# ---- des_key_sched ----
des_key_sched/cell_classes.png
Scale: 4 px per µm. Fill, decap, tap and diode cells in grey.
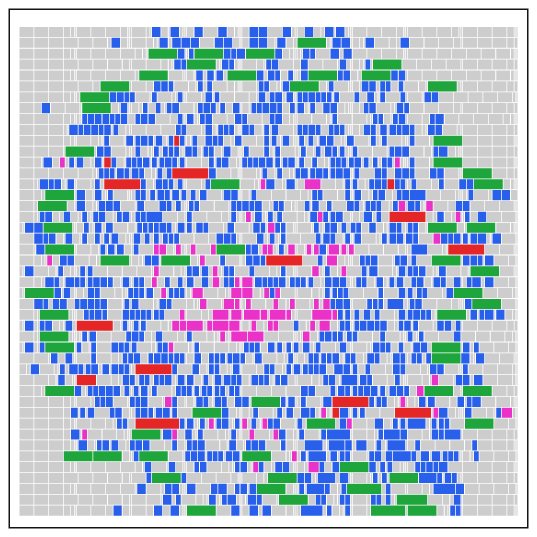

$ cat src/rtl/des_key_sched.sv
// DES key schedule: one 48-bit subkey per cycle over 16 rounds, encrypt or decrypt order; start is ignored while busy.
// Defining DES_KEY_PARITY_CHK_EN rejects keys with an even-parity byte and pulses key_err.
module des_key_sched (
    input  logic        clk,
    input  logic        rst,
    input  logic [63:0] key_in,
    input  logic        decrypt,
    input  logic        start,
    output logic        busy,
    output logic [4:0]  round,
    output logic [47:0] subkey,
    output logic        subkey_valid,
    output logic        done,
    output logic        key_err
);

    typedef enum logic [1:0] {S_IDLE, S_LOAD, S_ROUND, S_DONE} state_t;

    localparam int PC1_TBL [56] = '{
        57, 49, 41, 33, 25, 17,  9,  1, 58, 50, 42, 34, 26, 18,
        10,  2, 59, 51, 43, 35, 27, 19, 11,  3, 60, 52, 44, 36,
        63, 55, 47, 39, 31, 23, 15,  7, 62, 54, 46, 38, 30, 22,
        14,  6, 61, 53, 45, 37, 29, 21, 13,  5, 28, 20, 12,  4
    };

    localparam int PC2_TBL [48] = '{
        14, 17, 11, 24,  1,  5,  3, 28, 15,  6, 21, 10,
        23, 19, 12,  4, 26,  8, 16,  7, 27, 20, 13,  2,
        41, 52, 31, 37, 47, 55, 30, 40, 51, 45, 33, 48,
        44, 49, 39, 56, 34, 53, 46, 42, 50, 36, 29, 32
    };

    state_t      state_q, state_d;
    logic [4:0]  round_q, round_d;
    logic [27:0] c_q, c_d;
    logic [27:0] d_q, d_d;
    logic        dec_q, dec_d;
    logic        parity_ok;

    // Table bit n (1-based, MSB first) maps to vector index WIDTH-n.
    function automatic logic [55:0] pc1(input logic [63:0] k);
        logic [55:0] o;
        o = '0;
        for (int i = 0; i < 56; i++) o[55-i] = k[64-PC1_TBL[i]];
        return o;
    endfunction

    function automatic logic [47:0] pc2(input logic [55:0] cd);
        logic [47:0] o;
        o = '0;
        for (int i = 0; i < 48; i++) o[47-i] = cd[56-PC2_TBL[i]];
        return o;
    endfunction

    function automatic logic [27:0] rot(input logic [27:0] v, input logic right, input logic one);
        logic [27:0] o;
        if (!right) o = one ? {v[26:0], v[27]}    : {v[25:0], v[27:26]};
        else        o = one ? {v[0],    v[27:1]}  : {v[1:0],  v[27:2]};
        return o;
    endfunction

    // Decrypt walks the schedule backwards: the shift undone at round r is s(18-r),
    // which is single exactly when r is 2, 9 or 16 -- the same set as encrypt minus round 1.
    function automatic logic [55:0] step(input logic [27:0] c, input logic [27:0] d,
                                         input logic dec, input logic [4:0] r);
        logic one;
        one = (r == 5'd1) || (r == 5'd2) || (r == 5'd9) || (r == 5'd16);
        if (dec && r == 5'd1) return {c, d};
        return {rot(c, dec, one), rot(d, dec, one)};
    endfunction

`ifdef DES_KEY_PARITY_CHK_EN
    logic key_err_q, key_err_d;

    always_comb begin
        parity_ok = 1'b1;
        for (int b = 0; b < 8; b++) parity_ok = parity_ok & (^key_in[8*b +: 8]);
    end

    always_comb begin
        key_err_d = 1'b0;
        if (state_q == S_IDLE && start && !parity_ok) key_err_d = 1'b1;
    end

    always_ff @(posedge clk) begin
        if (rst) key_err_q <= 1'b0;
        else     key_err_q <= key_err_d;
    end

    assign key_err = key_err_q;
`else
    logic unused_parity_bits;

    assign unused_parity_bits = ^{key_in[56], key_in[48], key_in[40], key_in[32],
                                  key_in[24], key_in[16], key_in[8],  key_in[0]};
    assign parity_ok = 1'b1;
    assign key_err   = 1'b0;
`endif

    always_comb begin
        state_d = state_q;
        round_d = round_q;
        c_d     = c_q;
        d_d     = d_q;
        dec_d   = dec_q;
        case (state_q)
            S_IDLE: begin
                round_d = 5'd31;
                if (start && parity_ok) begin
                    state_d    = S_LOAD;
                    round_d    = 5'd0;
                    {c_d, d_d} = pc1(key_in);
                    dec_d      = decrypt;
                end
            end
            S_LOAD: begin
                state_d    = S_ROUND;
                round_d    = 5'd1;
                {c_d, d_d} = step(c_q, d_q, dec_q, 5'd1);
            end
            S_ROUND: begin
                if (round_q == 5'd16) begin
                    state_d = S_DONE;
                    round_d = 5'd17;
                end else begin
                    round_d    = round_q + 5'd1;
                    {c_d, d_d} = step(c_q, d_q, dec_q, round_q + 5'd1);
                end
            end
            S_DONE: begin
                state_d = S_IDLE;
                round_d = 5'd31;
                c_d     = '0;
                d_d     = '0;
            end
            default: begin
                state_d = S_IDLE;
                round_d = 5'd31;
            end
        endcase
    end

    always_ff @(posedge clk) begin
        if (rst) begin
            state_q <= S_IDLE;
            round_q <= 5'd31;
            c_q     <= '0;
            d_q     <= '0;
            dec_q   <= 1'b0;
        end else begin
            state_q <= state_d;
            round_q <= round_d;
            c_q     <= c_d;
            d_q     <= d_d;
            dec_q   <= dec_d;
        end
    end

    // C/D are frozen in DONE, so the final subkey stays visible there.
    assign busy         = (state_q != S_IDLE);
    assign round        = round_q;
    assign subkey_valid = (state_q == S_ROUND);
    assign done         = (state_q == S_DONE);
    assign subkey       = (state_q == S_ROUND || state_q == S_DONE) ? pc2({c_q, d_q}) : 48'h0;

endmodule

$ cat config.mk
export PLATFORM = sky130hd
export DESIGN_NAME = des_key_sched
export DESIGN_NICKNAME = d
export VERILOG_FILES = /design/src/rtl/des_key_sched.sv
export SDC_FILE = /design/constraint.sdc
export NUM_CORES = 1
export LEC_CHECK = 0
export ABC_AREA = 1
export CORE_MARGIN = 2
export CORE_UTILIZATION = 40
export DETAILED_ROUTE_END_ITERATION = 12
export DONT_BUFFER_PORTS = 1
export GPL_TIMING_DRIVEN = 0
export SYNTH_ARGS = -nofsm -noshare
export SYNTH_HDL_FRONTEND = slang
export SYNTH_SLANG_ARGS = --single-unit
$ cat constraint.sdc
create_clock -name clk -period 2.75 [get_ports clk]
set_clock_uncertainty 0.2 [all_clocks]
set_input_delay 0.4125 -clock clk [delete_from_list [all_inputs] [get_ports clk]]
set_output_delay 0.4125 -clock clk [all_outputs]
set_load 0.02 [all_outputs]
# ---- ladybird_fetch_buffer ----
File: src/rtl/ladybird_fetch_buffer.sv
// ladybird_fetch_buffer: sequential instruction prefetch buffer between the
// core instruction port and the instruction memory bus.
// Build option: LADYBIRD_FETCH_PREFETCH_EN selects the streaming prefetcher;
// without it the block is a thin pass-through with a registered response.
module ladybird_fetch_buffer #(
    parameter int XLEN  = 32,
    parameter int DEPTH = 4
) (
    input  logic            clk,
    input  logic            arst,
    input  logic            core_req,
    input  logic [XLEN-1:0] core_addr,
    output logic            core_gnt,
    output logic            core_data_gnt,
    output logic [XLEN-1:0] core_data,
    output logic            mem_req,
    output logic [XLEN-1:0] mem_addr,
    input  logic            mem_gnt,
    input  logic            mem_data_gnt,
    input  logic [XLEN-1:0] mem_data
);

    generate
        if (DEPTH < 2 || (DEPTH & (DEPTH - 1)) != 0) begin : g_bad_depth
            $error("ladybird_fetch_buffer: DEPTH must be a power of two and at least 2");
        end
    endgenerate

`ifdef LADYBIRD_FETCH_PREFETCH_EN

    localparam int PW = $clog2(DEPTH);
    localparam int CW = PW + 1;
    localparam logic [CW-1:0]   DEPTH_C   = CW'(DEPTH);
    localparam logic [XLEN-1:0] WORD_STEP = XLEN'(4);

    typedef enum logic {IDLE, STREAM} state_t;

    state_t          state, state_d;
    logic [XLEN-1:0] fetch_ptr, expected_addr;
    logic [CW-1:0]   fifo_count, live_cnt, discard_cnt;
    logic [PW-1:0]   rd_ptr, wr_ptr;
    logic [XLEN-1:0] fifo_addr [DEPTH];
    logic [XLEN-1:0] fifo_data [DEPTH];

    // A request that was raised but not yet accepted is frozen here; if a
    // flush overtakes it, it is marked stale so its eventual word is dropped.
    logic            hold_q, hold_stale_q;
    logic [XLEN-1:0] hold_addr_q;

    logic          head_match, miss, hit, can_issue, push;
    logic          gnt_live, gnt_stale, resp_keep, resp_drop;
    logic [CW-1:0] live_after, discard_after;

    // Classify the core request, drive the bus request and settle this cycle's counter deltas.
    always_comb begin
        state_d       = state;
        head_match    = 1'b0;
        miss          = 1'b0;
        hit           = 1'b0;
        can_issue     = 1'b0;
        core_gnt      = 1'b0;
        mem_req       = 1'b0;
        mem_addr      = '0;
        gnt_live      = 1'b0;
        gnt_stale     = 1'b0;
        resp_keep     = 1'b0;
        resp_drop     = 1'b0;
        push          = 1'b0;
        live_after    = live_cnt;
        discard_after = discard_cnt;

        head_match = (fifo_count != '0) && (fifo_addr[rd_ptr] == core_addr);
        if (core_req) begin
            if (state == IDLE) begin
                miss = 1'b1;
            end else if (head_match) begin
                hit = 1'b1;
            end else if (!((fifo_count == '0) && (core_addr == expected_addr))) begin
                miss = 1'b1;
            end
        end
        if (miss) begin
            state_d = STREAM;
        end
        core_gnt = hit;

        can_issue = (state == STREAM) && !miss &&
                    ((fifo_count + live_cnt + discard_cnt) < DEPTH_C);
        mem_req   = hold_q || can_issue;
        if (hold_q) begin
            mem_addr = hold_addr_q;
        end else if (can_issue) begin
            mem_addr = fetch_ptr;
        end

        gnt_stale = mem_req && mem_gnt && hold_q && hold_stale_q;
        gnt_live  = mem_req && mem_gnt && !(hold_q && hold_stale_q);
        resp_drop = mem_data_gnt && (discard_cnt != '0);
        resp_keep = mem_data_gnt && (discard_cnt == '0) && (live_cnt != '0);
        push      = resp_keep && !miss;

        live_after    = live_cnt + CW'(gnt_live) - CW'(resp_keep);
        discard_after = discard_cnt + CW'(gnt_stale) - CW'(resp_drop);
    end

    // State register: leaves IDLE on the first request and then streams until reset.
    always_ff @(posedge clk or posedge arst) begin
        if (arst) begin
            state <= IDLE;
        end else begin
            state <= state_d;
        end
    end

    // Pointers, occupancy, in-flight bookkeeping and the core response register.
    always_ff @(posedge clk or posedge arst) begin
        if (arst) begin
            fetch_ptr     <= '0;
            expected_addr <= '0;
            fifo_count    <= '0;
            live_cnt      <= '0;
            discard_cnt   <= '0;
            rd_ptr        <= '0;
            wr_ptr        <= '0;
            hold_q        <= 1'b0;
            hold_stale_q  <= 1'b0;
            hold_addr_q   <= '0;
            core_data_gnt <= 1'b0;
            core_data     <= '0;
        end else begin
            core_data_gnt <= hit;
            if (hit) begin
                core_data <= fifo_data[rd_ptr];
            end

            hold_q       <= mem_req && !mem_gnt;
            hold_addr_q  <= mem_addr;
            hold_stale_q <= mem_req && !mem_gnt && (miss || (hold_q && hold_stale_q));

            if (miss) begin
                fetch_ptr     <= core_addr;
                expected_addr <= core_addr;
                live_cnt      <= '0;
                discard_cnt   <= live_after + discard_after;
                fifo_count    <= '0;
                rd_ptr        <= '0;
                wr_ptr        <= '0;
            end else begin
                if (gnt_live) begin
                    fetch_ptr <= fetch_ptr + WORD_STEP;
                end
                live_cnt    <= live_after;
                discard_cnt <= discard_after;
                if (push) begin
                    wr_ptr        <= wr_ptr + PW'(1);
                    expected_addr <= expected_addr + WORD_STEP;
                end
                if (hit) begin
                    rd_ptr <= rd_ptr + PW'(1);
                end
                fifo_count <= fifo_count + CW'(push) - CW'(hit);
            end
        end
    end

    // FIFO storage needs no reset; occupancy alone decides which entries are live.
    always_ff @(posedge clk) begin
        if (push) begin
            fifo_addr[wr_ptr] <= expected_addr;
            fifo_data[wr_ptr] <= mem_data;
        end
    end

`else

    // Pass-through: the core talks straight to memory, held quiet while in reset.
    always_comb begin
        mem_req  = core_req && !arst;
        mem_addr = arst ? '0 : core_addr;
        core_gnt = mem_gnt && !arst;
    end

    // The read response is retimed by one register stage toward the core.
    always_ff @(posedge clk or posedge arst) begin
        if (arst) begin
            core_data_gnt <= 1'b0;
            core_data     <= '0;
        end else begin
            core_data_gnt <= mem_data_gnt;
            core_data     <= mem_data;
        end
    end

`endif

endmodule

File: config.mk
export PLATFORM = sky130hd
export DESIGN_NAME = ladybird_fetch_buffer
export DESIGN_NICKNAME = d
export VERILOG_FILES = /design/src/rtl/ladybird_fetch_buffer.sv
export SDC_FILE = /design/constraint.sdc
export NUM_CORES = 1
export LEC_CHECK = 0
export CAP_MARGIN = 40
export CORE_UTILIZATION = 25
export DETAILED_ROUTE_END_ITERATION = 12
export PLACE_DENSITY = 0.78
export SLEW_MARGIN = 20
export SYNTH_ARGS = -nofsm -noshare
export SYNTH_HDL_FRONTEND = slang
export SYNTH_SLANG_ARGS = --single-unit
File: constraint.sdc
create_clock -name clk -period 1.26 [get_ports clk]
set_input_delay 0.126 -clock clk [delete_from_list [all_inputs] [get_ports clk]]
set_output_delay 0.126 -clock clk [all_outputs]
set_load 0.005 [all_outputs]
des_key_sched/final_congestion.png
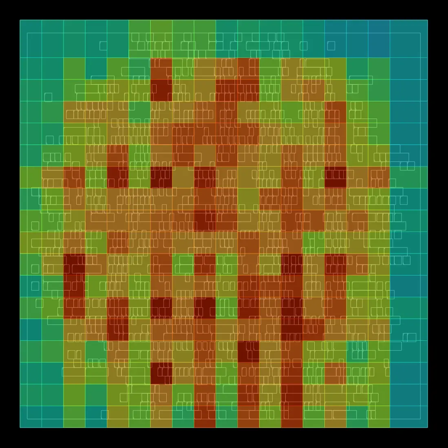
grt peak-use layer: met2
detailed-route wire length per cell: 16.7 µm
total routing resource utilization after global routing: 28.1%

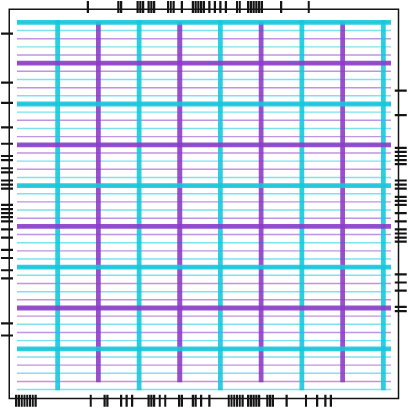
des_key_sched/pdn.png
Scale: 3 px per µm. Pins as bars on the die edge.
net	colour
VDD	purple
VSS	cyan
rows	45
met5 straps	9
met1 rails	46
met4 straps	9
overall die width: 129 µm
chip height: 129 µm
CORE AREA: 15,300 µm²
maximum ir drop on the vdd rail: 0.515 mV

About des_key_sched/cell_classes.png:
class	colour	cells	share of their area
all other logic	blue	1,030	70%
clock drivers and dummy loads	red	15	4.3%
other buffers and delay cells	magenta	92	7.1%
flip-flops	green	64	19%
Post-Layout Inst Area: 7030 µm²
fraction of the core area covered by cells at the end of the flow: 46.1%

==> tab_implementation.tex, des_key_sched <==
% Yosys + OpenROAD metrics
\begin{tabular}{lr}
\hline
Metric & Value \\
\hline
\multicolumn{2}{l}{\textbf{Synthesis}} \\
Area fraction in mux cells & 0\% \\
Area fraction in full adders, half adders and majority gates & about 2.0\% \\
Simple-gate share of the synthesized area & 47.4\% \\
Post-Synthesis Mean Instance Area & around 5.3 µm² \\
\multicolumn{2}{l}{\textbf{Layout}} \\
Data buffer area share & 6.86\% \\
Net count reported at finish & approximately 1.3k \\
Non-clock inverter count & a little over 70 \\
Leading cell category by total area & multi-input combinational cells \\
Most numerous logic cell after layout & sky130\_fd\_sc\_hd\_\_nand2\_1 \\
Commonest cells after routing, fill and taps aside & 474 x sky130\_fd\_sc\_hd\_\_nand2\_1, 117 x sky130\_fd\_sc\_hd\_\_nand3\_1, 116 x sky130\_fd\_sc\_hd\_\_a21oi\_1 \\
Comb\_multi\_in & 958 \\
Fraction of standard cell area that is sequential & 18.4\% \\
\multicolumn{2}{l}{\textbf{Setup path}} \\
Start-to-end type of the worst setup path & register to output port \\
R2r endpoint & d\_q[5] \\
CP Depth & 6 \\
Arrival @ worst endpoint & $\sim$2000 ps \\
\multicolumn{2}{l}{\textbf{Global routing}} \\
Wire length of the first global-routing pass & $\sim$37,000 µm \\
\multicolumn{2}{l}{\textbf{Floorplanning}} \\
Core Density at Floorplan & 41.1\% \\
\multicolumn{2}{l}{\textbf{Worst hold path}} \\
Worst Min Path Start & rst \\
\multicolumn{2}{l}{\textbf{Placed design}} \\
Placed Cells & roughly 1.4k \\
Placer congestion estimate & just over 0.9 \\
\multicolumn{2}{l}{\textbf{STA}} \\
Post-route setup slack & between 90 and 100 ps \\
Fin crit share & between 90\% and 100\% \\
Worst relative slew slack & between 50\% and 60\% \\
\multicolumn{2}{l}{\textbf{Clocking}} \\
Clock Path Buffers & 2 \\
Number of buffers created by CTS & 9 \\
H-tree lvl count & 3 \\
\multicolumn{2}{l}{\textbf{Power}} \\
Overall Power & between 9 and 10 mW \\
\multicolumn{2}{l}{\textbf{Status}} \\
Result of the run & finished, final reports clean \\
\hline
\end{tabular}
==> des_key_sched: where the power goes <==
group / total (mW) / switching (mW) / internal [mW]
clock network: 1.17 / 0.448 / 0.717
logic: 6.95 / 4.75 / 2.20
registers: 1.74 / 0.380 / 1.36
==> des_key_sched: timing repair <==
item / CTS / global route
buffers inserted: 0 / 0
resized: 57 / 26
pin swaps: 0 / 0
endpoints found under the setup margin: 104 / 92
==> des_key_sched: registers in the layout, summed over array words and instances, names as in the netlist <==
| register | flops |
|---|---|
| dec_q | 1 |
| d_q | 28 |
| round | 5 |
| state_q | 2 |
| c_q | 28 |
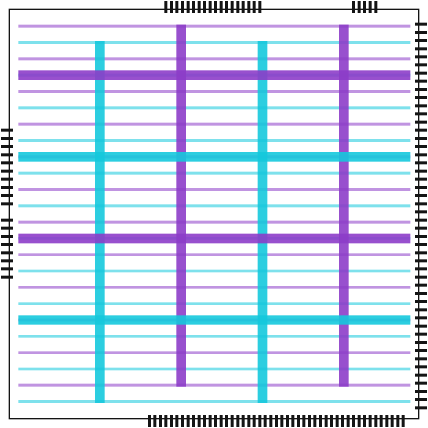
ladybird_fetch_buffer/pdn.png
Scale: 6 px per µm. Pins as bars on the die edge.
net	colour
VSS	cyan
VDD	purple
met4 straps	4
signal pins	136
met5 straps	4

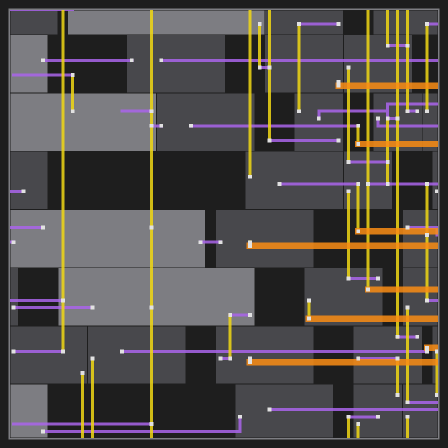
ladybird_fetch_buffer/zoom.png
Window x 41 to 61, y 41 to 61 µm. Cells in grey, sequential cells in the stronger grey; small squares are vias.
layer	colour
met3	orange
met2	yellow
met1	purple
most frequent	dlymetal6s2s_1 (7), nor2b_1 (6)
cells with their middle in the window	21
sequential cells in the window	3
netlist names of flops here include	core_data (3)

==> tab_implementation.tex, ladybird_fetch_buffer <==
% Yosys + OpenROAD metrics
\begin{tabular}{lr}
\hline
Metric & Value \\
\hline
\multicolumn{2}{l}{\textbf{Setup path}} \\
Type of origin of the critical path & register \\
Start-to-end type of the worst setup path & register to output port \\
\multicolumn{2}{l}{\textbf{Worst hold path}} \\
Hold Path Class & primary input to async pin \\
\multicolumn{2}{l}{\textbf{Synthesis}} \\
Number of synthesized register bits & 33 \\
Leading cell types by count after synthesis & 33 x sky130\_fd\_sc\_hd\_\_dfrtp\_1, 29 x sky130\_fd\_sc\_hd\_\_nor2b\_1, 5 x sky130\_fd\_sc\_hd\_\_and2b\_2 \\
Cell total in the yosys stat output & 71 \\
Area contributors post-synth & sky130\_fd\_sc\_hd\_\_dfrtp\_1 76\%, sky130\_fd\_sc\_hd\_\_nor2b\_1 17\%, sky130\_fd\_sc\_hd\_\_and2b\_2 4.0\% \\
\multicolumn{2}{l}{\textbf{Detailed routing}} \\
Detailed-router iteration count before antenna repair & 2 \\
Routed WL & 3660 µm \\
Number of vias per cell & 3.91 \\
\multicolumn{2}{l}{\textbf{Status}} \\
Result of the run & finished, final reports clean \\
\multicolumn{2}{l}{\textbf{STA}} \\
Measured slew at the worst slew-check pin & around 170 ps \\
Number of setup violations in the final report & 0 \\
Final hold violation count & 0 \\
\multicolumn{2}{l}{\textbf{Power}} \\
Fraction of power consumed by combinational cells & approximately a fifth \\
Static power due to leakage & roughly 1.4 nW \\
Power consumed by combinational cells & just under 0.5 mW \\
Ratio of total power to cell area & just under 900 nW/µm² \\
Sw power & roughly 0.46 mW \\
\multicolumn{2}{l}{\textbf{Layout}} \\
Flip-flop count of the largest register after layout & 32 \\
Register with the most flip-flops & core\_data \\
\multicolumn{2}{l}{\textbf{Placed design}} \\
Cell Area, Placed & $\sim$2500 µm² \\
Placer congestion estimate & 0.743 \\
\multicolumn{2}{l}{\textbf{Global routing}} \\
M3 GR Usage & 7.83\% \\
Global routing usage on met1 & 15.0\% \\
\multicolumn{2}{l}{\textbf{Clocking}} \\
Register clock-pin slew on the reported worst setup and hold paths & 60 ps \\
Clock Path Buffers & 2 \\
Number of buffers created by CTS & 5 \\
\multicolumn{2}{l}{\textbf{Floorplanning}} \\
Area of the die & around 4600 µm² \\
\hline
\end{tabular}
-- ladybird_fetch_buffer: final cells by class --
type | count | area, µm² | share of cell area, %
clock buffer | 5 | 68.8 | 2.63
clock inverter | 1 | 5.00 | 0.191
inverter | 1 | 3.75 | 0.143
multi-input combinational | 34 | 225 | 8.60
sequential | 33 | 826 | 31.5
tap | 50 | 62.6 | 2.39
timing repair buffer | 139 | 1430 | 54.5
-- ladybird_fetch_buffer: repair_timing --
action / in CTS / in global routing
endpoints found under the hold margin: 0 / 0
resized: 40 / 28
setup endpoints to repair: 35 / 28
pin swaps: 0 / 0
hold buffers: 0 / 0

# ---- mode_stepper_flat ----
[src/rtl/mode_stepper_if.sv]
// Front-panel mode selector bundle: raw active-low buttons in, mode index, change pulse and sample tick out.
interface mode_stepper_if #(
  parameter int SEL_W = 2
);
  logic             next_n;
  logic             prev_n;
  logic [SEL_W-1:0] sel;
  logic             changed;
  logic             tick;

  modport master (output next_n, output prev_n, input sel, input changed, input tick);
  modport slave  (input next_n, input prev_n, output sel, output changed, output tick);
endinterface

[src/rtl/mode_stepper.sv]
// Debounced next/prev pushbuttons stepping a wrap-around mode index, with hold-to-auto-repeat.
// Steps land on the tick edge that completes a stable history; no backpressure, free-running.
module mode_stepper #(
  parameter int TICK_DIV     = 100000,
  parameter int DB_SAMPLES   = 4,
  parameter int NUM_MODES    = 4,
  parameter int RESET_MODE   = 0,
  parameter int REPEAT_TICKS = 50
) (
  input  logic          clk,
  input  logic          reset,
  mode_stepper_if.slave bus
);
  localparam int SEL_W    = ($clog2(NUM_MODES) > 1) ? $clog2(NUM_MODES) : 1;
  localparam int CNT_W    = $clog2(TICK_DIV);
  localparam int RPT_W    = (REPEAT_TICKS > 2) ? $clog2(REPEAT_TICKS) : 1;
  localparam int RPT_LAST = (REPEAT_TICKS > 0) ? REPEAT_TICKS - 1 : 0;

  logic [CNT_W-1:0]      cnt_q;
  logic                  tick;
  logic [1:0]            sync1_q, sync2_q, pressed;
  logic [DB_SAMPLES-2:0] hist_q [2];
  logic [DB_SAMPLES-1:0] hist_nx [2];
  logic [1:0]            db_q, db_nx;
  logic [RPT_W-1:0]      rpt_q [2];
  logic [RPT_W-1:0]      rpt_nx [2];
  logic                  lock_q, lock_nx;
  logic [1:0]            fire;
  logic [SEL_W-1:0]      sel_q;
  logic                  changed_q;

  assign tick    = (cnt_q == CNT_W'(TICK_DIV - 1));
  assign pressed = ~sync2_q;   // bit 0 = next, bit 1 = prev

  always_comb begin
    fire    = 2'b00;
    lock_nx = lock_q;
    db_nx   = db_q;
    for (int b = 0; b < 2; b++) begin
      // Only the newest DB_SAMPLES-1 samples are kept; the current one completes the window.
      hist_nx[b] = {hist_q[b], pressed[b]};
      rpt_nx[b]  = rpt_q[b];
      if (&hist_nx[b])       db_nx[b] = 1'b1;
      else if (~|hist_nx[b]) db_nx[b] = 1'b0;
    end
    if (tick) begin
      if (&db_nx) begin
        lock_nx   = 1'b1;
        rpt_nx[0] = '0;
        rpt_nx[1] = '0;
      end else begin
        // A two-button chord stays locked out until both have been released.
        if (~|db_nx) lock_nx = 1'b0;
        for (int b = 0; b < 2; b++) begin
          if (!db_nx[b] || lock_nx) begin
            rpt_nx[b] = '0;
          end else if (!db_q[b]) begin
            fire[b]   = 1'b1;
            rpt_nx[b] = '0;
          end else if (REPEAT_TICKS > 0) begin
            if (rpt_q[b] == RPT_W'(RPT_LAST)) begin
              fire[b]   = 1'b1;
              rpt_nx[b] = '0;
            end else begin
              rpt_nx[b] = rpt_q[b] + RPT_W'(1);
            end
          end
        end
      end
    end
  end

  always_ff @(posedge clk) begin
    if (reset) begin
      cnt_q     <= '0;
      sync1_q   <= 2'b11;
      sync2_q   <= 2'b11;
      db_q      <= 2'b00;
      lock_q    <= 1'b0;
      sel_q     <= SEL_W'(RESET_MODE);
      changed_q <= 1'b0;
      for (int b = 0; b < 2; b++) begin
        hist_q[b] <= '0;
        rpt_q[b]  <= '0;
      end
    end else begin
      cnt_q     <= tick ? '0 : cnt_q + CNT_W'(1);
      sync1_q   <= {bus.prev_n, bus.next_n};
      sync2_q   <= sync1_q;
      lock_q    <= lock_nx;
      changed_q <= |fire;
      for (int b = 0; b < 2; b++) begin
        rpt_q[b] <= rpt_nx[b];
        if (tick) hist_q[b] <= hist_nx[b][DB_SAMPLES-2:0];
      end
      if (tick) db_q <= db_nx;
      if (fire[0]) begin
        sel_q <= (sel_q == SEL_W'(NUM_MODES - 1)) ? '0 : sel_q + SEL_W'(1);
      end else if (fire[1]) begin
        sel_q <= (sel_q == '0) ? SEL_W'(NUM_MODES - 1) : sel_q - SEL_W'(1);
      end
    end
  end

  assign bus.sel     = sel_q;
  assign bus.changed = changed_q;
  assign bus.tick    = tick;
endmodule

[src/flat_wrapper.sv]
// flat-port wrapper written by rule: the top's interface ports become plain ports
module mode_stepper_flat 
#(
  parameter int TICK_DIV     = 100000,
  parameter int DB_SAMPLES   = 4,
  parameter int NUM_MODES    = 4,
  parameter int RESET_MODE   = 0,
  parameter int REPEAT_TICKS = 50
)
  (clk, reset, bus_next_n, bus_prev_n, bus_sel, bus_changed, bus_tick);
  mode_stepper_if #(.SEL_W((2))) bus_i ();
  input  logic clk;
  input  logic reset;
  input wire logic [$bits(bus_i.next_n)-1:0] bus_next_n;
  input wire logic [$bits(bus_i.prev_n)-1:0] bus_prev_n;
  output wire logic [$bits(bus_i.sel)-1:0] bus_sel;
  output wire logic [$bits(bus_i.changed)-1:0] bus_changed;
  output wire logic [$bits(bus_i.tick)-1:0] bus_tick;
  assign bus_i.next_n = bus_next_n;
  assign bus_i.prev_n = bus_prev_n;
  assign bus_sel = bus_i.sel;
  assign bus_changed = bus_i.changed;
  assign bus_tick = bus_i.tick;
  mode_stepper #(.TICK_DIV(TICK_DIV), .DB_SAMPLES(DB_SAMPLES), .NUM_MODES(NUM_MODES), .RESET_MODE(RESET_MODE), .REPEAT_TICKS(REPEAT_TICKS)) u_core (.clk(clk), .reset(reset), .bus(bus_i));
endmodule
[config.mk]
export PLATFORM = sky130hd
export DESIGN_NAME = mode_stepper_flat
export DESIGN_NICKNAME = d
export VERILOG_FILES = /design/src/rtl/mode_stepper_if.sv /design/src/rtl/mode_stepper.sv /design/src/flat_wrapper.sv
export SDC_FILE = /design/constraint.sdc
export NUM_CORES = 1
export LEC_CHECK = 0
export CORE_ASPECT_RATIO = 1.75
export CORE_UTILIZATION = 40
export CTS_BUF_LIST = sky130_fd_sc_hd__clkbuf_4 sky130_fd_sc_hd__clkbuf_8
export DETAILED_ROUTE_END_ITERATION = 7
export HOLD_SLACK_MARGIN = 0.15
export MAX_ROUTING_LAYER = met4
export SLEW_MARGIN = 20
export SYNTH_ARGS = -nofsm -noshare
export SYNTH_HDL_FRONTEND = slang
export SYNTH_SLANG_ARGS = --single-unit
[constraint.sdc]
create_clock -name clk -period 2.7 [get_ports clk]
set_input_delay 0.54 -clock clk [delete_from_list [all_inputs] [get_ports clk]]
set_output_delay 0.54 -clock clk [all_outputs]
set_load 0.1 [all_outputs]
# ---- simd_batch_scheduler ----
--- src/rtl/simd_batch_scheduler.sv ---
// simd_batch_scheduler: issues N SIMD batches (start/done handshake) with address stepping and a hang timeout
// Ports: clk/rst (async active-high); cfg_start, cfg_base_addr, cfg_num_batches, abort in;
//        simd_start out / simd_done in to the SIMD control FSM;
//        batch_addr, batch_idx, batches_done, busy, done, error out (all decoded from registers).
module simd_batch_scheduler #(
  parameter int ADDR_W  = 16,
  parameter int LANES   = 4,
  parameter int CNT_W   = 8,
  parameter int TIMEOUT = 256
) (
  input  logic              clk,
  input  logic              rst,
  input  logic              cfg_start,
  input  logic [ADDR_W-1:0] cfg_base_addr,
  input  logic [CNT_W-1:0]  cfg_num_batches,
  input  logic              abort,
  output logic              simd_start,
  input  logic              simd_done,
  output logic [ADDR_W-1:0] batch_addr,
  output logic [CNT_W-1:0]  batch_idx,
  output logic [CNT_W-1:0]  batches_done,
  output logic              busy,
  output logic              done,
  output logic              error
);
  localparam int TW = $clog2(TIMEOUT);
  typedef enum logic [2:0] {IDLE, ISSUE, WAIT, NEXT, FINISH, ERR} state_t;
  state_t          state;
  logic [CNT_W-1:0] num;
  logic [TW-1:0]    timer;
  assign simd_start = state == ISSUE;
  assign done       = state == FINISH;
  assign error      = state == ERR;
  assign busy       = state inside {ISSUE, WAIT, NEXT, FINISH};
  always_ff @(posedge clk or posedge rst) begin
    if (rst) begin
      state        <= IDLE;
      num          <= '0;
      timer        <= '0;
      batch_addr   <= '0;
      batch_idx    <= '0;
      batches_done <= '0;
    end else if (abort && state != IDLE) begin
      state <= IDLE;
    end else begin
      case (state)
        IDLE, ERR: if (cfg_start) begin
          num          <= cfg_num_batches;
          batch_addr   <= cfg_base_addr;
          batch_idx    <= '0;
          batches_done <= '0;
          timer        <= '0;
          state        <= cfg_num_batches != '0 ? ISSUE : FINISH;
        end
        ISSUE: begin
          timer <= '0;
          state <= WAIT;
        end
        WAIT: begin
          // a done arriving in the final timeout cycle still counts as success
          if (simd_done) state <= NEXT;
          else if (timer == TW'(TIMEOUT - 1)) state <= ERR;
          else timer <= timer + 1'b1;
        end
        NEXT: begin
          batches_done <= batches_done + 1'b1;
          if (batch_idx == num - CNT_W'(1)) state <= FINISH;
          else begin
            batch_idx  <= batch_idx + 1'b1;
            batch_addr <= batch_addr + ADDR_W'(LANES);
            state      <= ISSUE;
          end
        end
        FINISH: state <= IDLE;
        default: state <= IDLE;
      endcase
    end
  end
endmodule

--- config.mk ---
export PLATFORM = sky130hd
export DESIGN_NAME = simd_batch_scheduler
export DESIGN_NICKNAME = d
export VERILOG_FILES = /design/src/rtl/simd_batch_scheduler.sv
export SDC_FILE = /design/constraint.sdc
export NUM_CORES = 1
export LEC_CHECK = 0
export CAP_MARGIN = 20
export CORE_ASPECT_RATIO = 1.5
export CORE_MARGIN = 1.5
export CORE_UTILIZATION = 46
export DETAILED_ROUTE_END_ITERATION = 12
export PLACE_DENSITY = 0.84
export SLEW_MARGIN = 20
export SYNTH_ARGS = -nofsm -noshare
export SYNTH_HDL_FRONTEND = slang
export SYNTH_SLANG_ARGS = --single-unit
--- constraint.sdc ---
create_clock -name clk -period 2.57 [get_ports clk]
set_clock_uncertainty 0.15 [all_clocks]
set_input_delay 0.514 -clock clk [delete_from_list [all_inputs] [get_ports clk]]
set_output_delay 0.514 -clock clk [all_outputs]
set_load 0.05 [all_outputs]

==> layout pictures side by side <==
Sequential cells grouped by signal name.
picture 1
Scale: 6 px per µm. Other sequential cells in the stronger grey, the rest of the logic in the fainter grey.
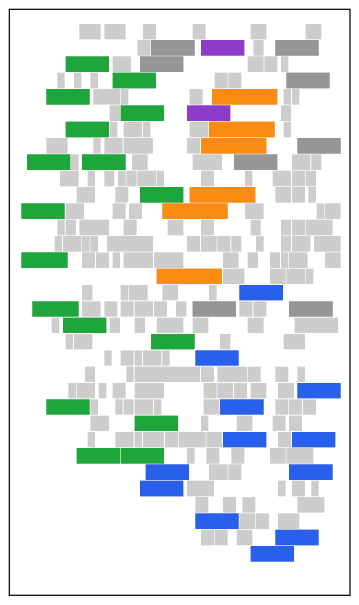
picture 2
Scale: 4 px per µm. Other sequential cells in the stronger grey, the rest of the logic in the fainter grey.
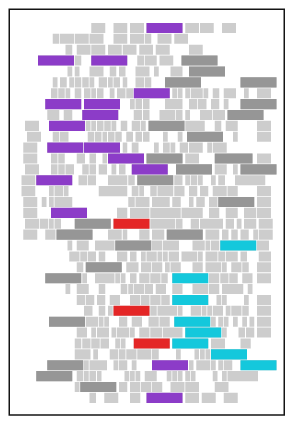
Of these, largest die: picture 2
Of these, most cells: picture 2
picture 2: simd_batch_scheduler
picture 1: mode_stepper_flat

simd_batch_scheduler/clock_map.png
Scale: 6 px per µm.
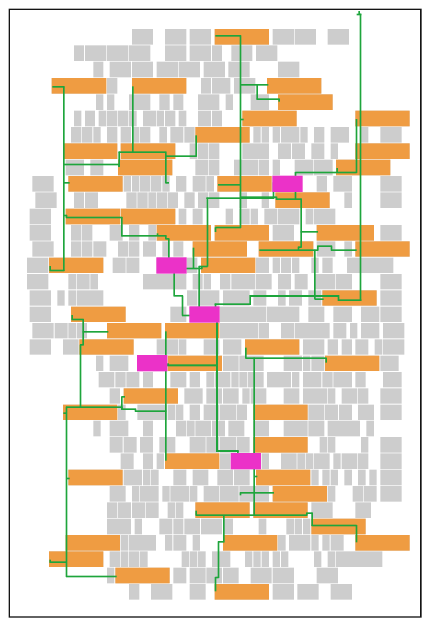
[flip-flops] orange | count: 51
[clock wires] green | length: 620 µm
[cells driving clock nets] magenta | count: 5
routed clock nets	6
flops lie	spread over the die
Clock net power: 0.502 mW
part of the power in the clock network: 11.6%
clock insertion delay at the later pin of the skew report: 300 ps

==> tab_implementation.tex, simd_batch_scheduler <==
% Yosys + OpenROAD metrics
\begin{tabular}{lr}
\hline
Metric & Value \\
\hline
\multicolumn{2}{l}{\textbf{Synthesis}} \\
Leading cell types by count after synthesis & 62 x sky130\_fd\_sc\_hd\_\_nand2\_1, 51 x sky130\_fd\_sc\_hd\_\_dfrtp\_1, 41 x sky130\_fd\_sc\_hd\_\_nor2\_1 \\
Area contributors post-synth & sky130\_fd\_sc\_hd\_\_dfrtp\_1 43\%, sky130\_fd\_sc\_hd\_\_nand2\_1 7.9\%, sky130\_fd\_sc\_hd\_\_nor2\_1 5.2\% \\
\multicolumn{2}{l}{\textbf{Setup path}} \\
Nature of the critical path endpoint & register \\
Start-to-end type of the worst setup path & register to register \\
Crit path max-delay family & simple AND/OR/NAND/NOR gates \\
Beginning of the critical path & num[4] \\
\multicolumn{2}{l}{\textbf{Worst hold path}} \\
Hold Crit Endpoint & batch\_addr[0] \\
Worst Min Path Start & batch\_addr[0] \\
\multicolumn{2}{l}{\textbf{Status}} \\
Result of the run & complete, but fails checks \\
Failing checks & setup timing \\
\multicolumn{2}{l}{\textbf{Power}} \\
Fraction of power consumed by combinational cells & between 50\% and 60\% \\
Sequential Power & $\sim$1.3 mW \\
Power consumed by combinational cells & between 2 and 3 mW \\
Internal power of the cells & around 2.3 mW \\
\multicolumn{2}{l}{\textbf{STA}} \\
Final hold violation count & 0 \\
Post-route setup slack & -35.5 ps \\
RSZ-0062 raised after global routing & true \\
Number of setup violations in the final report & 1 \\
\multicolumn{2}{l}{\textbf{Detailed routing}} \\
Detailed-router iteration count before antenna repair & 4 \\
Number of vias per cell & roughly 5.6 \\
Routed WL & between 7000 and 8000 µm \\
\multicolumn{2}{l}{\textbf{Placed design}} \\
Placed Cells & roughly 500 \\
Placer congestion estimate & 0.903 \\
Placed wire-length estimate after detailed placement & 5640 µm \\
\multicolumn{2}{l}{\textbf{Floorplanning}} \\
\# Taps & between 70 and 80 \\
Number of rows created at floorplan & 35 \\
\multicolumn{2}{l}{\textbf{Layout}} \\
Sequential cells & $\sim$51 \\
\multicolumn{2}{l}{\textbf{Global routing}} \\
GR Overflow Total & 0 \\
\multicolumn{2}{l}{\textbf{Clocking}} \\
Register clock-pin slew on the reported worst setup and hold paths & about 80 ps \\
\hline
\end{tabular}
-- simd_batch_scheduler: routing by layer --
layer	up-vias	wire length (µm)	global-route usage (%)
met5	-	0	0
met4	0	126	9.85
met3	11	250	3.13
met2	64	4300	42.5
met1	1398	3020	26.0
li1	1415	-	-
-- simd_batch_scheduler: logic make-up after synthesis --
| family | Yosys count | share of synthesized area, % |
|---|---|---|
| mux | 7 | 2.50 |
| xor+xnor | 19 | 5.65 |
| fa+ha+maj | 5 | 2.12 |
| flops | 51 | 43.3 |
| simple gates | 172 | 27.7 |
| buf+inv | 17 | 2.25 |
| compound gates | 81 | 16.5 |
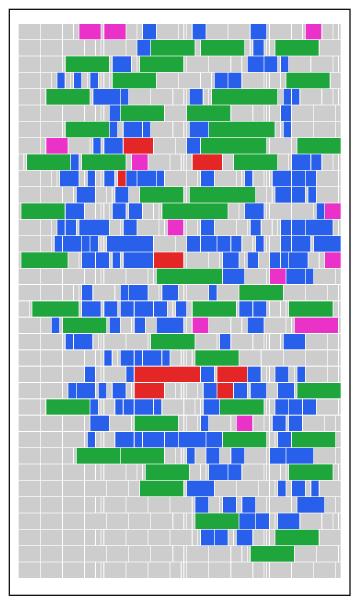
mode_stepper_flat/cell_classes.png
Scale: 6 px per µm. Fill, decap, tap and diode cells in grey.
class	colour	cells	share of their area
clock drivers and dummy loads	red	8	4.8%
all other logic	blue	170	48%
flip-flops	green	45	42%
other buffers and delay cells	magenta	12	4.8%
number of rows created at floorplan: 34
fraction of standard cell area that is sequential: 41.0%

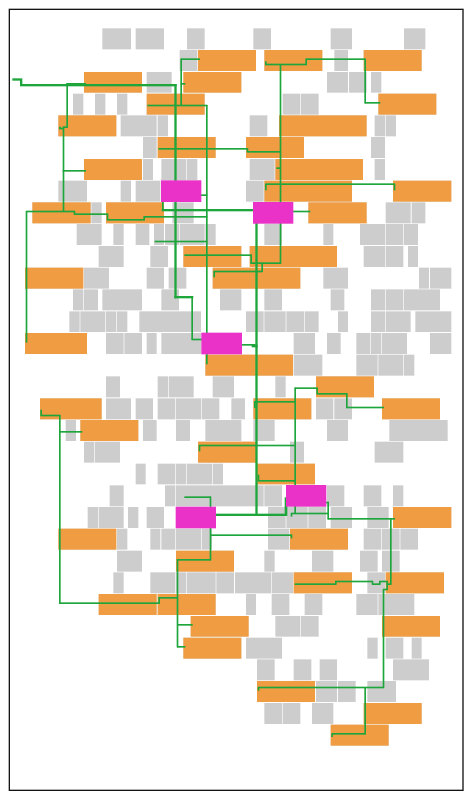
mode_stepper_flat/clock_map.png
Scale: 8 px per µm.
[cells driving clock nets] magenta | count: 5
[flip-flops] orange | count: 45
[clock wires] green | length: 569 µm
routed clock nets	6

==> tab_implementation.tex, mode_stepper_flat <==
% Yosys + OpenROAD metrics
\begin{tabular}{lr}
\hline
Metric & Value \\
\hline
\multicolumn{2}{l}{\textbf{Status}} \\
Result of the run & finished, final reports clean \\
\multicolumn{2}{l}{\textbf{Synthesis}} \\
Simple-gate share of the synthesized area & 27.0\% \\
Area contributors post-synth & sky130\_fd\_sc\_hd\_\_dfxtp\_1 38\%, sky130\_fd\_sc\_hd\_\_edfxtp\_1 8.7\%, sky130\_fd\_sc\_hd\_\_a31oi\_1 5.7\% \\
Cell type with the highest aggregate area in the netlist & sky130\_fd\_sc\_hd\_\_dfxtp\_1 \\
Post-synthesis cell type count & 39 \\
Share of the synthesized netlist area taken by xor and xnor gates & 6.31\% \\
Post-synth area from yosys stat & approximately 2100 µm² \\
\multicolumn{2}{l}{\textbf{Clocking}} \\
Setup repair bufs after CTS & 0 \\
Number of clock sinks seen by CTS & 45 \\
Register clock-pin slew on the reported worst setup and hold paths & 80 ps \\
\multicolumn{2}{l}{\textbf{Detailed routing}} \\
Via total after detailed routing & about 1.7k \\
WL met1 & 1710 µm \\
Detailed-route wire length per cell & $\sim$14 µm \\
Post-route DRC violation count & 0 \\
\multicolumn{2}{l}{\textbf{Layout}} \\
Net count reported at finish & about 250 \\
Post-Layout Inst Area & 2350 µm² \\
Flip-flop count of the largest register after layout & 17 \\
Register with the most flip-flops & u\_core.cnt\_q \\
\multicolumn{2}{l}{\textbf{Floorplanning}} \\
CORE AREA & 4980 µm² \\
\multicolumn{2}{l}{\textbf{Placed design}} \\
Number of input and output port buffers inserted & 7 \\
\multicolumn{2}{l}{\textbf{Setup path}} \\
Required time of the worst setup path & 2160 ps \\
Beginning of the critical path & u\_core.cnt\_q[0] \\
Chain of cells forming the critical path & ha\_1 -> nand4\_1 -> nor4\_4 -> buf\_4 -> buf\_12 \\
Path depth of the worst reg2reg path & 5 \\
\multicolumn{2}{l}{\textbf{Global routing}} \\
Wire length of the first global-routing pass & slightly below 7000 µm \\
Grt peak-use layer & met2 \\
\multicolumn{2}{l}{\textbf{Power}} \\
Maximum ir drop on the vdd rail & $\sim$0.36 mV \\
Static power due to leakage & about 0.82 nW \\
\hline
\end{tabular}
==> mode_stepper_flat: area by class of cell <==
cell class                      instances  area, µm²
Fill cell                             510       2630
Clock buffer                            6       76.3
Tap cell                               54       67.6
Sequential cell                        45        963
Timing Repair Buffer                   12        110
Multi-Input combinational cell        161       1070
Clock inverter                          2       33.8
Inverter                                9       33.8
==> mode_stepper_flat: power breakdown <==
part | switching, mW | internal (mW)
Sequential | 0.00853 | 0.686
Clock | 0.223 | 0.283
Combinational | 0.0177 | 0.0124

# ---- instruction_fetch_stage ----
instruction_fetch_stage/registers.png
Scale: 4 px per µm. Other sequential cells in the stronger grey, the rest of the logic in the fainter grey.
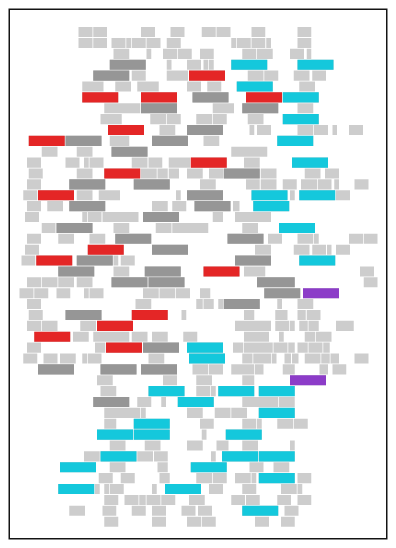

`src/rtl/instruction_fetch_stage.sv`:
```
// Instruction fetch stage: issues the PC to a synchronous instruction memory,
// captures returned words with their address in a small in-order queue, and
// hands them to decode over valid/ready. Holds the PC when the queue cannot
// take another request and discards everything on a branch flush.
module instruction_fetch_stage #(
  parameter int unsigned ADDR_W = 16,
  parameter int unsigned DATA_W = 16,
  parameter int unsigned DEPTH  = 2
) (
  input  logic              i_clk,
  input  logic              i_reset,
  input  logic [ADDR_W-1:0] i_pc_addr,
  input  logic              i_branch_flush,
  output logic              o_pc_hold,
  output logic              o_imem_en,
  output logic [ADDR_W-1:0] o_imem_addr,
  input  logic [DATA_W-1:0] i_imem_rdata,
  output logic              o_instr_valid,
  input  logic              i_dec_ready,
  output logic [DATA_W-1:0] o_instr_out,
  output logic [ADDR_W-1:0] o_instr_pc
);

  localparam int unsigned PTR_W = (DEPTH > 1) ? $clog2(DEPTH) : 1;
  localparam int unsigned CNT_W = $clog2(DEPTH + 1);
  localparam logic [PTR_W-1:0] LAST_PTR = PTR_W'(DEPTH - 1);
  localparam logic [CNT_W:0]   DEPTH_C  = (CNT_W + 1)'(DEPTH);

  logic              r_req_valid;
  logic [ADDR_W-1:0] r_req_pc;
  logic [CNT_W-1:0]  r_count;
  logic [PTR_W-1:0]  r_rd_ptr;
  logic [PTR_W-1:0]  r_wr_ptr;
  logic [ADDR_W-1:0] r_q_pc    [DEPTH];
  logic [DATA_W-1:0] r_q_instr [DEPTH];

  logic              w_pop;
  logic              w_write;
  logic              w_issue_ok;
  logic [CNT_W:0]    w_occ;
  logic [CNT_W-1:0]  w_count_next;

  function automatic logic [PTR_W-1:0] ptr_inc(input logic [PTR_W-1:0] p);
    return (p == LAST_PTR) ? '0 : p + 1'b1;
  endfunction

  // Handshake, occupancy and issue decisions; everything forced quiet in reset.
  always_comb begin
    o_instr_valid = (r_count != '0) & ~i_branch_flush & ~i_reset;
    w_pop         = o_instr_valid & i_dec_ready;
    w_write       = r_req_valid & ~i_branch_flush;
    // Entries already committed (queued plus in flight) after this cycle's pop.
    w_occ         = {1'b0, r_count} + {{CNT_W{1'b0}}, r_req_valid}
                  - {{CNT_W{1'b0}}, w_pop};
    w_issue_ok    = (w_occ < DEPTH_C);
    o_imem_en     = w_issue_ok & ~i_branch_flush & ~i_reset;
    o_pc_hold     = ~w_issue_ok & ~i_branch_flush & ~i_reset;
    o_imem_addr   = i_pc_addr;
    o_instr_out   = i_reset ? '0 : r_q_instr[r_rd_ptr];
    o_instr_pc    = i_reset ? '0 : r_q_pc[r_rd_ptr];
  end

  // Next occupancy: simultaneous write and pop cancel out.
  always_comb begin
    w_count_next = r_count;
    unique case ({w_write, w_pop})
      2'b10:   w_count_next = r_count + 1'b1;
      2'b01:   w_count_next = r_count - 1'b1;
      default: w_count_next = r_count;
    endcase
  end

  // Request tracking and queue state; flush overrides any write or pop.
  always_ff @(posedge i_clk or posedge i_reset) begin
    if (i_reset) begin
      r_req_valid <= 1'b0;
      r_req_pc    <= '0;
      r_count     <= '0;
      r_rd_ptr    <= '0;
      r_wr_ptr    <= '0;
      for (int unsigned i = 0; i < DEPTH; i++) begin
        r_q_pc[i]    <= '0;
        r_q_instr[i] <= '0;
      end
    end else if (i_branch_flush) begin
      r_req_valid <= 1'b0;
      r_count     <= '0;
      r_rd_ptr    <= '0;
      r_wr_ptr    <= '0;
    end else begin
      r_req_valid <= o_imem_en;
      if (o_imem_en) begin
        r_req_pc <= i_pc_addr;
      end
      if (w_write) begin
        r_q_pc[r_wr_ptr]    <= r_req_pc;
        r_q_instr[r_wr_ptr] <= i_imem_rdata;
        r_wr_ptr            <= ptr_inc(r_wr_ptr);
      end
      if (w_pop) begin
        r_rd_ptr <= ptr_inc(r_rd_ptr);
      end
      r_count <= w_count_next;
    end
  end

endmodule
```
`config.mk`:
```
export PLATFORM = sky130hd
export DESIGN_NAME = instruction_fetch_stage
export DESIGN_NICKNAME = d
export VERILOG_FILES = /design/src/rtl/instruction_fetch_stage.sv
export SDC_FILE = /design/constraint.sdc
export NUM_CORES = 1
export LEC_CHECK = 0
export CAP_MARGIN = 10
export CORE_AREA = 2 2 92 130
export DETAILED_ROUTE_END_ITERATION = 10
export DIE_AREA = 0 0 94 132
export GPL_TIMING_DRIVEN = 1
export HOLD_SLACK_MARGIN = 0.03
export REMOVE_ABC_BUFFERS = 1
export SYNTH_ARGS = -nofsm -noshare
export SYNTH_HDL_FRONTEND = slang
export SYNTH_SLANG_ARGS = --single-unit
export TNS_END_PERCENT = 10
```
`constraint.sdc`:
```
create_clock -name i_clk -period 4.37 [get_ports i_clk]
set_clock_uncertainty 0.05 [all_clocks]
set_input_delay 0.874 -clock i_clk [delete_from_list [all_inputs] [get_ports i_clk]]
set_output_delay 0.874 -clock i_clk [all_outputs]
set_load 0.01 [all_outputs]
```
# ---- channel_cfg_sequencer_flat ----
$ cat src/rtl/channel_cfg_sequencer_pkg.sv
// Shared types and constants for the channel configuration sequencer.
// Holds the FSM state enum, the attenuation-to-alpha table and beta helper.
package channel_cfg_pkg;

  localparam int COEF_W      = 16;
  localparam int ATT_ENTRIES = 8;
  localparam int AIDX_W      = $clog2(ATT_ENTRIES);

  typedef logic [COEF_W-1:0] coef_t;

  localparam coef_t Q1_15_ONE = 16'h8000;

  typedef enum logic [1:0] {
    RUN,
    ARM,
    FLUSH,
    LOAD
  } state_e;

  localparam coef_t ALPHA_TAB [ATT_ENTRIES] = '{
    16'h0000, 16'h1000, 16'h2000, 16'h3000,
    16'h4000, 16'h5000, 16'h6000, 16'h7000
  };

  // alpha never exceeds 0x7000, so the subtraction cannot wrap
  function automatic coef_t beta_of(coef_t a);
    return Q1_15_ONE - a;
  endfunction

endpackage

$ cat src/rtl/channel_cfg_sequencer_if.sv
// Attenuation-change request channel (valid/ready plus reject pulse).
// Ports: cfg_valid/cfg_idx from requester; cfg_ready/cfg_err back to it.
interface channel_cfg_sequencer_if #(
  parameter int IDX_W = 3
);

  logic             cfg_valid;
  logic [IDX_W-1:0] cfg_idx;
  logic             cfg_ready;
  logic             cfg_err;

  modport master (
    output cfg_valid,
    output cfg_idx,
    input  cfg_ready,
    input  cfg_err
  );

  modport slave (
    input  cfg_valid,
    input  cfg_idx,
    output cfg_ready,
    output cfg_err
  );

endinterface

$ cat src/rtl/channel_cfg_sequencer_ui_counter.sv
// Free-running mod-N sample counter producing the UI boundary strobe.
// Ports: i_clk, i_rst (sync, active-high) in; o_strobe on the last sample.
module ui_counter #(
  parameter int N = 10
) (
  input  logic i_clk,
  input  logic i_rst,
  output logic o_strobe
);

  localparam int CW = (N > 1) ? $clog2(N) : 1;
  localparam logic [CW-1:0] LAST = CW'(N - 1);

  logic [CW-1:0] r_cnt;

  always_ff @(posedge i_clk) begin
    if (i_rst) begin
      r_cnt <= '0;
    end else if (r_cnt == LAST) begin
      r_cnt <= '0;
    end else begin
      r_cnt <= r_cnt + CW'(1);
    end
  end

  assign o_strobe = (r_cnt == LAST) && !i_rst;

endmodule

$ cat src/rtl/channel_cfg_sequencer.sv
// Sequences RX channel filter reconfiguration: UI timing, flush, coef load.
// Ports: CLK, rst; cfg request channel; filter enables/clear; alpha/beta.
module channel_cfg_sequencer
  import channel_cfg_pkg::*;
#(
  parameter int N           = 10,
  parameter int FLUSH_LEN   = 16,
  parameter int DEFAULT_IDX = 2,
  parameter int IDX_W       = 3
) (
  input  logic                    CLK,
  input  logic                    rst,
  channel_cfg_sequencer_if.slave  cfg,
  output logic                    sample_en,
  output logic                    ui_strobe,
  output logic                    filt_clr,
  output coef_t                   coef_alpha,
  output coef_t                   coef_beta,
  output logic                    coef_upd,
  output logic [AIDX_W-1:0]       att_idx,
  output logic                    busy
);

  localparam int FW = $clog2(FLUSH_LEN + 1);
  localparam logic [FW-1:0] FLAST = FW'(FLUSH_LEN - 1);
  localparam logic [AIDX_W-1:0] DEF = AIDX_W'(DEFAULT_IDX);

  state_e              r_state;
  state_e              w_state_nxt;
  logic [FW-1:0]       r_fcnt;
  logic [AIDX_W-1:0]   r_pend;
  logic [AIDX_W-1:0]   r_idx;
  coef_t               r_alpha;
  logic                r_err;
  logic                w_strobe;
  logic                w_accept;
  logic                w_bad;

  ui_counter #(
    .N (N)
  ) u_ui (
    .i_clk    (CLK),
    .i_rst    (rst),
    .o_strobe (w_strobe)
  );

  // Only a request channel wider than the table can carry a bad index
  generate
    if (IDX_W > AIDX_W) begin : g_chk
      assign w_bad = (cfg.cfg_idx >= IDX_W'(ATT_ENTRIES));
    end else begin : g_nochk
      assign w_bad = 1'b0;
    end
  endgenerate

  assign w_accept = cfg.cfg_valid && cfg.cfg_ready;

  always_ff @(posedge CLK) begin
    if (rst) begin
      r_state <= RUN;
      r_fcnt  <= '0;
      r_pend  <= DEF;
      r_idx   <= DEF;
      r_alpha <= ALPHA_TAB[DEFAULT_IDX];
      r_err   <= 1'b0;
    end else begin
      r_state <= w_state_nxt;
      r_err   <= w_accept && w_bad;
      if (w_accept && !w_bad) begin
        r_pend <= cfg.cfg_idx[AIDX_W-1:0];
      end
      if (r_state == FLUSH) begin
        r_fcnt <= r_fcnt + FW'(1);
      end else begin
        r_fcnt <= '0;
      end
      if (r_state == LOAD) begin
        r_alpha <= ALPHA_TAB[r_pend];
        r_idx   <= r_pend;
      end
    end
  end

  // ARM is entered the cycle after accept, so any strobe seen
  // in ARM is strictly later than the accept cycle
  always_comb begin
    w_state_nxt = r_state;
    unique case (r_state)
      RUN: begin
        if (w_accept && !w_bad) begin
          w_state_nxt = ARM;
        end
      end
      ARM: begin
        if (w_strobe) begin
          w_state_nxt = FLUSH;
        end
      end
      FLUSH: begin
        if (r_fcnt == FLAST) begin
          w_state_nxt = LOAD;
        end
      end
      LOAD: begin
        w_state_nxt = RUN;
      end
      default: begin
        w_state_nxt = RUN;
      end
    endcase
  end

  always_comb begin
    sample_en     = 1'b0;
    filt_clr      = 1'b0;
    coef_upd      = 1'b0;
    busy          = 1'b0;
    cfg.cfg_ready = 1'b0;
    if (!rst) begin
      sample_en     = (r_state == RUN) || (r_state == ARM);
      filt_clr      = (r_state == FLUSH);
      coef_upd      = (r_state == LOAD);
      busy          = (r_state != RUN);
      cfg.cfg_ready = (r_state == RUN);
    end
  end

  assign cfg.cfg_err = r_err;
  assign ui_strobe   = w_strobe;
  assign coef_alpha  = r_alpha;
  assign coef_beta   = beta_of(r_alpha);
  assign att_idx     = r_idx;

endmodule

$ cat src/flat_wrapper.sv
// flat-port wrapper written by rule: the top's interface ports become plain ports
module channel_cfg_sequencer_flat import channel_cfg_pkg::*;
#(
  parameter int N           = 10,
  parameter int FLUSH_LEN   = 16,
  parameter int DEFAULT_IDX = 2,
  parameter int IDX_W       = 3
)
  (CLK, rst, sample_en, ui_strobe, filt_clr, coef_alpha, coef_beta, coef_upd, att_idx, busy, cfg_cfg_valid, cfg_cfg_idx, cfg_cfg_ready, cfg_cfg_err);
  channel_cfg_sequencer_if #(.IDX_W(IDX_W)) cfg_i ();
  input  logic CLK;
  input  logic rst;
  output logic sample_en;
  output logic ui_strobe;
  output logic filt_clr;
  output coef_t coef_alpha;
  output coef_t coef_beta;
  output logic coef_upd;
  output logic [AIDX_W-1:0] att_idx;
  output logic busy;
  input wire logic [$bits(cfg_i.cfg_valid)-1:0] cfg_cfg_valid;
  input wire logic [$bits(cfg_i.cfg_idx)-1:0] cfg_cfg_idx;
  output wire logic [$bits(cfg_i.cfg_ready)-1:0] cfg_cfg_ready;
  output wire logic [$bits(cfg_i.cfg_err)-1:0] cfg_cfg_err;
  assign cfg_i.cfg_valid = cfg_cfg_valid;
  assign cfg_i.cfg_idx = cfg_cfg_idx;
  assign cfg_cfg_ready = cfg_i.cfg_ready;
  assign cfg_cfg_err = cfg_i.cfg_err;
  channel_cfg_sequencer #(.N(N), .FLUSH_LEN(FLUSH_LEN), .DEFAULT_IDX(DEFAULT_IDX), .IDX_W(IDX_W)) u_core (.CLK(CLK), .rst(rst), .cfg(cfg_i), .sample_en(sample_en), .ui_strobe(ui_strobe), .filt_clr(filt_clr), .coef_alpha(coef_alpha), .coef_beta(coef_beta), .coef_upd(coef_upd), .att_idx(att_idx), .busy(busy));
endmodule
$ cat config.mk
export PLATFORM = sky130hd
export DESIGN_NAME = channel_cfg_sequencer_flat
export DESIGN_NICKNAME = d
export VERILOG_FILES = /design/src/rtl/channel_cfg_sequencer_pkg.sv /design/src/rtl/channel_cfg_sequencer_if.sv /design/src/rtl/channel_cfg_sequencer_ui_counter.sv /design/src/rtl/channel_cfg_sequencer.sv /design/src/flat_wrapper.sv
export SDC_FILE = /design/constraint.sdc
export NUM_CORES = 1
export LEC_CHECK = 0
export CAP_MARGIN = 20
export CELL_PAD_IN_SITES_DETAIL_PLACEMENT = 2
export CELL_PAD_IN_SITES_GLOBAL_PLACEMENT = 2
export CORE_AREA = 2 2 69 71
export CTS_CLUSTER_SIZE = 12
export DETAILED_ROUTE_END_ITERATION = 16
export DIE_AREA = 0 0 71 73
export PLACE_DENSITY = 0.8
export SYNTH_ARGS = -nofsm -noshare
export SYNTH_HDL_FRONTEND = slang
export SYNTH_SLANG_ARGS = --single-unit
$ cat constraint.sdc
create_clock -name CLK -period 2.9 [get_ports CLK]
set_input_delay 0.58 -clock CLK [delete_from_list [all_inputs] [get_ports CLK]]
set_output_delay 0.58 -clock CLK [all_outputs]
set_load 0.01 [all_outputs]
instruction_fetch_stage/pdn.png
Scale: 3 px per µm. Pins as bars on the die edge.
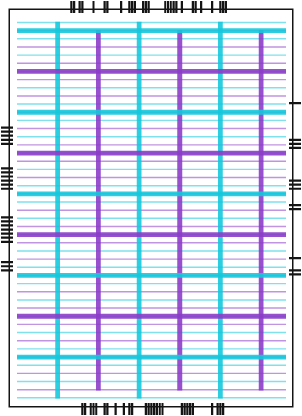
net	colour
VSS	cyan
VDD	purple
met1 rails	47
rows	46

Notes on instruction_fetch_stage/registers.png above:
netlist name	colour	placed flops
r_count	purple	2
r_req_pc	red	16
r_q_instr	cyan	32
not coloured	35

==> tab_implementation.tex, instruction_fetch_stage <==
% Yosys + OpenROAD metrics
\begin{tabular}{lr}
\hline
Metric & Value \\
\hline
\multicolumn{2}{l}{\textbf{Power}} \\
Proportion of power drawn by flip-flops and latches & between 40\% and 50\% \\
Sequential Power & approximately 1.2 mW \\
\multicolumn{2}{l}{\textbf{Status}} \\
Result of the run & finished, final reports clean \\
\multicolumn{2}{l}{\textbf{Setup path}} \\
Beginning of the critical path & i\_dec\_ready \\
Crit path max-delay family & buffers and inverters \\
\multicolumn{2}{l}{\textbf{Job}} \\
Max-cap check violation count & 0 \\
\multicolumn{2}{l}{\textbf{Global routing}} \\
Routing usage on met2 & about a quarter \\
\multicolumn{2}{l}{\textbf{Synthesis}} \\
Area contributors post-synth & sky130\_fd\_sc\_hd\_\_dfrtp\_1 54\%, sky130\_fd\_sc\_hd\_\_mux2\_2 20\%, sky130\_fd\_sc\_hd\_\_mux2i\_1 8.6\% \\
Number of enable-type register cells in the synthesized netlist & 0 \\
\multicolumn{2}{l}{\textbf{Placed design}} \\
Placed Cells & 501 \\
Number of input and output port buffers inserted & approximately 86 \\
\multicolumn{2}{l}{\textbf{Detailed routing}} \\
Post-route DRC violation count & 0 \\
Met2 layer wire length in the routed design & 4260 µm \\
\multicolumn{2}{l}{\textbf{Floorplanning}} \\
Chip height & between 100 and 150 µm \\
\multicolumn{2}{l}{\textbf{Clocking}} \\
Hold Buf Count CTS & 0 \\
Register clock-pin slew on the reported worst setup and hold paths & around 60 ps \\
CTS tree & yes \\
\multicolumn{2}{l}{\textbf{Layout}} \\
Clock tree buffer count of the final layout & 10 \\
Net count reported at finish & $\sim$400 \\
\multicolumn{2}{l}{\textbf{STA}} \\
Post-route setup slack & $\sim$140 ps \\
\hline
\end{tabular}
## instruction_fetch_stage: cells by family (layout without fill, tap and decap cells)
logic type | count (synthesis) | after routing | synth area share (%)
and+or+nand+nor | 48 | 48 | 6.18
DFF | 85 | 85 | 53.6
buffers and inverters | 36 | 116 | 5.93
xor gates and xnor gates | 2 | 2 | 0.631
muxes | 114 | 114 | 32.1
AOI/OAI and AO/OA | 5 | 5 | 0.757
adders and majority gates | 2 | 2 | 0.820
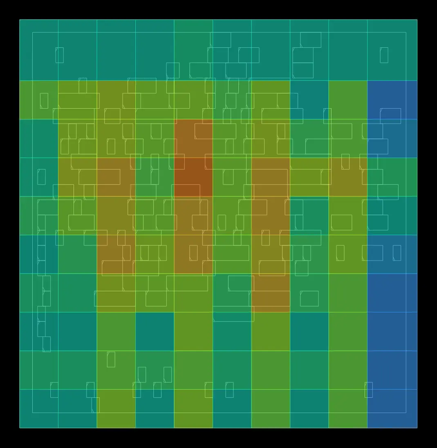
channel_cfg_sequencer_flat/final_congestion.png
M3 GR Usage: 2.62%
fraction of the core area covered by cells at the end of the flow: 27.4%

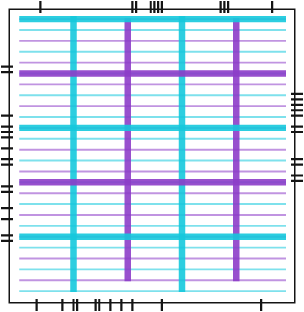
channel_cfg_sequencer_flat/pdn.png
Scale: 4 px per µm. Pins as bars on the die edge.
net	colour
VSS	cyan
VDD	purple
signal pins	48
rows	25
met1 rails	26
met4 straps	4

==> tab_implementation.tex, channel_cfg_sequencer_flat <==
% Yosys + OpenROAD metrics
\begin{tabular}{lr}
\hline
Metric & Value \\
\hline
\multicolumn{2}{l}{\textbf{Status}} \\
Result of the run & finished, final reports clean \\
\multicolumn{2}{l}{\textbf{Worst hold path}} \\
Hold Path Class & register to register \\
Worst Min Path Start & u\_core.r\_pend[2] \\
\multicolumn{2}{l}{\textbf{Setup path}} \\
Crit path max-delay family & buffers and inverters \\
Reg2Reg Launch Point & u\_core.r\_fcnt[0] \\
\multicolumn{2}{l}{\textbf{Global routing}} \\
Wire length of the first global-routing pass & approximately 3500 µm \\
\multicolumn{2}{l}{\textbf{Power}} \\
Part of the power in the clock network & 24.6\% \\
Maximum ir drop on the vdd rail & $\sim$0.22 mV \\
\multicolumn{2}{l}{\textbf{STA}} \\
Tightest hold margin & 460 ps \\
\multicolumn{2}{l}{\textbf{Layout}} \\
Filler cell count & $\sim$540 \\
Sequential standard cell area & $\sim$340 µm² \\
\multicolumn{2}{l}{\textbf{Synthesis}} \\
Number of enable-type register cells in the synthesized netlist & 0 \\
Sequential-to-total area share from yosys stat & 32.7\% \\
\multicolumn{2}{l}{\textbf{Detailed routing}} \\
Via total after detailed routing & about 760 \\
\multicolumn{2}{l}{\textbf{Placed design}} \\
Placer congestion estimate & 0.697 \\
\hline
\end{tabular}
channel_cfg_sequencer_flat: metal layers:
metal	GRT usage (%)	up-vias	wire length (µm)	share of wire [%]
li1	-	375	-	-
met1	9.22	358	904	41
met2	16.2	28	1130	51
met3	2.62	2	150	6.8
met4	3.14	0	14	0.64
met5	0	-	0	0
channel_cfg_sequencer_flat: area by class of cell:
type	instances	share of cell area (%)
Clock inverter	1	0.403
Timing Repair Buffer	23	18.1
Inverter	10	3.02
Multi-Input combinational cell	89	42.3
Clock buffer	3	3.32
Sequential cell	17	27.4
Tap cell	54	5.44

## Gallery

Clock network drawn from the DEF.
(a)
Scale: 8 px per µm.
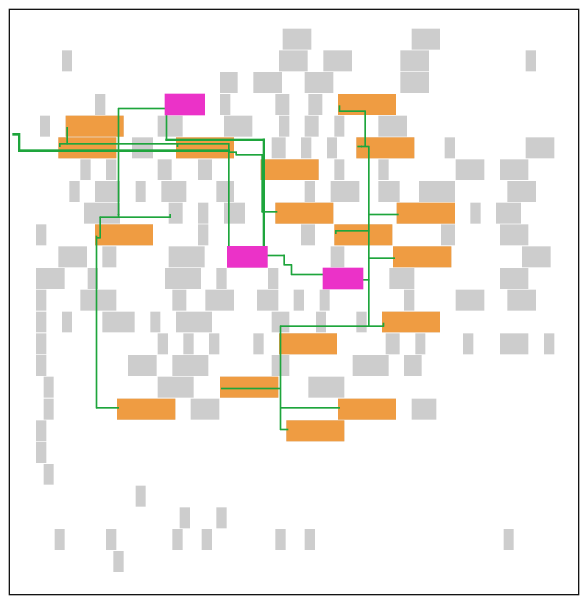
(b)
Scale: 4 px per µm.
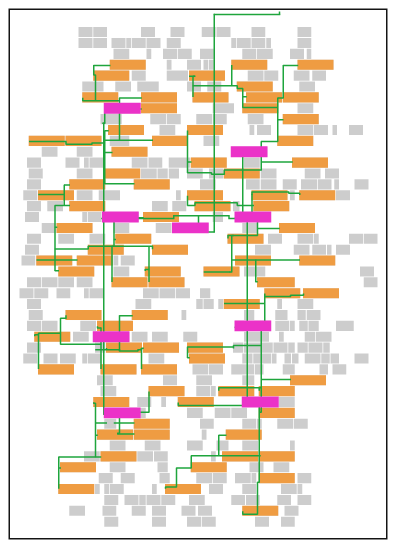
channel_cfg_sequencer_flat is (a).
instruction_fetch_stage is (b).
The one with the most sequential cells is (b).
The one with the largest die is (b).

Key to (b):
[cells driving clock nets] magenta | count: 9
[flip-flops] orange | count: 85
[clock wires] green | length: 1,010 µm
routed clock nets	10


# ---- fetch_sequencer_flat ----
fetch_sequencer_flat/registers.png
Scale: 4 px per µm. Other sequential cells in the stronger grey, the rest of the logic in the fainter grey.
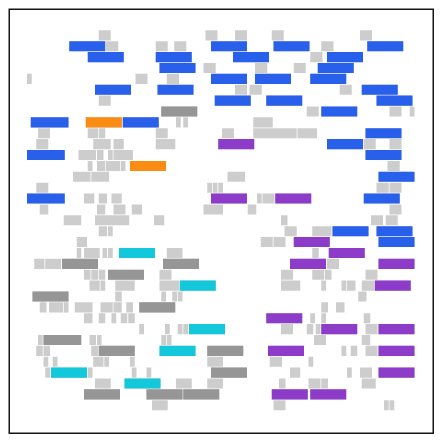

### config.mk
export PLATFORM = sky130hd
export DESIGN_NAME = fetch_sequencer_flat
export DESIGN_NICKNAME = d
export VERILOG_FILES = /design/src/rtl/fetch_sequencer_pkg.sv /design/src/rtl/fetch_sequencer_if.sv /design/src/rtl/fetch_sequencer_pc_queue.sv /design/src/rtl/fetch_sequencer.sv /design/src/flat_wrapper.sv
export SDC_FILE = /design/constraint.sdc
export NUM_CORES = 1
export LEC_CHECK = 0
export CAP_MARGIN = 10
export CORE_MARGIN = 4
export CORE_UTILIZATION = 30
export DETAILED_ROUTE_END_ITERATION = 6
export DONT_BUFFER_PORTS = 1
export PLACE_DENSITY = 0.4
export RECOVER_POWER = 25
export SYNTH_ARGS = -nofsm -noshare
export SYNTH_HDL_FRONTEND = slang
export SYNTH_SLANG_ARGS = --single-unit
### constraint.sdc
create_clock -name clk -period 2.5 [get_ports clk]
set_clock_uncertainty 0.2 [all_clocks]
set_input_delay 0.5 -clock clk [delete_from_list [all_inputs] [get_ports clk]]
set_output_delay 0.5 -clock clk [all_outputs]
set_load 0.01 [all_outputs]
### src/rtl/fetch_sequencer_pkg.sv
// Shared types and constants for the instruction-fetch front end and the decode stage.
package fetch_pkg;

  localparam int DEF_ADDR_W  = 8;
  localparam int DEF_INSTR_W = 32;

  localparam logic [DEF_INSTR_W-1:0] NOP_INSTR = 32'h0800_0240;

  typedef enum logic [1:0] {
    BOOT,
    RUN,
    HALTED
  } fetch_state_e;

  // IF/ID pipeline register contents, also consumed by decode.
  typedef struct packed {
    logic [DEF_INSTR_W-1:0] instr;
    logic [DEF_ADDR_W-1:0]  pc;
    logic                   valid;
  } if_id_t;

endpackage

### src/rtl/fetch_sequencer_if.sv
// ROM bus, pipeline control inputs and IF/ID outputs of the fetch sequencer.
interface fetch_sequencer_if #(
  parameter int ADDR_W  = 8,
  parameter int INSTR_W = 32,
  parameter int CNT_W   = 16
);
  logic [ADDR_W-1:0]  rom_address;
  logic [INSTR_W-1:0] rom_instruction;
  logic               stall;
  logic               flush;
  logic               branch_taken;
  logic [ADDR_W-1:0]  branch_target;
  logic               halt_req;
  logic [INSTR_W-1:0] if_id_instr;
  logic [ADDR_W-1:0]  if_id_pc;
  logic               if_id_valid;
  logic               halted;
  logic [CNT_W-1:0]   fetch_count;

  // The fetch sequencer side.
  modport master (
    output rom_address, if_id_instr, if_id_pc, if_id_valid, halted, fetch_count,
    input  rom_instruction, stall, flush, branch_taken, branch_target, halt_req
  );

  // The ROM / pipeline environment side.
  modport slave (
    input  rom_address, if_id_instr, if_id_pc, if_id_valid, halted, fetch_count,
    output rom_instruction, stall, flush, branch_taken, branch_target, halt_req
  );
endinterface

### src/rtl/fetch_sequencer_pc_queue.sv
// Front/back program counter pair with one delay slot: PC takes nPC, nPC takes
// either the word-aligned redirect target or nPC+4 (wrapping modulo 2^ADDR_W).
module pc_queue #(
  parameter int                ADDR_W   = 8,
  parameter logic [ADDR_W-1:0] RESET_PC = '0
) (
  input  logic              clk,
  input  logic              rst_n,
  input  logic              advance_i,
  input  logic              redirect_i,
  input  logic [ADDR_W-1:0] target_i,
  output logic [ADDR_W-1:0] pc_o,
  output logic [ADDR_W-1:0] npc_o
);

  logic [ADDR_W-1:0] pc_q, pc_d;
  logic [ADDR_W-1:0] npc_q, npc_d;

  // Next-PC mux; the low two target bits are dropped to keep fetches word aligned.
  always_comb begin
    pc_d  = pc_q;
    npc_d = npc_q;
    if (advance_i) begin
      pc_d  = npc_q;
      npc_d = redirect_i ? (target_i & ~ADDR_W'(3)) : (npc_q + ADDR_W'(4));
    end
  end

  // PC/nPC registers.
  always_ff @(posedge clk or negedge rst_n) begin
    if (!rst_n) begin
      pc_q  <= RESET_PC;
      npc_q <= RESET_PC + ADDR_W'(4);
    end else begin
      pc_q  <= pc_d;
      npc_q <= npc_d;
    end
  end

  assign pc_o  = pc_q;
  assign npc_o = npc_q;

endmodule

### src/rtl/fetch_sequencer.sv
// Instruction-fetch controller: sequences PC/nPC, applies halt/stall/flush/branch,
// and registers the fetched ROM word into IF/ID.
module fetch_sequencer #(
  parameter int                ADDR_W   = fetch_pkg::DEF_ADDR_W,
  parameter int                INSTR_W  = fetch_pkg::DEF_INSTR_W,
  parameter logic [ADDR_W-1:0] RESET_PC = 8'h00,
  parameter int                CNT_W    = 16
) (
  input  logic               clk,
  input  logic               rst_n,
  fetch_sequencer_if.master  bus
);
  import fetch_pkg::*;

  fetch_state_e       state_q, state_d;
  if_id_t             ifid_q, ifid_d;
  logic [CNT_W-1:0]   cnt_q, cnt_d;
  logic               advance;
  logic [ADDR_W-1:0]  pc;
  logic [ADDR_W-1:0]  npc;
  logic [INSTR_W-1:0] rom_word;

  assign rom_word = bus.rom_instruction;

  pc_queue #(
    .ADDR_W   (ADDR_W),
    .RESET_PC (RESET_PC)
  ) u_pc_queue (
    .clk        (clk),
    .rst_n      (rst_n),
    .advance_i  (advance),
    .redirect_i (bus.branch_taken),
    .target_i   (bus.branch_target),
    .pc_o       (pc),
    .npc_o      (npc)
  );

  // Next state, IF/ID load and counter update; halt beats stall beats normal fetch.
  always_comb begin
    state_d = state_q;
    ifid_d  = ifid_q;
    cnt_d   = cnt_q;
    advance = 1'b0;
    unique case (state_q)
      BOOT: begin
        state_d = bus.halt_req ? HALTED : RUN;
      end
      RUN: begin
        if (bus.halt_req) begin
          state_d      = HALTED;
          ifid_d.instr = NOP_INSTR;
          ifid_d.valid = 1'b0;
        end else if (bus.stall) begin
          if (bus.flush) begin
            ifid_d = '{instr: NOP_INSTR, pc: pc, valid: 1'b0};
          end
        end else begin
          advance = 1'b1;
          if (bus.flush) begin
            ifid_d = '{instr: NOP_INSTR, pc: pc, valid: 1'b0};
          end else begin
            ifid_d = '{instr: rom_word, pc: pc, valid: 1'b1};
            cnt_d  = cnt_q + CNT_W'(1);
          end
        end
      end
      HALTED: begin
        state_d = HALTED;
      end
      default: begin
        state_d = BOOT;
      end
    endcase
  end

  // State, IF/ID and retired-fetch counter registers.
  always_ff @(posedge clk or negedge rst_n) begin
    if (!rst_n) begin
      state_q <= BOOT;
      ifid_q  <= '{instr: NOP_INSTR, pc: '0, valid: 1'b0};
      cnt_q   <= '0;
    end else begin
      state_q <= state_d;
      ifid_q  <= ifid_d;
      cnt_q   <= cnt_d;
    end
  end

  assign bus.rom_address = pc;
  assign bus.if_id_instr = ifid_q.instr;
  assign bus.if_id_pc    = ifid_q.pc;
  assign bus.if_id_valid = ifid_q.valid;
  assign bus.halted      = (state_q == HALTED);
  assign bus.fetch_count = cnt_q;

  logic unused_npc;
  assign unused_npc = ^npc;

endmodule

### src/flat_wrapper.sv
// flat-port wrapper written by rule: the top's interface ports become plain ports
module fetch_sequencer_flat import fetch_pkg::*;
#(
  parameter int                ADDR_W   = fetch_pkg::DEF_ADDR_W,
  parameter int                INSTR_W  = fetch_pkg::DEF_INSTR_W,
  parameter logic [ADDR_W-1:0] RESET_PC = 8'h00,
  parameter int                CNT_W    = 16
)
  (clk, rst_n, bus_rom_address, bus_if_id_instr, bus_if_id_pc, bus_if_id_valid, bus_halted, bus_fetch_count, bus_rom_instruction, bus_stall, bus_flush, bus_branch_taken, bus_branch_target, bus_halt_req);
  fetch_sequencer_if #(.ADDR_W(ADDR_W), .INSTR_W(INSTR_W), .CNT_W(CNT_W)) bus_i ();
  input  logic clk;
  input  logic rst_n;
  output wire logic [$bits(bus_i.rom_address)-1:0] bus_rom_address;
  output wire logic [$bits(bus_i.if_id_instr)-1:0] bus_if_id_instr;
  output wire logic [$bits(bus_i.if_id_pc)-1:0] bus_if_id_pc;
  output wire logic [$bits(bus_i.if_id_valid)-1:0] bus_if_id_valid;
  output wire logic [$bits(bus_i.halted)-1:0] bus_halted;
  output wire logic [$bits(bus_i.fetch_count)-1:0] bus_fetch_count;
  input wire logic [$bits(bus_i.rom_instruction)-1:0] bus_rom_instruction;
  input wire logic [$bits(bus_i.stall)-1:0] bus_stall;
  input wire logic [$bits(bus_i.flush)-1:0] bus_flush;
  input wire logic [$bits(bus_i.branch_taken)-1:0] bus_branch_taken;
  input wire logic [$bits(bus_i.branch_target)-1:0] bus_branch_target;
  input wire logic [$bits(bus_i.halt_req)-1:0] bus_halt_req;
  assign bus_rom_address = bus_i.rom_address;
  assign bus_if_id_instr = bus_i.if_id_instr;
  assign bus_if_id_pc = bus_i.if_id_pc;
  assign bus_if_id_valid = bus_i.if_id_valid;
  assign bus_halted = bus_i.halted;
  assign bus_fetch_count = bus_i.fetch_count;
  assign bus_i.rom_instruction = bus_rom_instruction;
  assign bus_i.stall = bus_stall;
  assign bus_i.flush = bus_flush;
  assign bus_i.branch_taken = bus_branch_taken;
  assign bus_i.branch_target = bus_branch_target;
  assign bus_i.halt_req = bus_halt_req;
  fetch_sequencer #(.ADDR_W(ADDR_W), .INSTR_W(INSTR_W), .RESET_PC(RESET_PC), .CNT_W(CNT_W)) u_core (.clk(clk), .rst_n(rst_n), .bus(bus_i));
endmodule
# ---- multicycle_ctrl ----
==> config.mk <==
export PLATFORM = sky130hd
export DESIGN_NAME = multicycle_ctrl
export DESIGN_NICKNAME = d
export VERILOG_FILES = /design/src/rtl/cpu_pkg.sv /design/src/rtl/mc_alu_dec.sv /design/src/rtl/multicycle_ctrl.sv
export SDC_FILE = /design/constraint.sdc
export NUM_CORES = 1
export LEC_CHECK = 0
export CAP_MARGIN = 20
export CORE_MARGIN = 1.5
export CORE_UTILIZATION = 30
export CTS_CLUSTER_SIZE = 12
export DETAILED_ROUTE_END_ITERATION = 10
export RECOVER_POWER = 25
export REMOVE_ABC_BUFFERS = 1
export SYNTH_ARGS = -nofsm -noshare
export SYNTH_HDL_FRONTEND = slang
export SYNTH_SLANG_ARGS = --single-unit
==> constraint.sdc <==
create_clock -name clk -period 2.2 [get_ports clk]
set_input_delay 0.33 -clock clk [delete_from_list [all_inputs] [get_ports clk]]
set_output_delay 0.33 -clock clk [all_outputs]
set_load 0.1 [all_outputs]
==> src/rtl/cpu_pkg.sv <==
// Shared definitions for the multi-cycle MIPS-subset controller:
// state encoding, opcode/func constants, ALU codes and datapath mux-select
// encodings. Imported by multicycle_ctrl and mc_alu_dec.
package cpu_pkg;

  localparam int ST_W_DEF  = 4;
  localparam int ALU_W_DEF = 3;

  typedef enum logic [3:0] {
    ST_FETCH    = 4'd0,
    ST_DECODE   = 4'd1,
    ST_EXEC_R   = 4'd2,
    ST_WB_R     = 4'd3,
    ST_EXEC_I   = 4'd4,
    ST_WB_I     = 4'd5,
    ST_MEM_ADDR = 4'd6,
    ST_MEM_RD   = 4'd7,
    ST_WB_MEM   = 4'd8,
    ST_MEM_WR   = 4'd9,
    ST_BRANCH   = 4'd10,
    ST_JUMP     = 4'd11,
    ST_JR       = 4'd12,
    ST_JAL      = 4'd13,
    ST_ILLEGAL  = 4'd14
  } state_t;

  // Opcodes (IR[31:26])
  localparam logic [5:0] OP_RTYPE = 6'h00;
  localparam logic [5:0] OP_J     = 6'h02;
  localparam logic [5:0] OP_JAL   = 6'h03;
  localparam logic [5:0] OP_BEQ   = 6'h04;
  localparam logic [5:0] OP_BNE   = 6'h05;
  localparam logic [5:0] OP_ADDI  = 6'h08;
  localparam logic [5:0] OP_SLTI  = 6'h0A;
  localparam logic [5:0] OP_ANDI  = 6'h0C;
  localparam logic [5:0] OP_ORI   = 6'h0D;
  localparam logic [5:0] OP_LUI   = 6'h0F;
  localparam logic [5:0] OP_LW    = 6'h23;
  localparam logic [5:0] OP_SW    = 6'h2B;

  // R-type func codes (IR[5:0])
  localparam logic [5:0] FN_SRL = 6'h02;
  localparam logic [5:0] FN_JR  = 6'h08;
  localparam logic [5:0] FN_ADD = 6'h20;
  localparam logic [5:0] FN_SUB = 6'h22;
  localparam logic [5:0] FN_AND = 6'h24;
  localparam logic [5:0] FN_OR  = 6'h25;
  localparam logic [5:0] FN_SLT = 6'h2A;

  // ALU operation codes
  localparam logic [2:0] ALU_ADD = 3'b000;
  localparam logic [2:0] ALU_SUB = 3'b001;
  localparam logic [2:0] ALU_AND = 3'b010;
  localparam logic [2:0] ALU_OR  = 3'b011;
  localparam logic [2:0] ALU_SRL = 3'b101;
  localparam logic [2:0] ALU_LUI = 3'b110;
  localparam logic [2:0] ALU_SLT = 3'b111;

  // Datapath mux selects
  localparam logic [1:0] SRC_A_PC      = 2'd0;
  localparam logic [1:0] SRC_A_RS      = 2'd1;
  localparam logic [1:0] SRC_A_SHAMT   = 2'd2;
  localparam logic [1:0] SRC_B_RT      = 2'd0;
  localparam logic [1:0] SRC_B_FOUR    = 2'd1;
  localparam logic [1:0] SRC_B_IMM     = 2'd2;
  localparam logic [1:0] SRC_B_IMM_SH2 = 2'd3;
  localparam logic [1:0] REG_DST_RT    = 2'd0;
  localparam logic [1:0] REG_DST_RD    = 2'd1;
  localparam logic [1:0] REG_DST_RA    = 2'd2;
  localparam logic [1:0] M2R_ALUOUT    = 2'd0;
  localparam logic [1:0] M2R_MDR       = 2'd1;
  localparam logic [1:0] M2R_PC        = 2'd2;
  localparam logic [1:0] PC_SRC_ALU    = 2'd0;
  localparam logic [1:0] PC_SRC_ALUOUT = 2'd1;
  localparam logic [1:0] PC_SRC_JUMP   = 2'd2;
  localparam logic [1:0] PC_SRC_RS     = 2'd3;

endpackage

==> src/rtl/mc_alu_dec.sv <==
// Combinational instruction decoder for the multi-cycle controller.
// Ports:
//   opcode, func   : IR opcode and func fields
//   alu_ctrl       : ALU operation for R-type (by func) or I-type (by opcode)
//   sign_or_zero   : 1 = zero-extend the immediate (andi/ori)
//   legal          : instruction belongs to the supported subset
module mc_alu_dec
  import cpu_pkg::*;
(
  input  logic [5:0] opcode,
  input  logic [5:0] func,
  output logic [2:0] alu_ctrl,
  output logic       sign_or_zero,
  output logic       legal
);

  // Opcode/func lookup; anything not listed is illegal.
  always_comb begin
    alu_ctrl     = ALU_ADD;
    sign_or_zero = 1'b0;
    legal        = 1'b0;
    case (opcode)
      OP_RTYPE: begin
        case (func)
          FN_ADD:  begin legal = 1'b1; alu_ctrl = ALU_ADD; end
          FN_SUB:  begin legal = 1'b1; alu_ctrl = ALU_SUB; end
          FN_AND:  begin legal = 1'b1; alu_ctrl = ALU_AND; end
          FN_OR:   begin legal = 1'b1; alu_ctrl = ALU_OR;  end
          FN_SLT:  begin legal = 1'b1; alu_ctrl = ALU_SLT; end
          FN_SRL:  begin legal = 1'b1; alu_ctrl = ALU_SRL; end
          FN_JR:   begin legal = 1'b1; end
          default: begin legal = 1'b0; end
        endcase
      end
      OP_ADDI: begin legal = 1'b1; alu_ctrl = ALU_ADD; end
      OP_ANDI: begin legal = 1'b1; alu_ctrl = ALU_AND; sign_or_zero = 1'b1; end
      OP_ORI:  begin legal = 1'b1; alu_ctrl = ALU_OR;  sign_or_zero = 1'b1; end
      OP_SLTI: begin legal = 1'b1; alu_ctrl = ALU_SLT; end
      OP_LUI:  begin legal = 1'b1; alu_ctrl = ALU_LUI; end
      OP_LW, OP_SW, OP_BEQ, OP_BNE, OP_J, OP_JAL: begin
        legal = 1'b1;
      end
      default: begin legal = 1'b0; end
    endcase
  end

endmodule

==> src/rtl/multicycle_ctrl.sv <==
// Multi-cycle sequencer for the MIPS-subset CPU. Moore FSM driving PC/IR/
// register-file/ALU/memory enables and mux selects; the branch pc_we also
// depends on the current-cycle ALU zero flag.
// Ports:
//   clk, reset            : clock, synchronous active-high reset
//   opcode, func, zero    : IR fields and ALU zero flag
//   mem_ready             : unified memory completes access this cycle
//   pc_we, ir_we, reg_we  : write enables
//   iord, mem_req, mem_we : memory address select / request / write
//   alu_src_a/b, alu_ctrl, sign_or_zero : ALU operand and op control
//   reg_dst, mem2reg, pc_src : register-file and PC mux selects
//   instr_done            : pulse in the final cycle of each instruction
//   illegal               : sticky unsupported-instruction flag
//   state                 : current state (debug)
module multicycle_ctrl
  import cpu_pkg::*;
#(
  parameter int ST_W  = ST_W_DEF,
  parameter int ALU_W = ALU_W_DEF
) (
  input  logic             clk,
  input  logic             reset,
  input  logic [5:0]       opcode,
  input  logic [5:0]       func,
  input  logic             zero,
  input  logic             mem_ready,
  output logic             pc_we,
  output logic             ir_we,
  output logic             iord,
  output logic             mem_req,
  output logic             mem_we,
  output logic [1:0]       alu_src_a,
  output logic [1:0]       alu_src_b,
  output logic [ALU_W-1:0] alu_ctrl,
  output logic             sign_or_zero,
  output logic             reg_we,
  output logic [1:0]       reg_dst,
  output logic [1:0]       mem2reg,
  output logic [1:0]       pc_src,
  output logic             instr_done,
  output logic             illegal,
  output logic [ST_W-1:0]  state
);

  state_t     state_q, state_d;
  logic       illegal_q, illegal_d;
  logic [2:0] alu_op;
  logic [2:0] dec_alu_ctrl;
  logic       dec_soz;
  logic       dec_legal;

  mc_alu_dec u_alu_dec (
    .opcode       (opcode),
    .func         (func),
    .alu_ctrl     (dec_alu_ctrl),
    .sign_or_zero (dec_soz),
    .legal        (dec_legal)
  );

  // State and sticky illegal flag registers.
  always_ff @(posedge clk) begin
    if (reset) begin
      state_q   <= ST_FETCH;
      illegal_q <= 1'b0;
    end else begin
      state_q   <= state_d;
      illegal_q <= illegal_d;
    end
  end

  // Next-state and Moore outputs. During reset every enable and select
  // stays at its zero default so an interrupted access issues no write.
  always_comb begin
    state_d      = state_q;
    illegal_d    = illegal_q;
    pc_we        = 1'b0;
    ir_we        = 1'b0;
    iord         = 1'b0;
    mem_req      = 1'b0;
    mem_we       = 1'b0;
    alu_src_a    = SRC_A_PC;
    alu_src_b    = SRC_B_RT;
    alu_op       = ALU_ADD;
    sign_or_zero = 1'b0;
    reg_we       = 1'b0;
    reg_dst      = REG_DST_RT;
    mem2reg      = M2R_ALUOUT;
    pc_src       = PC_SRC_ALU;
    instr_done   = 1'b0;
    if (reset) begin
      state_d   = ST_FETCH;
      illegal_d = 1'b0;
    end else begin
      case (state_q)
        ST_FETCH: begin
          mem_req   = 1'b1;
          alu_src_b = SRC_B_FOUR;
          if (mem_ready) begin
            ir_we   = 1'b1;
            pc_we   = 1'b1;
            state_d = ST_DECODE;
          end else begin
            state_d = ST_FETCH;
          end
        end
        ST_DECODE: begin
          // Branch target PC + (sext imm << 2) lands in ALUOut.
          alu_src_b = SRC_B_IMM_SH2;
          if (!dec_legal) begin
            state_d   = ST_ILLEGAL;
            illegal_d = 1'b1;
          end else begin
            case (opcode)
              OP_RTYPE: state_d = (func == FN_JR) ? ST_JR : ST_EXEC_R;
              OP_ADDI, OP_ANDI, OP_ORI, OP_SLTI, OP_LUI: state_d = ST_EXEC_I;
              OP_LW, OP_SW:   state_d = ST_MEM_ADDR;
              OP_BEQ, OP_BNE: state_d = ST_BRANCH;
              OP_J:           state_d = ST_JUMP;
              OP_JAL:         state_d = ST_JAL;
              default: begin
                state_d   = ST_ILLEGAL;
                illegal_d = 1'b1;
              end
            endcase
          end
        end
        ST_EXEC_R: begin
          alu_op    = dec_alu_ctrl;
          alu_src_b = SRC_B_RT;
          alu_src_a = (func == FN_SRL) ? SRC_A_SHAMT : SRC_A_RS;
          state_d   = ST_WB_R;
        end
        ST_WB_R: begin
          reg_we     = 1'b1;
          reg_dst    = REG_DST_RD;
          instr_done = 1'b1;
          state_d    = ST_FETCH;
        end
        ST_EXEC_I: begin
          alu_src_a    = SRC_A_RS;
          alu_src_b    = SRC_B_IMM;
          alu_op       = dec_alu_ctrl;
          sign_or_zero = dec_soz;
          state_d      = ST_WB_I;
        end
        ST_WB_I: begin
          reg_we     = 1'b1;
          instr_done = 1'b1;
          state_d    = ST_FETCH;
        end
        ST_MEM_ADDR: begin
          alu_src_a = SRC_A_RS;
          alu_src_b = SRC_B_IMM;
          state_d   = (opcode == OP_SW) ? ST_MEM_WR : ST_MEM_RD;
        end
        ST_MEM_RD: begin
          mem_req = 1'b1;
          iord    = 1'b1;
          state_d = mem_ready ? ST_WB_MEM : ST_MEM_RD;
        end
        ST_WB_MEM: begin
          reg_we     = 1'b1;
          mem2reg    = M2R_MDR;
          instr_done = 1'b1;
          state_d    = ST_FETCH;
        end
        ST_MEM_WR: begin
          mem_req    = 1'b1;
          mem_we     = 1'b1;
          iord       = 1'b1;
          instr_done = mem_ready;
          state_d    = mem_ready ? ST_FETCH : ST_MEM_WR;
        end
        ST_BRANCH: begin
          alu_src_a  = SRC_A_RS;
          alu_src_b  = SRC_B_RT;
          alu_op     = ALU_SUB;
          pc_src     = PC_SRC_ALUOUT;
          pc_we      = (opcode == OP_BEQ) ? zero : !zero;
          instr_done = 1'b1;
          state_d    = ST_FETCH;
        end
        ST_JUMP: begin
          pc_src     = PC_SRC_JUMP;
          pc_we      = 1'b1;
          instr_done = 1'b1;
          state_d    = ST_FETCH;
        end
        ST_JR: begin
          pc_src     = PC_SRC_RS;
          pc_we      = 1'b1;
          instr_done = 1'b1;
          state_d    = ST_FETCH;
        end
        ST_JAL: begin
          // PC already holds PC+4 from FETCH; it is written to $31 here.
          pc_src     = PC_SRC_JUMP;
          pc_we      = 1'b1;
          reg_we     = 1'b1;
          reg_dst    = REG_DST_RA;
          mem2reg    = M2R_PC;
          instr_done = 1'b1;
          state_d    = ST_FETCH;
        end
        ST_ILLEGAL: begin
          illegal_d = 1'b1;
          state_d   = ST_ILLEGAL;
        end
        default: begin
          state_d = ST_FETCH;
        end
      endcase
    end
  end

  assign alu_ctrl = ALU_W'(alu_op);
  assign illegal  = illegal_q;
  assign state    = ST_W'(state_q);

endmodule

# ---- relu_maxpool_stage ----
`src/rtl/conv_pkg.sv`:
```
// Shared types and helpers for the layer-1 post-processing path.
// Contents:
//   CONV_OUT_W / ACT_W  - accumulator and activation widths
//   act_t               - signed 16-bit activation
//   pool_state_e        - pooling FSM row-parity state
//   sat_act()           - clamp a 32-bit signed value into act_t
//   act_max()           - signed maximum of two activations
package conv_pkg;

    localparam int CONV_OUT_W = 32;
    localparam int ACT_W      = 16;

    typedef logic signed [ACT_W-1:0] act_t;

    typedef enum logic {
        EVEN = 1'b0,
        ODD  = 1'b1
    } pool_state_e;

    function automatic act_t sat_act(input logic signed [CONV_OUT_W-1:0] v);
        act_t res;
        if (v > 32'sd32767) begin
            res = 16'sh7FFF;
        end else if (v < -32'sd32768) begin
            res = 16'sh8000;
        end else begin
            res = act_t'(v[ACT_W-1:0]);
        end
        return res;
    endfunction

    function automatic act_t act_max(input act_t a, input act_t b);
        act_t res;
        if (a > b) begin
            res = a;
        end else begin
            res = b;
        end
        return res;
    endfunction

endpackage

```
`src/rtl/relu_maxpool_stage_relu_requant.sv`:
```
// relu_requant: first pipeline stage of relu_maxpool_stage.
// ReLU on the raw accumulator, optional round-half-up, arithmetic right shift
// by SHIFT, saturation to act_t, all registered in one cycle.
// Build option: REQUANT_ROUND_EN adds 1<<(SHIFT-1) (saturating at 32 bits)
// before the shift; latency is the same either way.
// Ports:
//   h_clk      in   clock, posedge
//   reset      in   synchronous active-high reset
//   in_data    in   32-bit signed accumulator
//   in_valid   in   accumulator valid
//   act_data   out  requantised activation (registered)
//   act_valid  out  activation valid (registered)
module relu_requant
    import conv_pkg::*;
#(
    parameter int SHIFT = 8
) (
    input  logic                         h_clk,
    input  logic                         reset,
    input  logic signed [CONV_OUT_W-1:0] in_data,
    input  logic                         in_valid,
    output act_t                         act_data,
    output logic                         act_valid
);

`ifdef REQUANT_ROUND_EN
    localparam logic [CONV_OUT_W:0] ROUND_C = (SHIFT > 0) ? (33'd1 << (SHIFT - 1)) : 33'd0;
    logic [CONV_OUT_W:0] sum_s;
`endif

    logic signed [CONV_OUT_W-1:0] relu_s;
    logic signed [CONV_OUT_W-1:0] rounded_s;
    logic signed [CONV_OUT_W-1:0] shifted_s;
    act_t                         act_s;
    act_t                         act_data_r;
    logic                         act_valid_r;

    // ReLU, optional rounding, shift and saturation of the incoming sample.
    always_comb begin
        relu_s    = 32'sd0;
        rounded_s = 32'sd0;
        shifted_s = 32'sd0;
        act_s     = 16'sd0;
        if (in_data[CONV_OUT_W-1]) begin
            relu_s = 32'sd0;
        end else begin
            relu_s = in_data;
        end
`ifdef REQUANT_ROUND_EN
        // relu_s is non-negative, so any carry into bit 31 or above is overflow.
        sum_s = {1'b0, relu_s} + ROUND_C;
        if (sum_s[CONV_OUT_W:CONV_OUT_W-1] != 2'b00) begin
            rounded_s = 32'sh7FFF_FFFF;
        end else begin
            rounded_s = $signed(sum_s[CONV_OUT_W-1:0]);
        end
`else
        rounded_s = relu_s;
`endif
        shifted_s = rounded_s >>> SHIFT;
        act_s     = sat_act(shifted_s);
    end

    // Stage-1 pipeline register; reset drops any pixel presented with it.
    always_ff @(posedge h_clk) begin
        if (reset) begin
            act_valid_r <= 1'b0;
            act_data_r  <= 16'sd0;
        end else begin
            act_valid_r <= in_valid;
            if (in_valid) begin
                act_data_r <= act_s;
            end else begin
                act_data_r <= act_data_r;
            end
        end
    end

    assign act_data  = act_data_r;
    assign act_valid = act_valid_r;

endmodule

```
`src/rtl/relu_maxpool_stage.sv`:
```
// relu_maxpool_stage: ReLU + requantise + 2x2/stride-2 max-pool on the
// row-major conv layer-1 accumulator stream.
// Build option: REQUANT_ROUND_EN (round-half-up before the requant shift).
// Ports:
//   h_clk       in   clock, posedge
//   reset       in   synchronous active-high reset
//   in_data     in   32-bit signed conv result
//   in_valid    in   in_data valid (gaps allowed, no backpressure)
//   in_finish   in   1-cycle frame-complete pulse from the conv layer
//   out_data    out  16-bit signed pooled activation
//   out_valid   out  1-cycle pulse per pooled pixel
//   out_finish  out  pulse with the last pooled pixel of a frame
//   invalid     out  pulse when in_finish arrives at an illegal point
// Latency: out_valid follows the window's bottom-right in_valid by 2 cycles.
module relu_maxpool_stage
    import conv_pkg::*;
#(
    parameter int FMAP_W = 8,
    parameter int FMAP_H = 8,
    parameter int SHIFT  = 8
) (
    input  logic        h_clk,
    input  logic        reset,
    input  logic [31:0] in_data,
    input  logic        in_valid,
    input  logic        in_finish,
    output logic [15:0] out_data,
    output logic        out_valid,
    output logic        out_finish,
    output logic        invalid
);

    localparam int COL_W = (FMAP_W > 1) ? $clog2(FMAP_W) : 1;
    localparam int ROW_W = (FMAP_H > 1) ? $clog2(FMAP_H) : 1;
    localparam int LB_D  = FMAP_W / 2;
    localparam int LB_AW = (LB_D > 1) ? $clog2(LB_D) : 1;

    generate
        if (((FMAP_W % 2) != 0) || ((FMAP_H % 2) != 0) || (FMAP_W < 2) || (FMAP_H < 2)) begin : g_bad_dims
            $error("relu_maxpool_stage: FMAP_W and FMAP_H must be even and >= 2");
        end
    endgenerate

    act_t              s1_data_s;
    logic              s1_valid_s;
    logic              fin_r;
    logic [COL_W-1:0]  col_r;
    logic [ROW_W-1:0]  row_r;
    pool_state_e       state_r;
    act_t              hmax_r;
    act_t              lb_r [LB_D];
    logic [15:0]       out_data_r;
    logic              out_valid_r;
    logic              out_finish_r;
    logic              invalid_r;

    logic              col_last_s;
    logic              row_last_s;
    logic              count_zero_s;
    logic              frame_last_s;
    logic              abort_s;
    logic [LB_AW-1:0]  lb_idx_s;
    act_t              pair_max_s;
    act_t              win_max_s;
    logic              lb_we_s;

    relu_requant #(
        .SHIFT (SHIFT)
    ) u_relu_requant (
        .h_clk     (h_clk),
        .reset     (reset),
        .in_data   ($signed(in_data)),
        .in_valid  (in_valid),
        .act_data  (s1_data_s),
        .act_valid (s1_valid_s)
    );

    // Delay in_finish by one cycle so it lines up with the stage-1 pixel it accompanied.
    always_ff @(posedge h_clk) begin
        if (reset) begin
            fin_r <= 1'b0;
        end else begin
            fin_r <= in_finish;
        end
    end

    // Window position, pooling maxima and finish legality for the current stage-1 pixel.
    always_comb begin
        col_last_s   = (col_r == COL_W'(FMAP_W - 1));
        row_last_s   = (row_r == ROW_W'(FMAP_H - 1));
        count_zero_s = (col_r == {COL_W{1'b0}}) && (row_r == {ROW_W{1'b0}});
        frame_last_s = s1_valid_s && col_last_s && row_last_s;
        // A finish is only acceptable on the final pixel or between frames.
        abort_s      = fin_r && !frame_last_s && !count_zero_s;
        lb_idx_s     = LB_AW'(col_r >> 1);
        pair_max_s   = act_max(hmax_r, s1_data_s);
        win_max_s    = act_max(lb_r[lb_idx_s], pair_max_s);
        lb_we_s      = !reset && !abort_s && s1_valid_s && col_r[0] && (state_r == EVEN);
    end

    // Line buffer of even-row pair maxima; every entry is written before it is read, so no reset.
    always_ff @(posedge h_clk) begin
        if (lb_we_s) begin
            lb_r[lb_idx_s] <= pair_max_s;
        end
    end

    // Pooling FSM: counters, horizontal pair register and registered outputs.
    always_ff @(posedge h_clk) begin
        if (reset) begin
            col_r        <= {COL_W{1'b0}};
            row_r        <= {ROW_W{1'b0}};
            state_r      <= EVEN;
            hmax_r       <= 16'sd0;
            out_data_r   <= 16'd0;
            out_valid_r  <= 1'b0;
            out_finish_r <= 1'b0;
            invalid_r    <= 1'b0;
        end else begin
            out_valid_r  <= 1'b0;
            out_finish_r <= 1'b0;
            invalid_r    <= abort_s;
            if (abort_s) begin
                col_r   <= {COL_W{1'b0}};
                row_r   <= {ROW_W{1'b0}};
                state_r <= EVEN;
            end else if (s1_valid_s) begin
                if (!col_r[0]) begin
                    hmax_r <= s1_data_s;
                end else begin
                    case (state_r)
                        EVEN: begin
                            hmax_r <= hmax_r;
                        end
                        ODD: begin
                            out_data_r   <= win_max_s;
                            out_valid_r  <= 1'b1;
                            out_finish_r <= row_last_s && col_last_s;
                        end
                        default: begin
                            state_r <= EVEN;
                        end
                    endcase
                end
                if (col_last_s) begin
                    col_r   <= {COL_W{1'b0}};
                    state_r <= (state_r == EVEN) ? ODD : EVEN;
                    if (row_last_s) begin
                        row_r <= {ROW_W{1'b0}};
                    end else begin
                        row_r <= row_r + ROW_W'(1);
                    end
                end else begin
                    col_r <= col_r + COL_W'(1);
                end
            end else begin
                col_r <= col_r;
            end
        end
    end

    assign out_data   = out_data_r;
    assign out_valid  = out_valid_r;
    assign out_finish = out_finish_r;
    assign invalid    = invalid_r;

endmodule
```
`config.mk`:
```
export PLATFORM = sky130hd
export DESIGN_NAME = relu_maxpool_stage
export DESIGN_NICKNAME = d
export VERILOG_FILES = /design/src/rtl/conv_pkg.sv /design/src/rtl/relu_maxpool_stage_relu_requant.sv /design/src/rtl/relu_maxpool_stage.sv
export SDC_FILE = /design/constraint.sdc
export NUM_CORES = 1
export LEC_CHECK = 0
export CAP_MARGIN = 20
export CORE_ASPECT_RATIO = 1.75
export CORE_MARGIN = 2
export CORE_UTILIZATION = 30
export DETAILED_ROUTE_END_ITERATION = 12
export GPL_ROUTABILITY_DRIVEN = 0
export PLACE_DENSITY_LB_ADDON = 0.15
export SYNTH_ARGS = -nofsm -noshare
export SYNTH_HDL_FRONTEND = slang
export SYNTH_HIERARCHICAL = 1
export SYNTH_SLANG_ARGS = --single-unit
```
`constraint.sdc`:
```
create_clock -name h_clk -period 4.2 [get_ports h_clk]
set_input_delay 0.42 -clock h_clk [delete_from_list [all_inputs] [get_ports h_clk]]
set_output_delay 0.42 -clock h_clk [all_outputs]
set_load 0.05 [all_outputs]
```
fetch_sequencer_flat/clock_map.png
Scale: 6 px per µm.
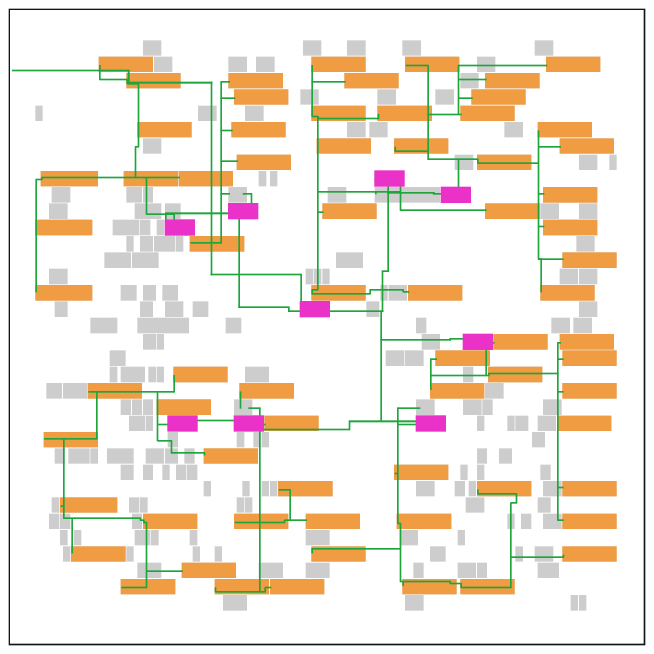
[cells driving clock nets] magenta | count: 9
[clock wires] green | length: 970 µm
[flip-flops] orange | count: 69
routed clock nets	10
flops lie	spread over the die
clock insertion delay at the later pin of the skew report: 340 ps
Clock net power: 0.904 mW

About fetch_sequencer_flat/registers.png:
netlist name	colour	placed flops
u_core.state_q	orange	2
u_core.u_pc_queue.pc_o	cyan	6
u_core.bus.fetch_count	purple	16
u_core.bus.if_id_instr	blue	32
not coloured	13
fraction of standard cell area that is sequential: 54.0%
sequential standard cell area: 1730 µm²
fraction of the core area covered by cells at the end of the flow: 34.7%
Sequential Power: 1.78 mW

==> tab_implementation.tex, fetch_sequencer_flat <==
% Yosys + OpenROAD metrics
\begin{tabular}{lr}
\hline
Metric & Value \\
\hline
\multicolumn{2}{l}{\textbf{Status}} \\
Result of the run & finished, final reports clean \\
\multicolumn{2}{l}{\textbf{Clocking}} \\
H-tree lvl count & 3 \\
Clock Path Buffers & 2 \\
\multicolumn{2}{l}{\textbf{Power}} \\
Static power due to leakage & around 1.5 nW \\
\multicolumn{2}{l}{\textbf{Synthesis}} \\
Async set or reset register ratio after synthesis & 100\% \\
Post-Synthesis Mean Instance Area & $\sim$12 µm² \\
Dominant comb cell & AND-OR/OR-AND gates \\
\multicolumn{2}{l}{\textbf{Layout}} \\
Leading cell category by total area & flip-flops and latches \\
Antenna diode count & 0 \\
Non-clock buffers & 6 \\
\multicolumn{2}{l}{\textbf{STA}} \\
Final critical path time including I/O delays and setup & slightly below 2000 ps \\
RSZ-0062 raised after global routing & false \\
\multicolumn{2}{l}{\textbf{Worst hold path}} \\
Hold Crit Endpoint & u\_core.state\_q[0] \\
\multicolumn{2}{l}{\textbf{Floorplanning}} \\
Overall die width & 106 µm \\
\multicolumn{2}{l}{\textbf{Setup path}} \\
Reg-to-reg slack, setup & 510 ps \\
Maximum fanout along the worst path & 11 \\
Path depth of the worst reg2reg path & 7 \\
Library cell appearing most often on the critical path & sky130\_fd\_sc\_hd\_\_o21ai\_0 \\
Critical path destination & u\_core.u\_pc\_queue.npc\_o[4] \\
\multicolumn{2}{l}{\textbf{Placed design}} \\
Minimum setup slack after placement & 472 ps \\
\multicolumn{2}{l}{\textbf{Detailed routing}} \\
Detailed-router iteration count before antenna repair & 4 \\
\multicolumn{2}{l}{\textbf{Job}} \\
Max-cap check violation count & 0 \\
Number of warnings in the stage logs & 31 \\
\multicolumn{2}{l}{\textbf{Global routing}} \\
Vias in the first global route & roughly 1.9k \\
\hline
\end{tabular}
[fetch_sequencer_flat: power breakdown]
part	internal [mW]	total [mW]	switching, mW
clock network	0.464	0.904	0.441
registers	1.42	1.78	0.362
logic	0.260	0.466	0.206
total	2.15	3.15	1.01
[fetch_sequencer_flat: critical path: cells and delay by family, from the launching register on]
kind / cells / cell delay [ps]
AND/OR/NAND/NOR: 2 / 510
flip-flops: 1 / 420
AND-OR/OR-AND: 2 / 320
buffers and inverters: 2 / 240
adder cells (fa/ha/maj): 1 / 170
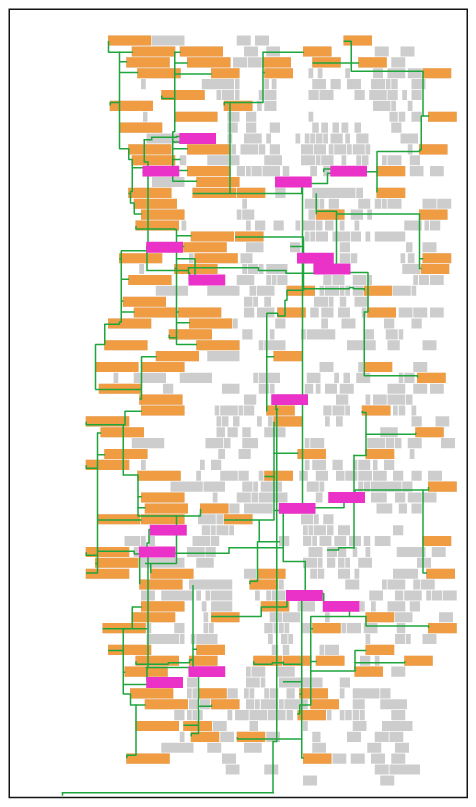
relu_maxpool_stage/clock_map.png
Scale: 4 px per µm.
[cells driving clock nets] magenta | count: 17
[clock wires] green | length: 1,890 µm
[flip-flops] orange | count: 126
routed clock nets	18
flops lie	spread over the die
clock insertion delay at the later pin of the skew report: 420 ps
part of the power in the clock network: 46.9%
Clock net power: 1.52 mW
Clock Skews: 6.50 ps

==> tab_implementation.tex, relu_maxpool_stage <==
% Yosys + OpenROAD metrics
\begin{tabular}{lr}
\hline
Metric & Value \\
\hline
\multicolumn{2}{l}{\textbf{Detailed routing}} \\
Tally of nets with antenna violations remaining after routing & 0 \\
Detailed-route wire length per cell & approximately 18 µm \\
\multicolumn{2}{l}{\textbf{Clocking}} \\
Number of cells upsized or downsized after cts & 0 \\
\multicolumn{2}{l}{\textbf{Status}} \\
Result of the run & finished, final reports clean \\
\multicolumn{2}{l}{\textbf{Synthesis}} \\
Post-synth area from yosys stat & about 6400 µm² \\
Cell total in the yosys stat output & between 500 and 600 \\
Netlist area before placement & $\sim$6400 µm² \\
\multicolumn{2}{l}{\textbf{Setup path}} \\
Reg-to-reg slack, setup & $\sim$200 ps \\
Required time of the worst setup path & 4530 ps \\
Start-to-end type of the worst setup path & register to register \\
\multicolumn{2}{l}{\textbf{Floorplanning}} \\
Number of rows created at floorplan & around 70 \\
\multicolumn{2}{l}{\textbf{STA}} \\
Tightest hold margin & 476 ps \\
Upper clock frequency limit & approximately 250 MHz \\
\multicolumn{2}{l}{\textbf{Global routing}} \\
GR Overflow Total & 0 \\
\multicolumn{2}{l}{\textbf{Layout}} \\
Most numerous logic cell after layout & sky130\_fd\_sc\_hd\_\_edfxtp\_1 \\
\multicolumn{2}{l}{\textbf{Power}} \\
Proportion of total power due to net switching & 23.7\% \\
Internal power of the cells & around 2.5 mW \\
\hline
\end{tabular}
-- relu_maxpool_stage: worst paths after layout --
path / endpoint / depth (start not counted) / from
worst max-delay path: out_data[0] / 18 / u_relu_requant/act_data[10]
worst min register to register: out_data[8] / 2 / out_data[8]
worst max register to register: out_data[0] / 18 / u_relu_requant/act_data[10]
worst min-delay path: out_data[8] / 2 / out_data[8]
-- relu_maxpool_stage: cell families after synthesis --
group	Yosys count	synth area share (%)
AOI/OAI and AO/OA	115	15.0
DFF	126	49.7
buffers and inverters	87	5.64
muxes	37	8.79
and+or+nand+nor	160	13.2
xor gates and xnor gates	1	0.138
adders and majority gates	38	7.47
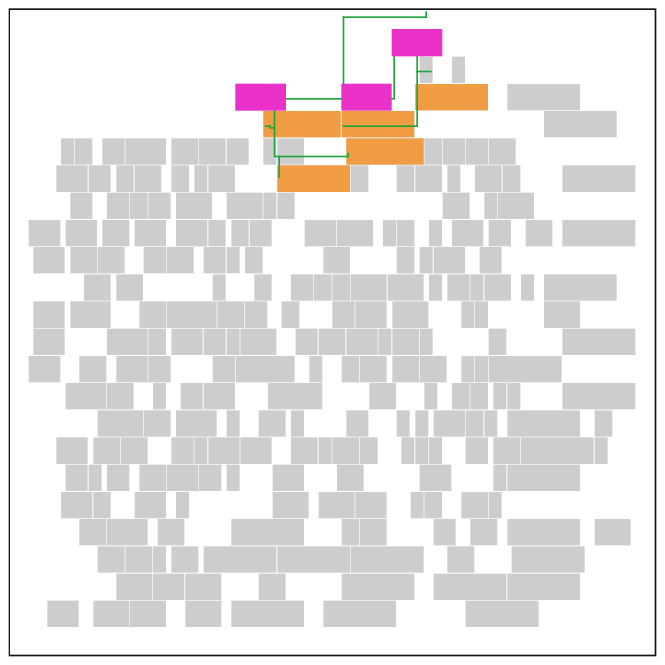
multicycle_ctrl/clock_map.png
Scale: 10 px per µm.
[flip-flops] orange | count: 5
[clock wires] green | length: 73.3 µm
[cells driving clock nets] magenta | count: 3
flops lie	top centre
routed clock nets	4
clock insertion delay at the later pin of the skew report: 210 ps
Clock Skews: 0.872 ps

==> tab_implementation.tex, multicycle_ctrl <==
% Yosys + OpenROAD metrics
\begin{tabular}{lr}
\hline
Metric & Value \\
\hline
\multicolumn{2}{l}{\textbf{Setup path}} \\
Reg2Reg Launch Point & state[3] \\
Type of origin of the critical path & primary input \\
Maximum cell stage delay along the critical path & around 560 ps \\
Arrival @ worst endpoint & around 1800 ps \\
Required time of the worst setup path & approximately 1900 ps \\
Crit path max-delay family & buffers and inverters \\
CP Depth & 7 \\
\multicolumn{2}{l}{\textbf{Detailed routing}} \\
Number of vias per cell & 5.23 \\
Detailed-routed wire length on met3 & around 110 µm \\
Detailed-route wire length per cell & about 13 µm \\
\multicolumn{2}{l}{\textbf{STA}} \\
Max-slew violations & 0 \\
Final critical path time including I/O delays and setup & around 2100 ps \\
\multicolumn{2}{l}{\textbf{Synthesis}} \\
Share of the synthesized netlist area taken by xor and xnor gates & slightly above 3\% \\
Top cell type by instance count after synthesis & sky130\_fd\_sc\_hd\_\_nor2\_1 \\
Number of synthesized register bits & 5 \\
Area fraction in full adders, half adders and majority gates & 0\% \\
Post-synthesis cell type count & about 55 \\
Cell total in the yosys stat output & about 180 \\
\multicolumn{2}{l}{\textbf{Layout}} \\
Fraction of standard cell area that is sequential & between 4 and 5\% \\
Layout cell share with drive strength beyond 1 & a little over a third \\
Non-clock buffers & 72 \\
Clock tree buffer count of the final layout & 4 \\
Sequential standard cell area & about 100 µm² \\
Share of cell area taken by multi-input logic gates & a little under half \\
Clock Network Area Fraction & around 2.2\% \\
\multicolumn{2}{l}{\textbf{Clocking}} \\
Number of cells upsized or downsized after cts & 17 \\
Hold Buf Count CTS & 0 \\
Clock Path Buffers & 2 \\
\multicolumn{2}{l}{\textbf{Floorplanning}} \\
\# Taps & $\sim$48 \\
Total I/O pin count & between 40 and 50 \\
\multicolumn{2}{l}{\textbf{Status}} \\
Result of the run & finished, final reports clean \\
\multicolumn{2}{l}{\textbf{Global routing}} \\
M3 GR Usage & between 2 and 3\% \\
\multicolumn{2}{l}{\textbf{Worst hold path}} \\
Hold Path Class & register to register \\
\hline
\end{tabular}
multicycle_ctrl: metrics by stage:
stage / utilization, % / setup slack, ps / hold slack [ps] / TNS [ps] / cells
final: 56.9 / 77.1 / 527 / 0 / 286
after global routing: 56.9 / -24.8 / 578 / -24.8 / 286
after CTS: 56.4 / 8.32 / 535 / 0 / 286
after detailed placement: 54.1 / -275 / 523 / -1230 / 281
after global placement: 54.1 / -265 / 526 / -1170 / 281
after floorplan: - / -2830 / 443 / -33710 / 162
multicycle_ctrl: report_power, final:
group / internal, mW / switching, mW
clock: 0.124 / 0.0394
sequential: 0.126 / 0.0764
combinational: 0.545 / 1.02

# ---- disjoint_switch_box_cfg ----
disjoint_switch_box_cfg/clock_map.png
Scale: 4 px per µm.
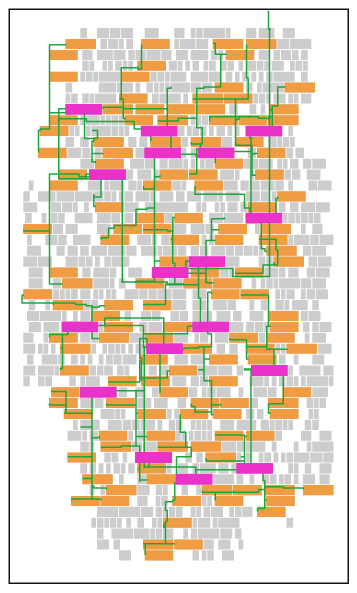
## src/rtl/disjoint_switch_box_cfg.sv

```systemverilog
// disjoint_switch_box_cfg: disjoint switch box with multi-beat double-buffered config.
// Define SWITCH_BOX_OUT_REG_EN to register the four *_out buses.
module disjoint_switch_box_cfg #(
  parameter int W = 8,
  parameter int CFG_WORD = 16,
  parameter int CONF_WIDTH = 8*W,
  parameter int NBEATS = (CONF_WIDTH + CFG_WORD - 1) / CFG_WORD
) (
  input  logic                clk,
  input  logic                rst,
  input  logic                cfg_valid,
  output logic                cfg_ready,
  input  logic [CFG_WORD-1:0] cfg_data,
  input  logic                cfg_abort,
  input  logic                cfg_commit,
  output logic                cfg_done,
  output logic                cfg_err,
  output logic                cfg_loaded,
  input  logic [W-1:0]        north_in,
  input  logic [W-1:0]        east_in,
  input  logic [W-1:0]        south_in,
  input  logic [W-1:0]        west_in,
  output logic [W-1:0]        north_out,
  output logic [W-1:0]        east_out,
  output logic [W-1:0]        south_out,
  output logic [W-1:0]        west_out
);
  localparam int KW = NBEATS > 1 ? $clog2(NBEATS) : 1;
  typedef enum logic [1:0] {IDLE, LOADING, LOADED} state_t;
  state_t state, state_nxt;
  logic [KW-1:0] k, k_nxt;
  logic [CONF_WIDTH-1:0] shadow, active;
  logic accept, last, apply, reject;
  logic [W-1:0] rn, re, rs, rw;
  assign cfg_ready = state != LOADED;
  assign cfg_loaded = state == LOADED;
  always_comb begin
    accept = cfg_valid && cfg_ready && !cfg_abort;
    last = k == KW'(NBEATS - 1);
    apply = !cfg_abort && cfg_commit && state == LOADED;
    reject = !cfg_abort && cfg_commit && state != LOADED;
    state_nxt = cfg_abort || apply ? IDLE : accept ? (last ? LOADED : LOADING) : state;
    k_nxt = cfg_abort || (accept && last) ? '0 : accept ? k + KW'(1) : k;
  end
  always_ff @(posedge clk) begin
    if (rst) begin
      state <= IDLE;
      k <= '0;
      shadow <= '0;
      active <= '0;
      cfg_done <= 1'b0;
      cfg_err <= 1'b0;
    end else begin
      state <= state_nxt;
      k <= k_nxt;
      cfg_done <= apply;
      cfg_err <= reject;
      if (apply) active <= shadow;
      // padding bits of the final beat fall past CONF_WIDTH and are dropped
      if (accept)
        for (int b = 0; b < CFG_WORD; b++)
          if (int'(k) * CFG_WORD + b < CONF_WIDTH) shadow[int'(k) * CFG_WORD + b] <= cfg_data[b];
    end
  end
  function automatic logic pick(input logic [1:0] s, input logic a, input logic b, input logic c);
    return s == 2'd1 ? a : s == 2'd2 ? b : s == 2'd3 ? c : 1'b0;
  endfunction
  for (genvar i = 0; i < W; i++) begin : g_track
    assign rn[i] = pick(active[8*i +: 2], east_in[i], south_in[i], west_in[i]);
    assign re[i] = pick(active[8*i+2 +: 2], south_in[i], west_in[i], north_in[i]);
    assign rs[i] = pick(active[8*i+4 +: 2], west_in[i], north_in[i], east_in[i]);
    assign rw[i] = pick(active[8*i+6 +: 2], north_in[i], east_in[i], south_in[i]);
  end
`ifdef SWITCH_BOX_OUT_REG_EN
  always_ff @(posedge clk) begin
    if (rst) {north_out, east_out, south_out, west_out} <= '0;
    else {north_out, east_out, south_out, west_out} <= {rn, re, rs, rw};
  end
`else
  assign {north_out, east_out, south_out, west_out} = {rn, re, rs, rw};
`endif
endmodule

```

## config.mk

```make
export PLATFORM = sky130hd
export DESIGN_NAME = disjoint_switch_box_cfg
export DESIGN_NICKNAME = d
export VERILOG_FILES = /design/src/rtl/disjoint_switch_box_cfg.sv
export SDC_FILE = /design/constraint.sdc
export NUM_CORES = 1
export LEC_CHECK = 0
export CAP_MARGIN = 20
export CORE_ASPECT_RATIO = 1.75
export CORE_MARGIN = 3
export CORE_UTILIZATION = 54
export CTS_CLUSTER_DIAMETER = 80
export DETAILED_ROUTE_END_ITERATION = 10
export GPL_TIMING_DRIVEN = 0
export PLACE_DENSITY = 0.84
export SYNTH_ARGS = -nofsm -noshare
export SYNTH_HDL_FRONTEND = slang
export SYNTH_SLANG_ARGS = --single-unit
```

## constraint.sdc

```tcl
create_clock -name clk -period 2 [get_ports clk]
set_clock_uncertainty 0.2 [all_clocks]
set_input_delay 0.4 -clock clk [delete_from_list [all_inputs] [get_ports clk]]
set_output_delay 0.4 -clock clk [all_outputs]
set_load 0.02 [all_outputs]
```

==> tab_implementation.tex <==
% Yosys + OpenROAD metrics
\begin{tabular}{lr}
\hline
Metric & Value \\
\hline
\multicolumn{2}{l}{\textbf{STA}} \\
Fin crit share & 99.5\% \\
Measured slew at the worst slew-check pin & around 480 ps \\
Final hold violation count & 0 \\
\multicolumn{2}{l}{\textbf{Setup path}} \\
Reg-to-reg slack, setup & 300 ps \\
Worst path bufs/invs & 1 \\
Crit path max-delay family & flip-flops \\
CP Depth & 4 \\
Maximum fanout along the worst path & 3 \\
\multicolumn{2}{l}{\textbf{Synthesis}} \\
Top cell type by instance count after synthesis & sky130\_fd\_sc\_hd\_\_nand2\_1 \\
Post-synthesis cell type count & 28 \\
Sequential-to-total area share from yosys stat & a little under half \\
Area contributors post-synth & sky130\_fd\_sc\_hd\_\_dfxtp\_1 46\%, sky130\_fd\_sc\_hd\_\_nand2\_1 12\%, sky130\_fd\_sc\_hd\_\_mux2i\_1 11\% \\
Leading cell types by count after synthesis & 192 x sky130\_fd\_sc\_hd\_\_nand2\_1, 134 x sky130\_fd\_sc\_hd\_\_dfxtp\_1, 82 x sky130\_fd\_sc\_hd\_\_nand2b\_1 \\
Top-area cell share & between 40 and 50\% \\
Simple-gate share of the synthesized area & between 20\% and 30\% \\
Cell type with the highest aggregate area in the netlist & sky130\_fd\_sc\_hd\_\_dfxtp\_1 \\
Area fraction in mux cells & between 10\% and 20\% \\
Share of the synthesized netlist area taken by xor and xnor gates & 0\% \\
Post-Synthesis Mean Instance Area & between 8 and 9 µm² \\
\multicolumn{2}{l}{\textbf{Detailed routing}} \\
Via total after detailed routing & around 5k \\
Number of vias per cell & about 5.4 \\
Top routing layer used & met4 \\
Met2 layer wire length in the routed design & 8350 µm \\
Detailed-router iteration count before antenna repair & 5 \\
Count of routing violations after the opening detailed-route iteration & approximately 270 \\
Routed WL & 15,500 µm \\
Detailed-routed wire length on met3 & roughly 780 µm \\
Tally of nets with antenna violations remaining after routing & 0 \\
Detailed-route wire length per cell & 16.6 µm \\
\multicolumn{2}{l}{\textbf{Job}} \\
Max-cap check violation count & 0 \\
\multicolumn{2}{l}{\textbf{Power}} \\
Proportion of total power due to net switching & a little over a fifth \\
Ratio of total power to cell area & just under 800 nW/µm² \\
Internal power of the cells & between 4 and 5 mW \\
Power consumed by combinational cells & around 0.32 mW \\
Maximum ir drop on the vdd rail & between 0.8 and 0.9 mV \\
Proportion of power drawn by flip-flops and latches & 45.2\% \\
Sw power & roughly 1.3 mW \\
\multicolumn{2}{l}{\textbf{Layout}} \\
Layout cell share with drive strength beyond 1 & between 20 and 25\% \\
Fraction of the core area covered by cells at the end of the flow & roughly 73\% \\
Post-Layout Inst Area & 7540 µm² \\
Commonest cells after routing, fill and taps aside & 189 x sky130\_fd\_sc\_hd\_\_nand2\_1, 102 x sky130\_fd\_sc\_hd\_\_dfxtp\_1, 82 x sky130\_fd\_sc\_hd\_\_nand2b\_1 \\
Non-filler cells, final & between 900 and 1k \\
\multicolumn{2}{l}{\textbf{Global routing}} \\
Pin count of the biggest net entering global routing & 17 \\
Initial antenna violation count & 0 \\
Grt peak-use layer & met2 \\
Total routing resource utilization after global routing & about a quarter \\
\multicolumn{2}{l}{\textbf{Clocking}} \\
Number of buffers created by CTS & 17 \\
CTS tree & yes \\
Root buffer cell & sky130\_fd\_sc\_hd\_\_clkbuf\_16 \\
\multicolumn{2}{l}{\textbf{Placed design}} \\
Number of input and output port buffers inserted & approximately 87 \\
Placed Cells & 880 \\
Placed wire-length estimate after detailed placement & 10,700 µm \\
Minimum setup slack after placement & -441 ps \\
\multicolumn{2}{l}{\textbf{Floorplanning}} \\
Area of the die & between 10,000 and 15,000 µm² \\
Overall die width & about 84 µm \\
\multicolumn{2}{l}{\textbf{Status}} \\
Result of the run & finished, final reports clean \\
\multicolumn{2}{l}{\textbf{Worst hold path}} \\
Hold Path Class & primary input to register \\
\hline
\end{tabular}
About disjoint_switch_box_cfg/clock_map.png:
[cells driving clock nets] magenta | count: 17
[flip-flops] orange | count: 134
[clock wires] green | length: 1,550 µm
routed clock nets	18
flops lie	spread over the die
clock insertion delay at the later pin of the skew report: 420 ps
Clock net power: 2.97 mW
part of the power in the clock network: 49.5%

-- cells by family (layout without fill, tap and decap cells) --
kind of cell / after synthesis / in the layout
buffers and inverters: 41 / 182
AND-OR/OR-AND: 104 / 104
multiplexers: 96 / 96
AND/OR/NAND/NOR: 287 / 287
adder cells (fa/ha/maj): 4 / 4
flip-flops: 134 / 134
-- final cells by class --
cell class              count  area (µm²)  area share, %
multi-input cells         491        3000           39.8
plain buffers              37         196           2.61
repair buffers            110         872           11.6
clock inverters             8        72.6          0.962
inverters                   4        15.0          0.199
well taps                 127         159           2.11
flip-flops and latches    134        2720           36.1
clock buffers              23         498           6.60


==> layout pictures side by side <==
PDN straps and rails.
shot_01.png
Scale: 6 px per µm. Pins as bars on the die edge.
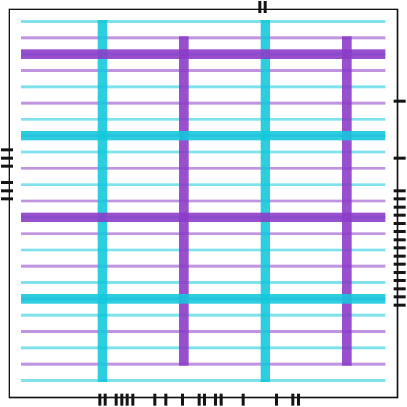
shot_02.png
Scale: 3 px per µm. Pins as bars on the die edge.
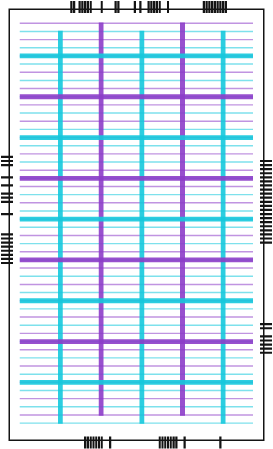
shot_03.png
Scale: 2 px per µm. Pins as bars on the die edge.
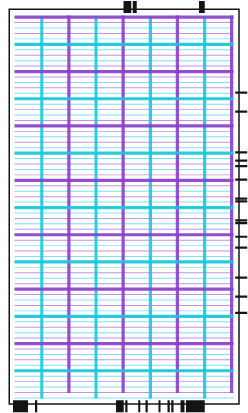
shot_04.png
Scale: 4 px per µm. Pins as bars on the die edge.
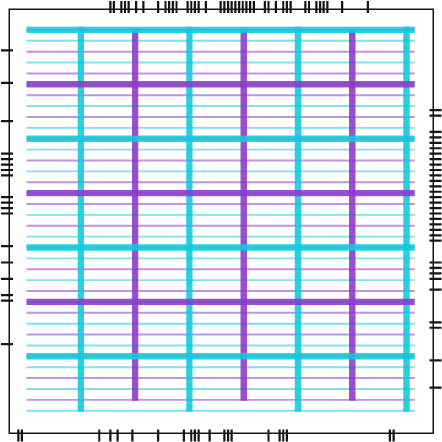
shot_05.png
Scale: 4 px per µm. Pins as bars on the die edge.
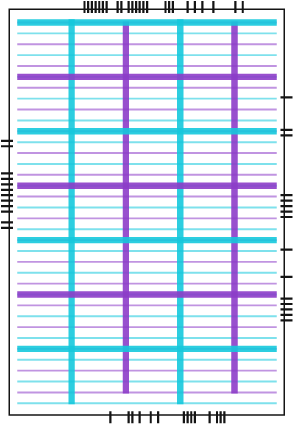
shot_06.png
Scale: 4 px per µm. Pins as bars on the die edge.
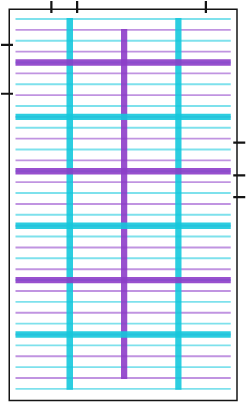
shot_05.png comes from simd_batch_scheduler.
shot_06.png comes from mode_stepper_flat.
shot_01.png comes from multicycle_ctrl.
shot_04.png comes from fetch_sequencer_flat.
shot_03.png comes from relu_maxpool_stage.
shot_02.png comes from disjoint_switch_box_cfg.
Of these, largest die: shot_03.png


==> screenshots <==
Sequential cells grouped by signal name.
panel A
Scale: 6 px per µm. Other sequential cells in the stronger grey, the rest of the logic in the fainter grey.
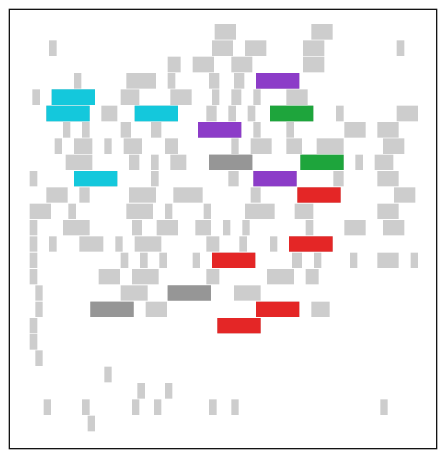
panel B
Scale: 4 px per µm. Other sequential cells in the stronger grey, the rest of the logic in the fainter grey.
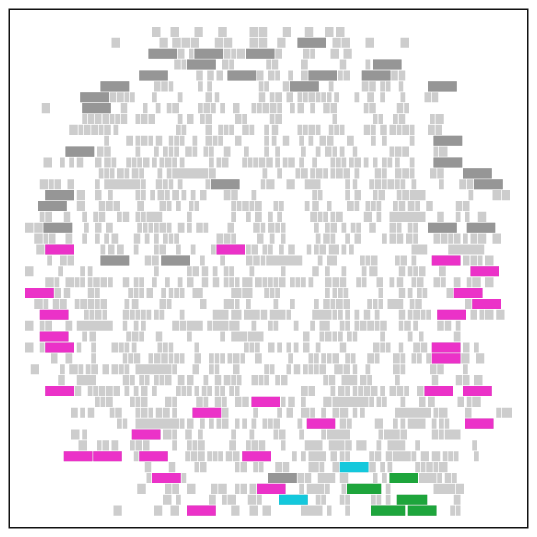
panel C
Scale: 3 px per µm. Other sequential cells in the stronger grey, the rest of the logic in the fainter grey.
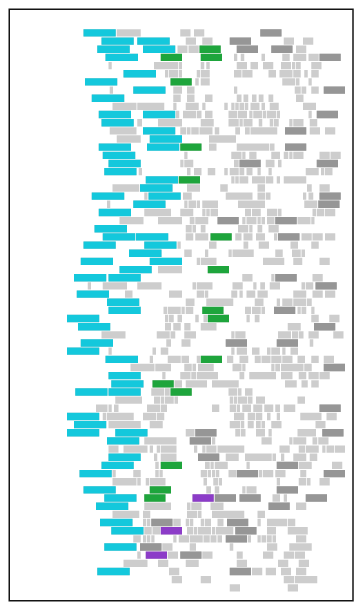
panel D
Scale: 4 px per µm. Other sequential cells in the stronger grey, the rest of the logic in the fainter grey.
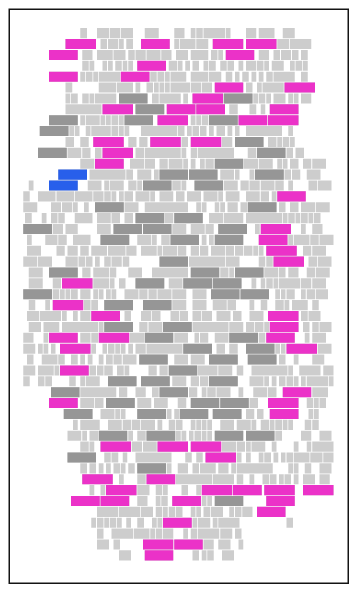
- smallest die: panel A
- fewest cells: panel A
- panel D = disjoint_switch_box_cfg
- panel B = des_key_sched
- panel C = relu_maxpool_stage
- panel A = channel_cfg_sequencer_flat

Key to panel B:
netlist name	colour	placed flops
state_q	cyan	2
d_q	magenta	28
round	green	5
not coloured	29

Power is estimated from default activity; no workload was simulated.
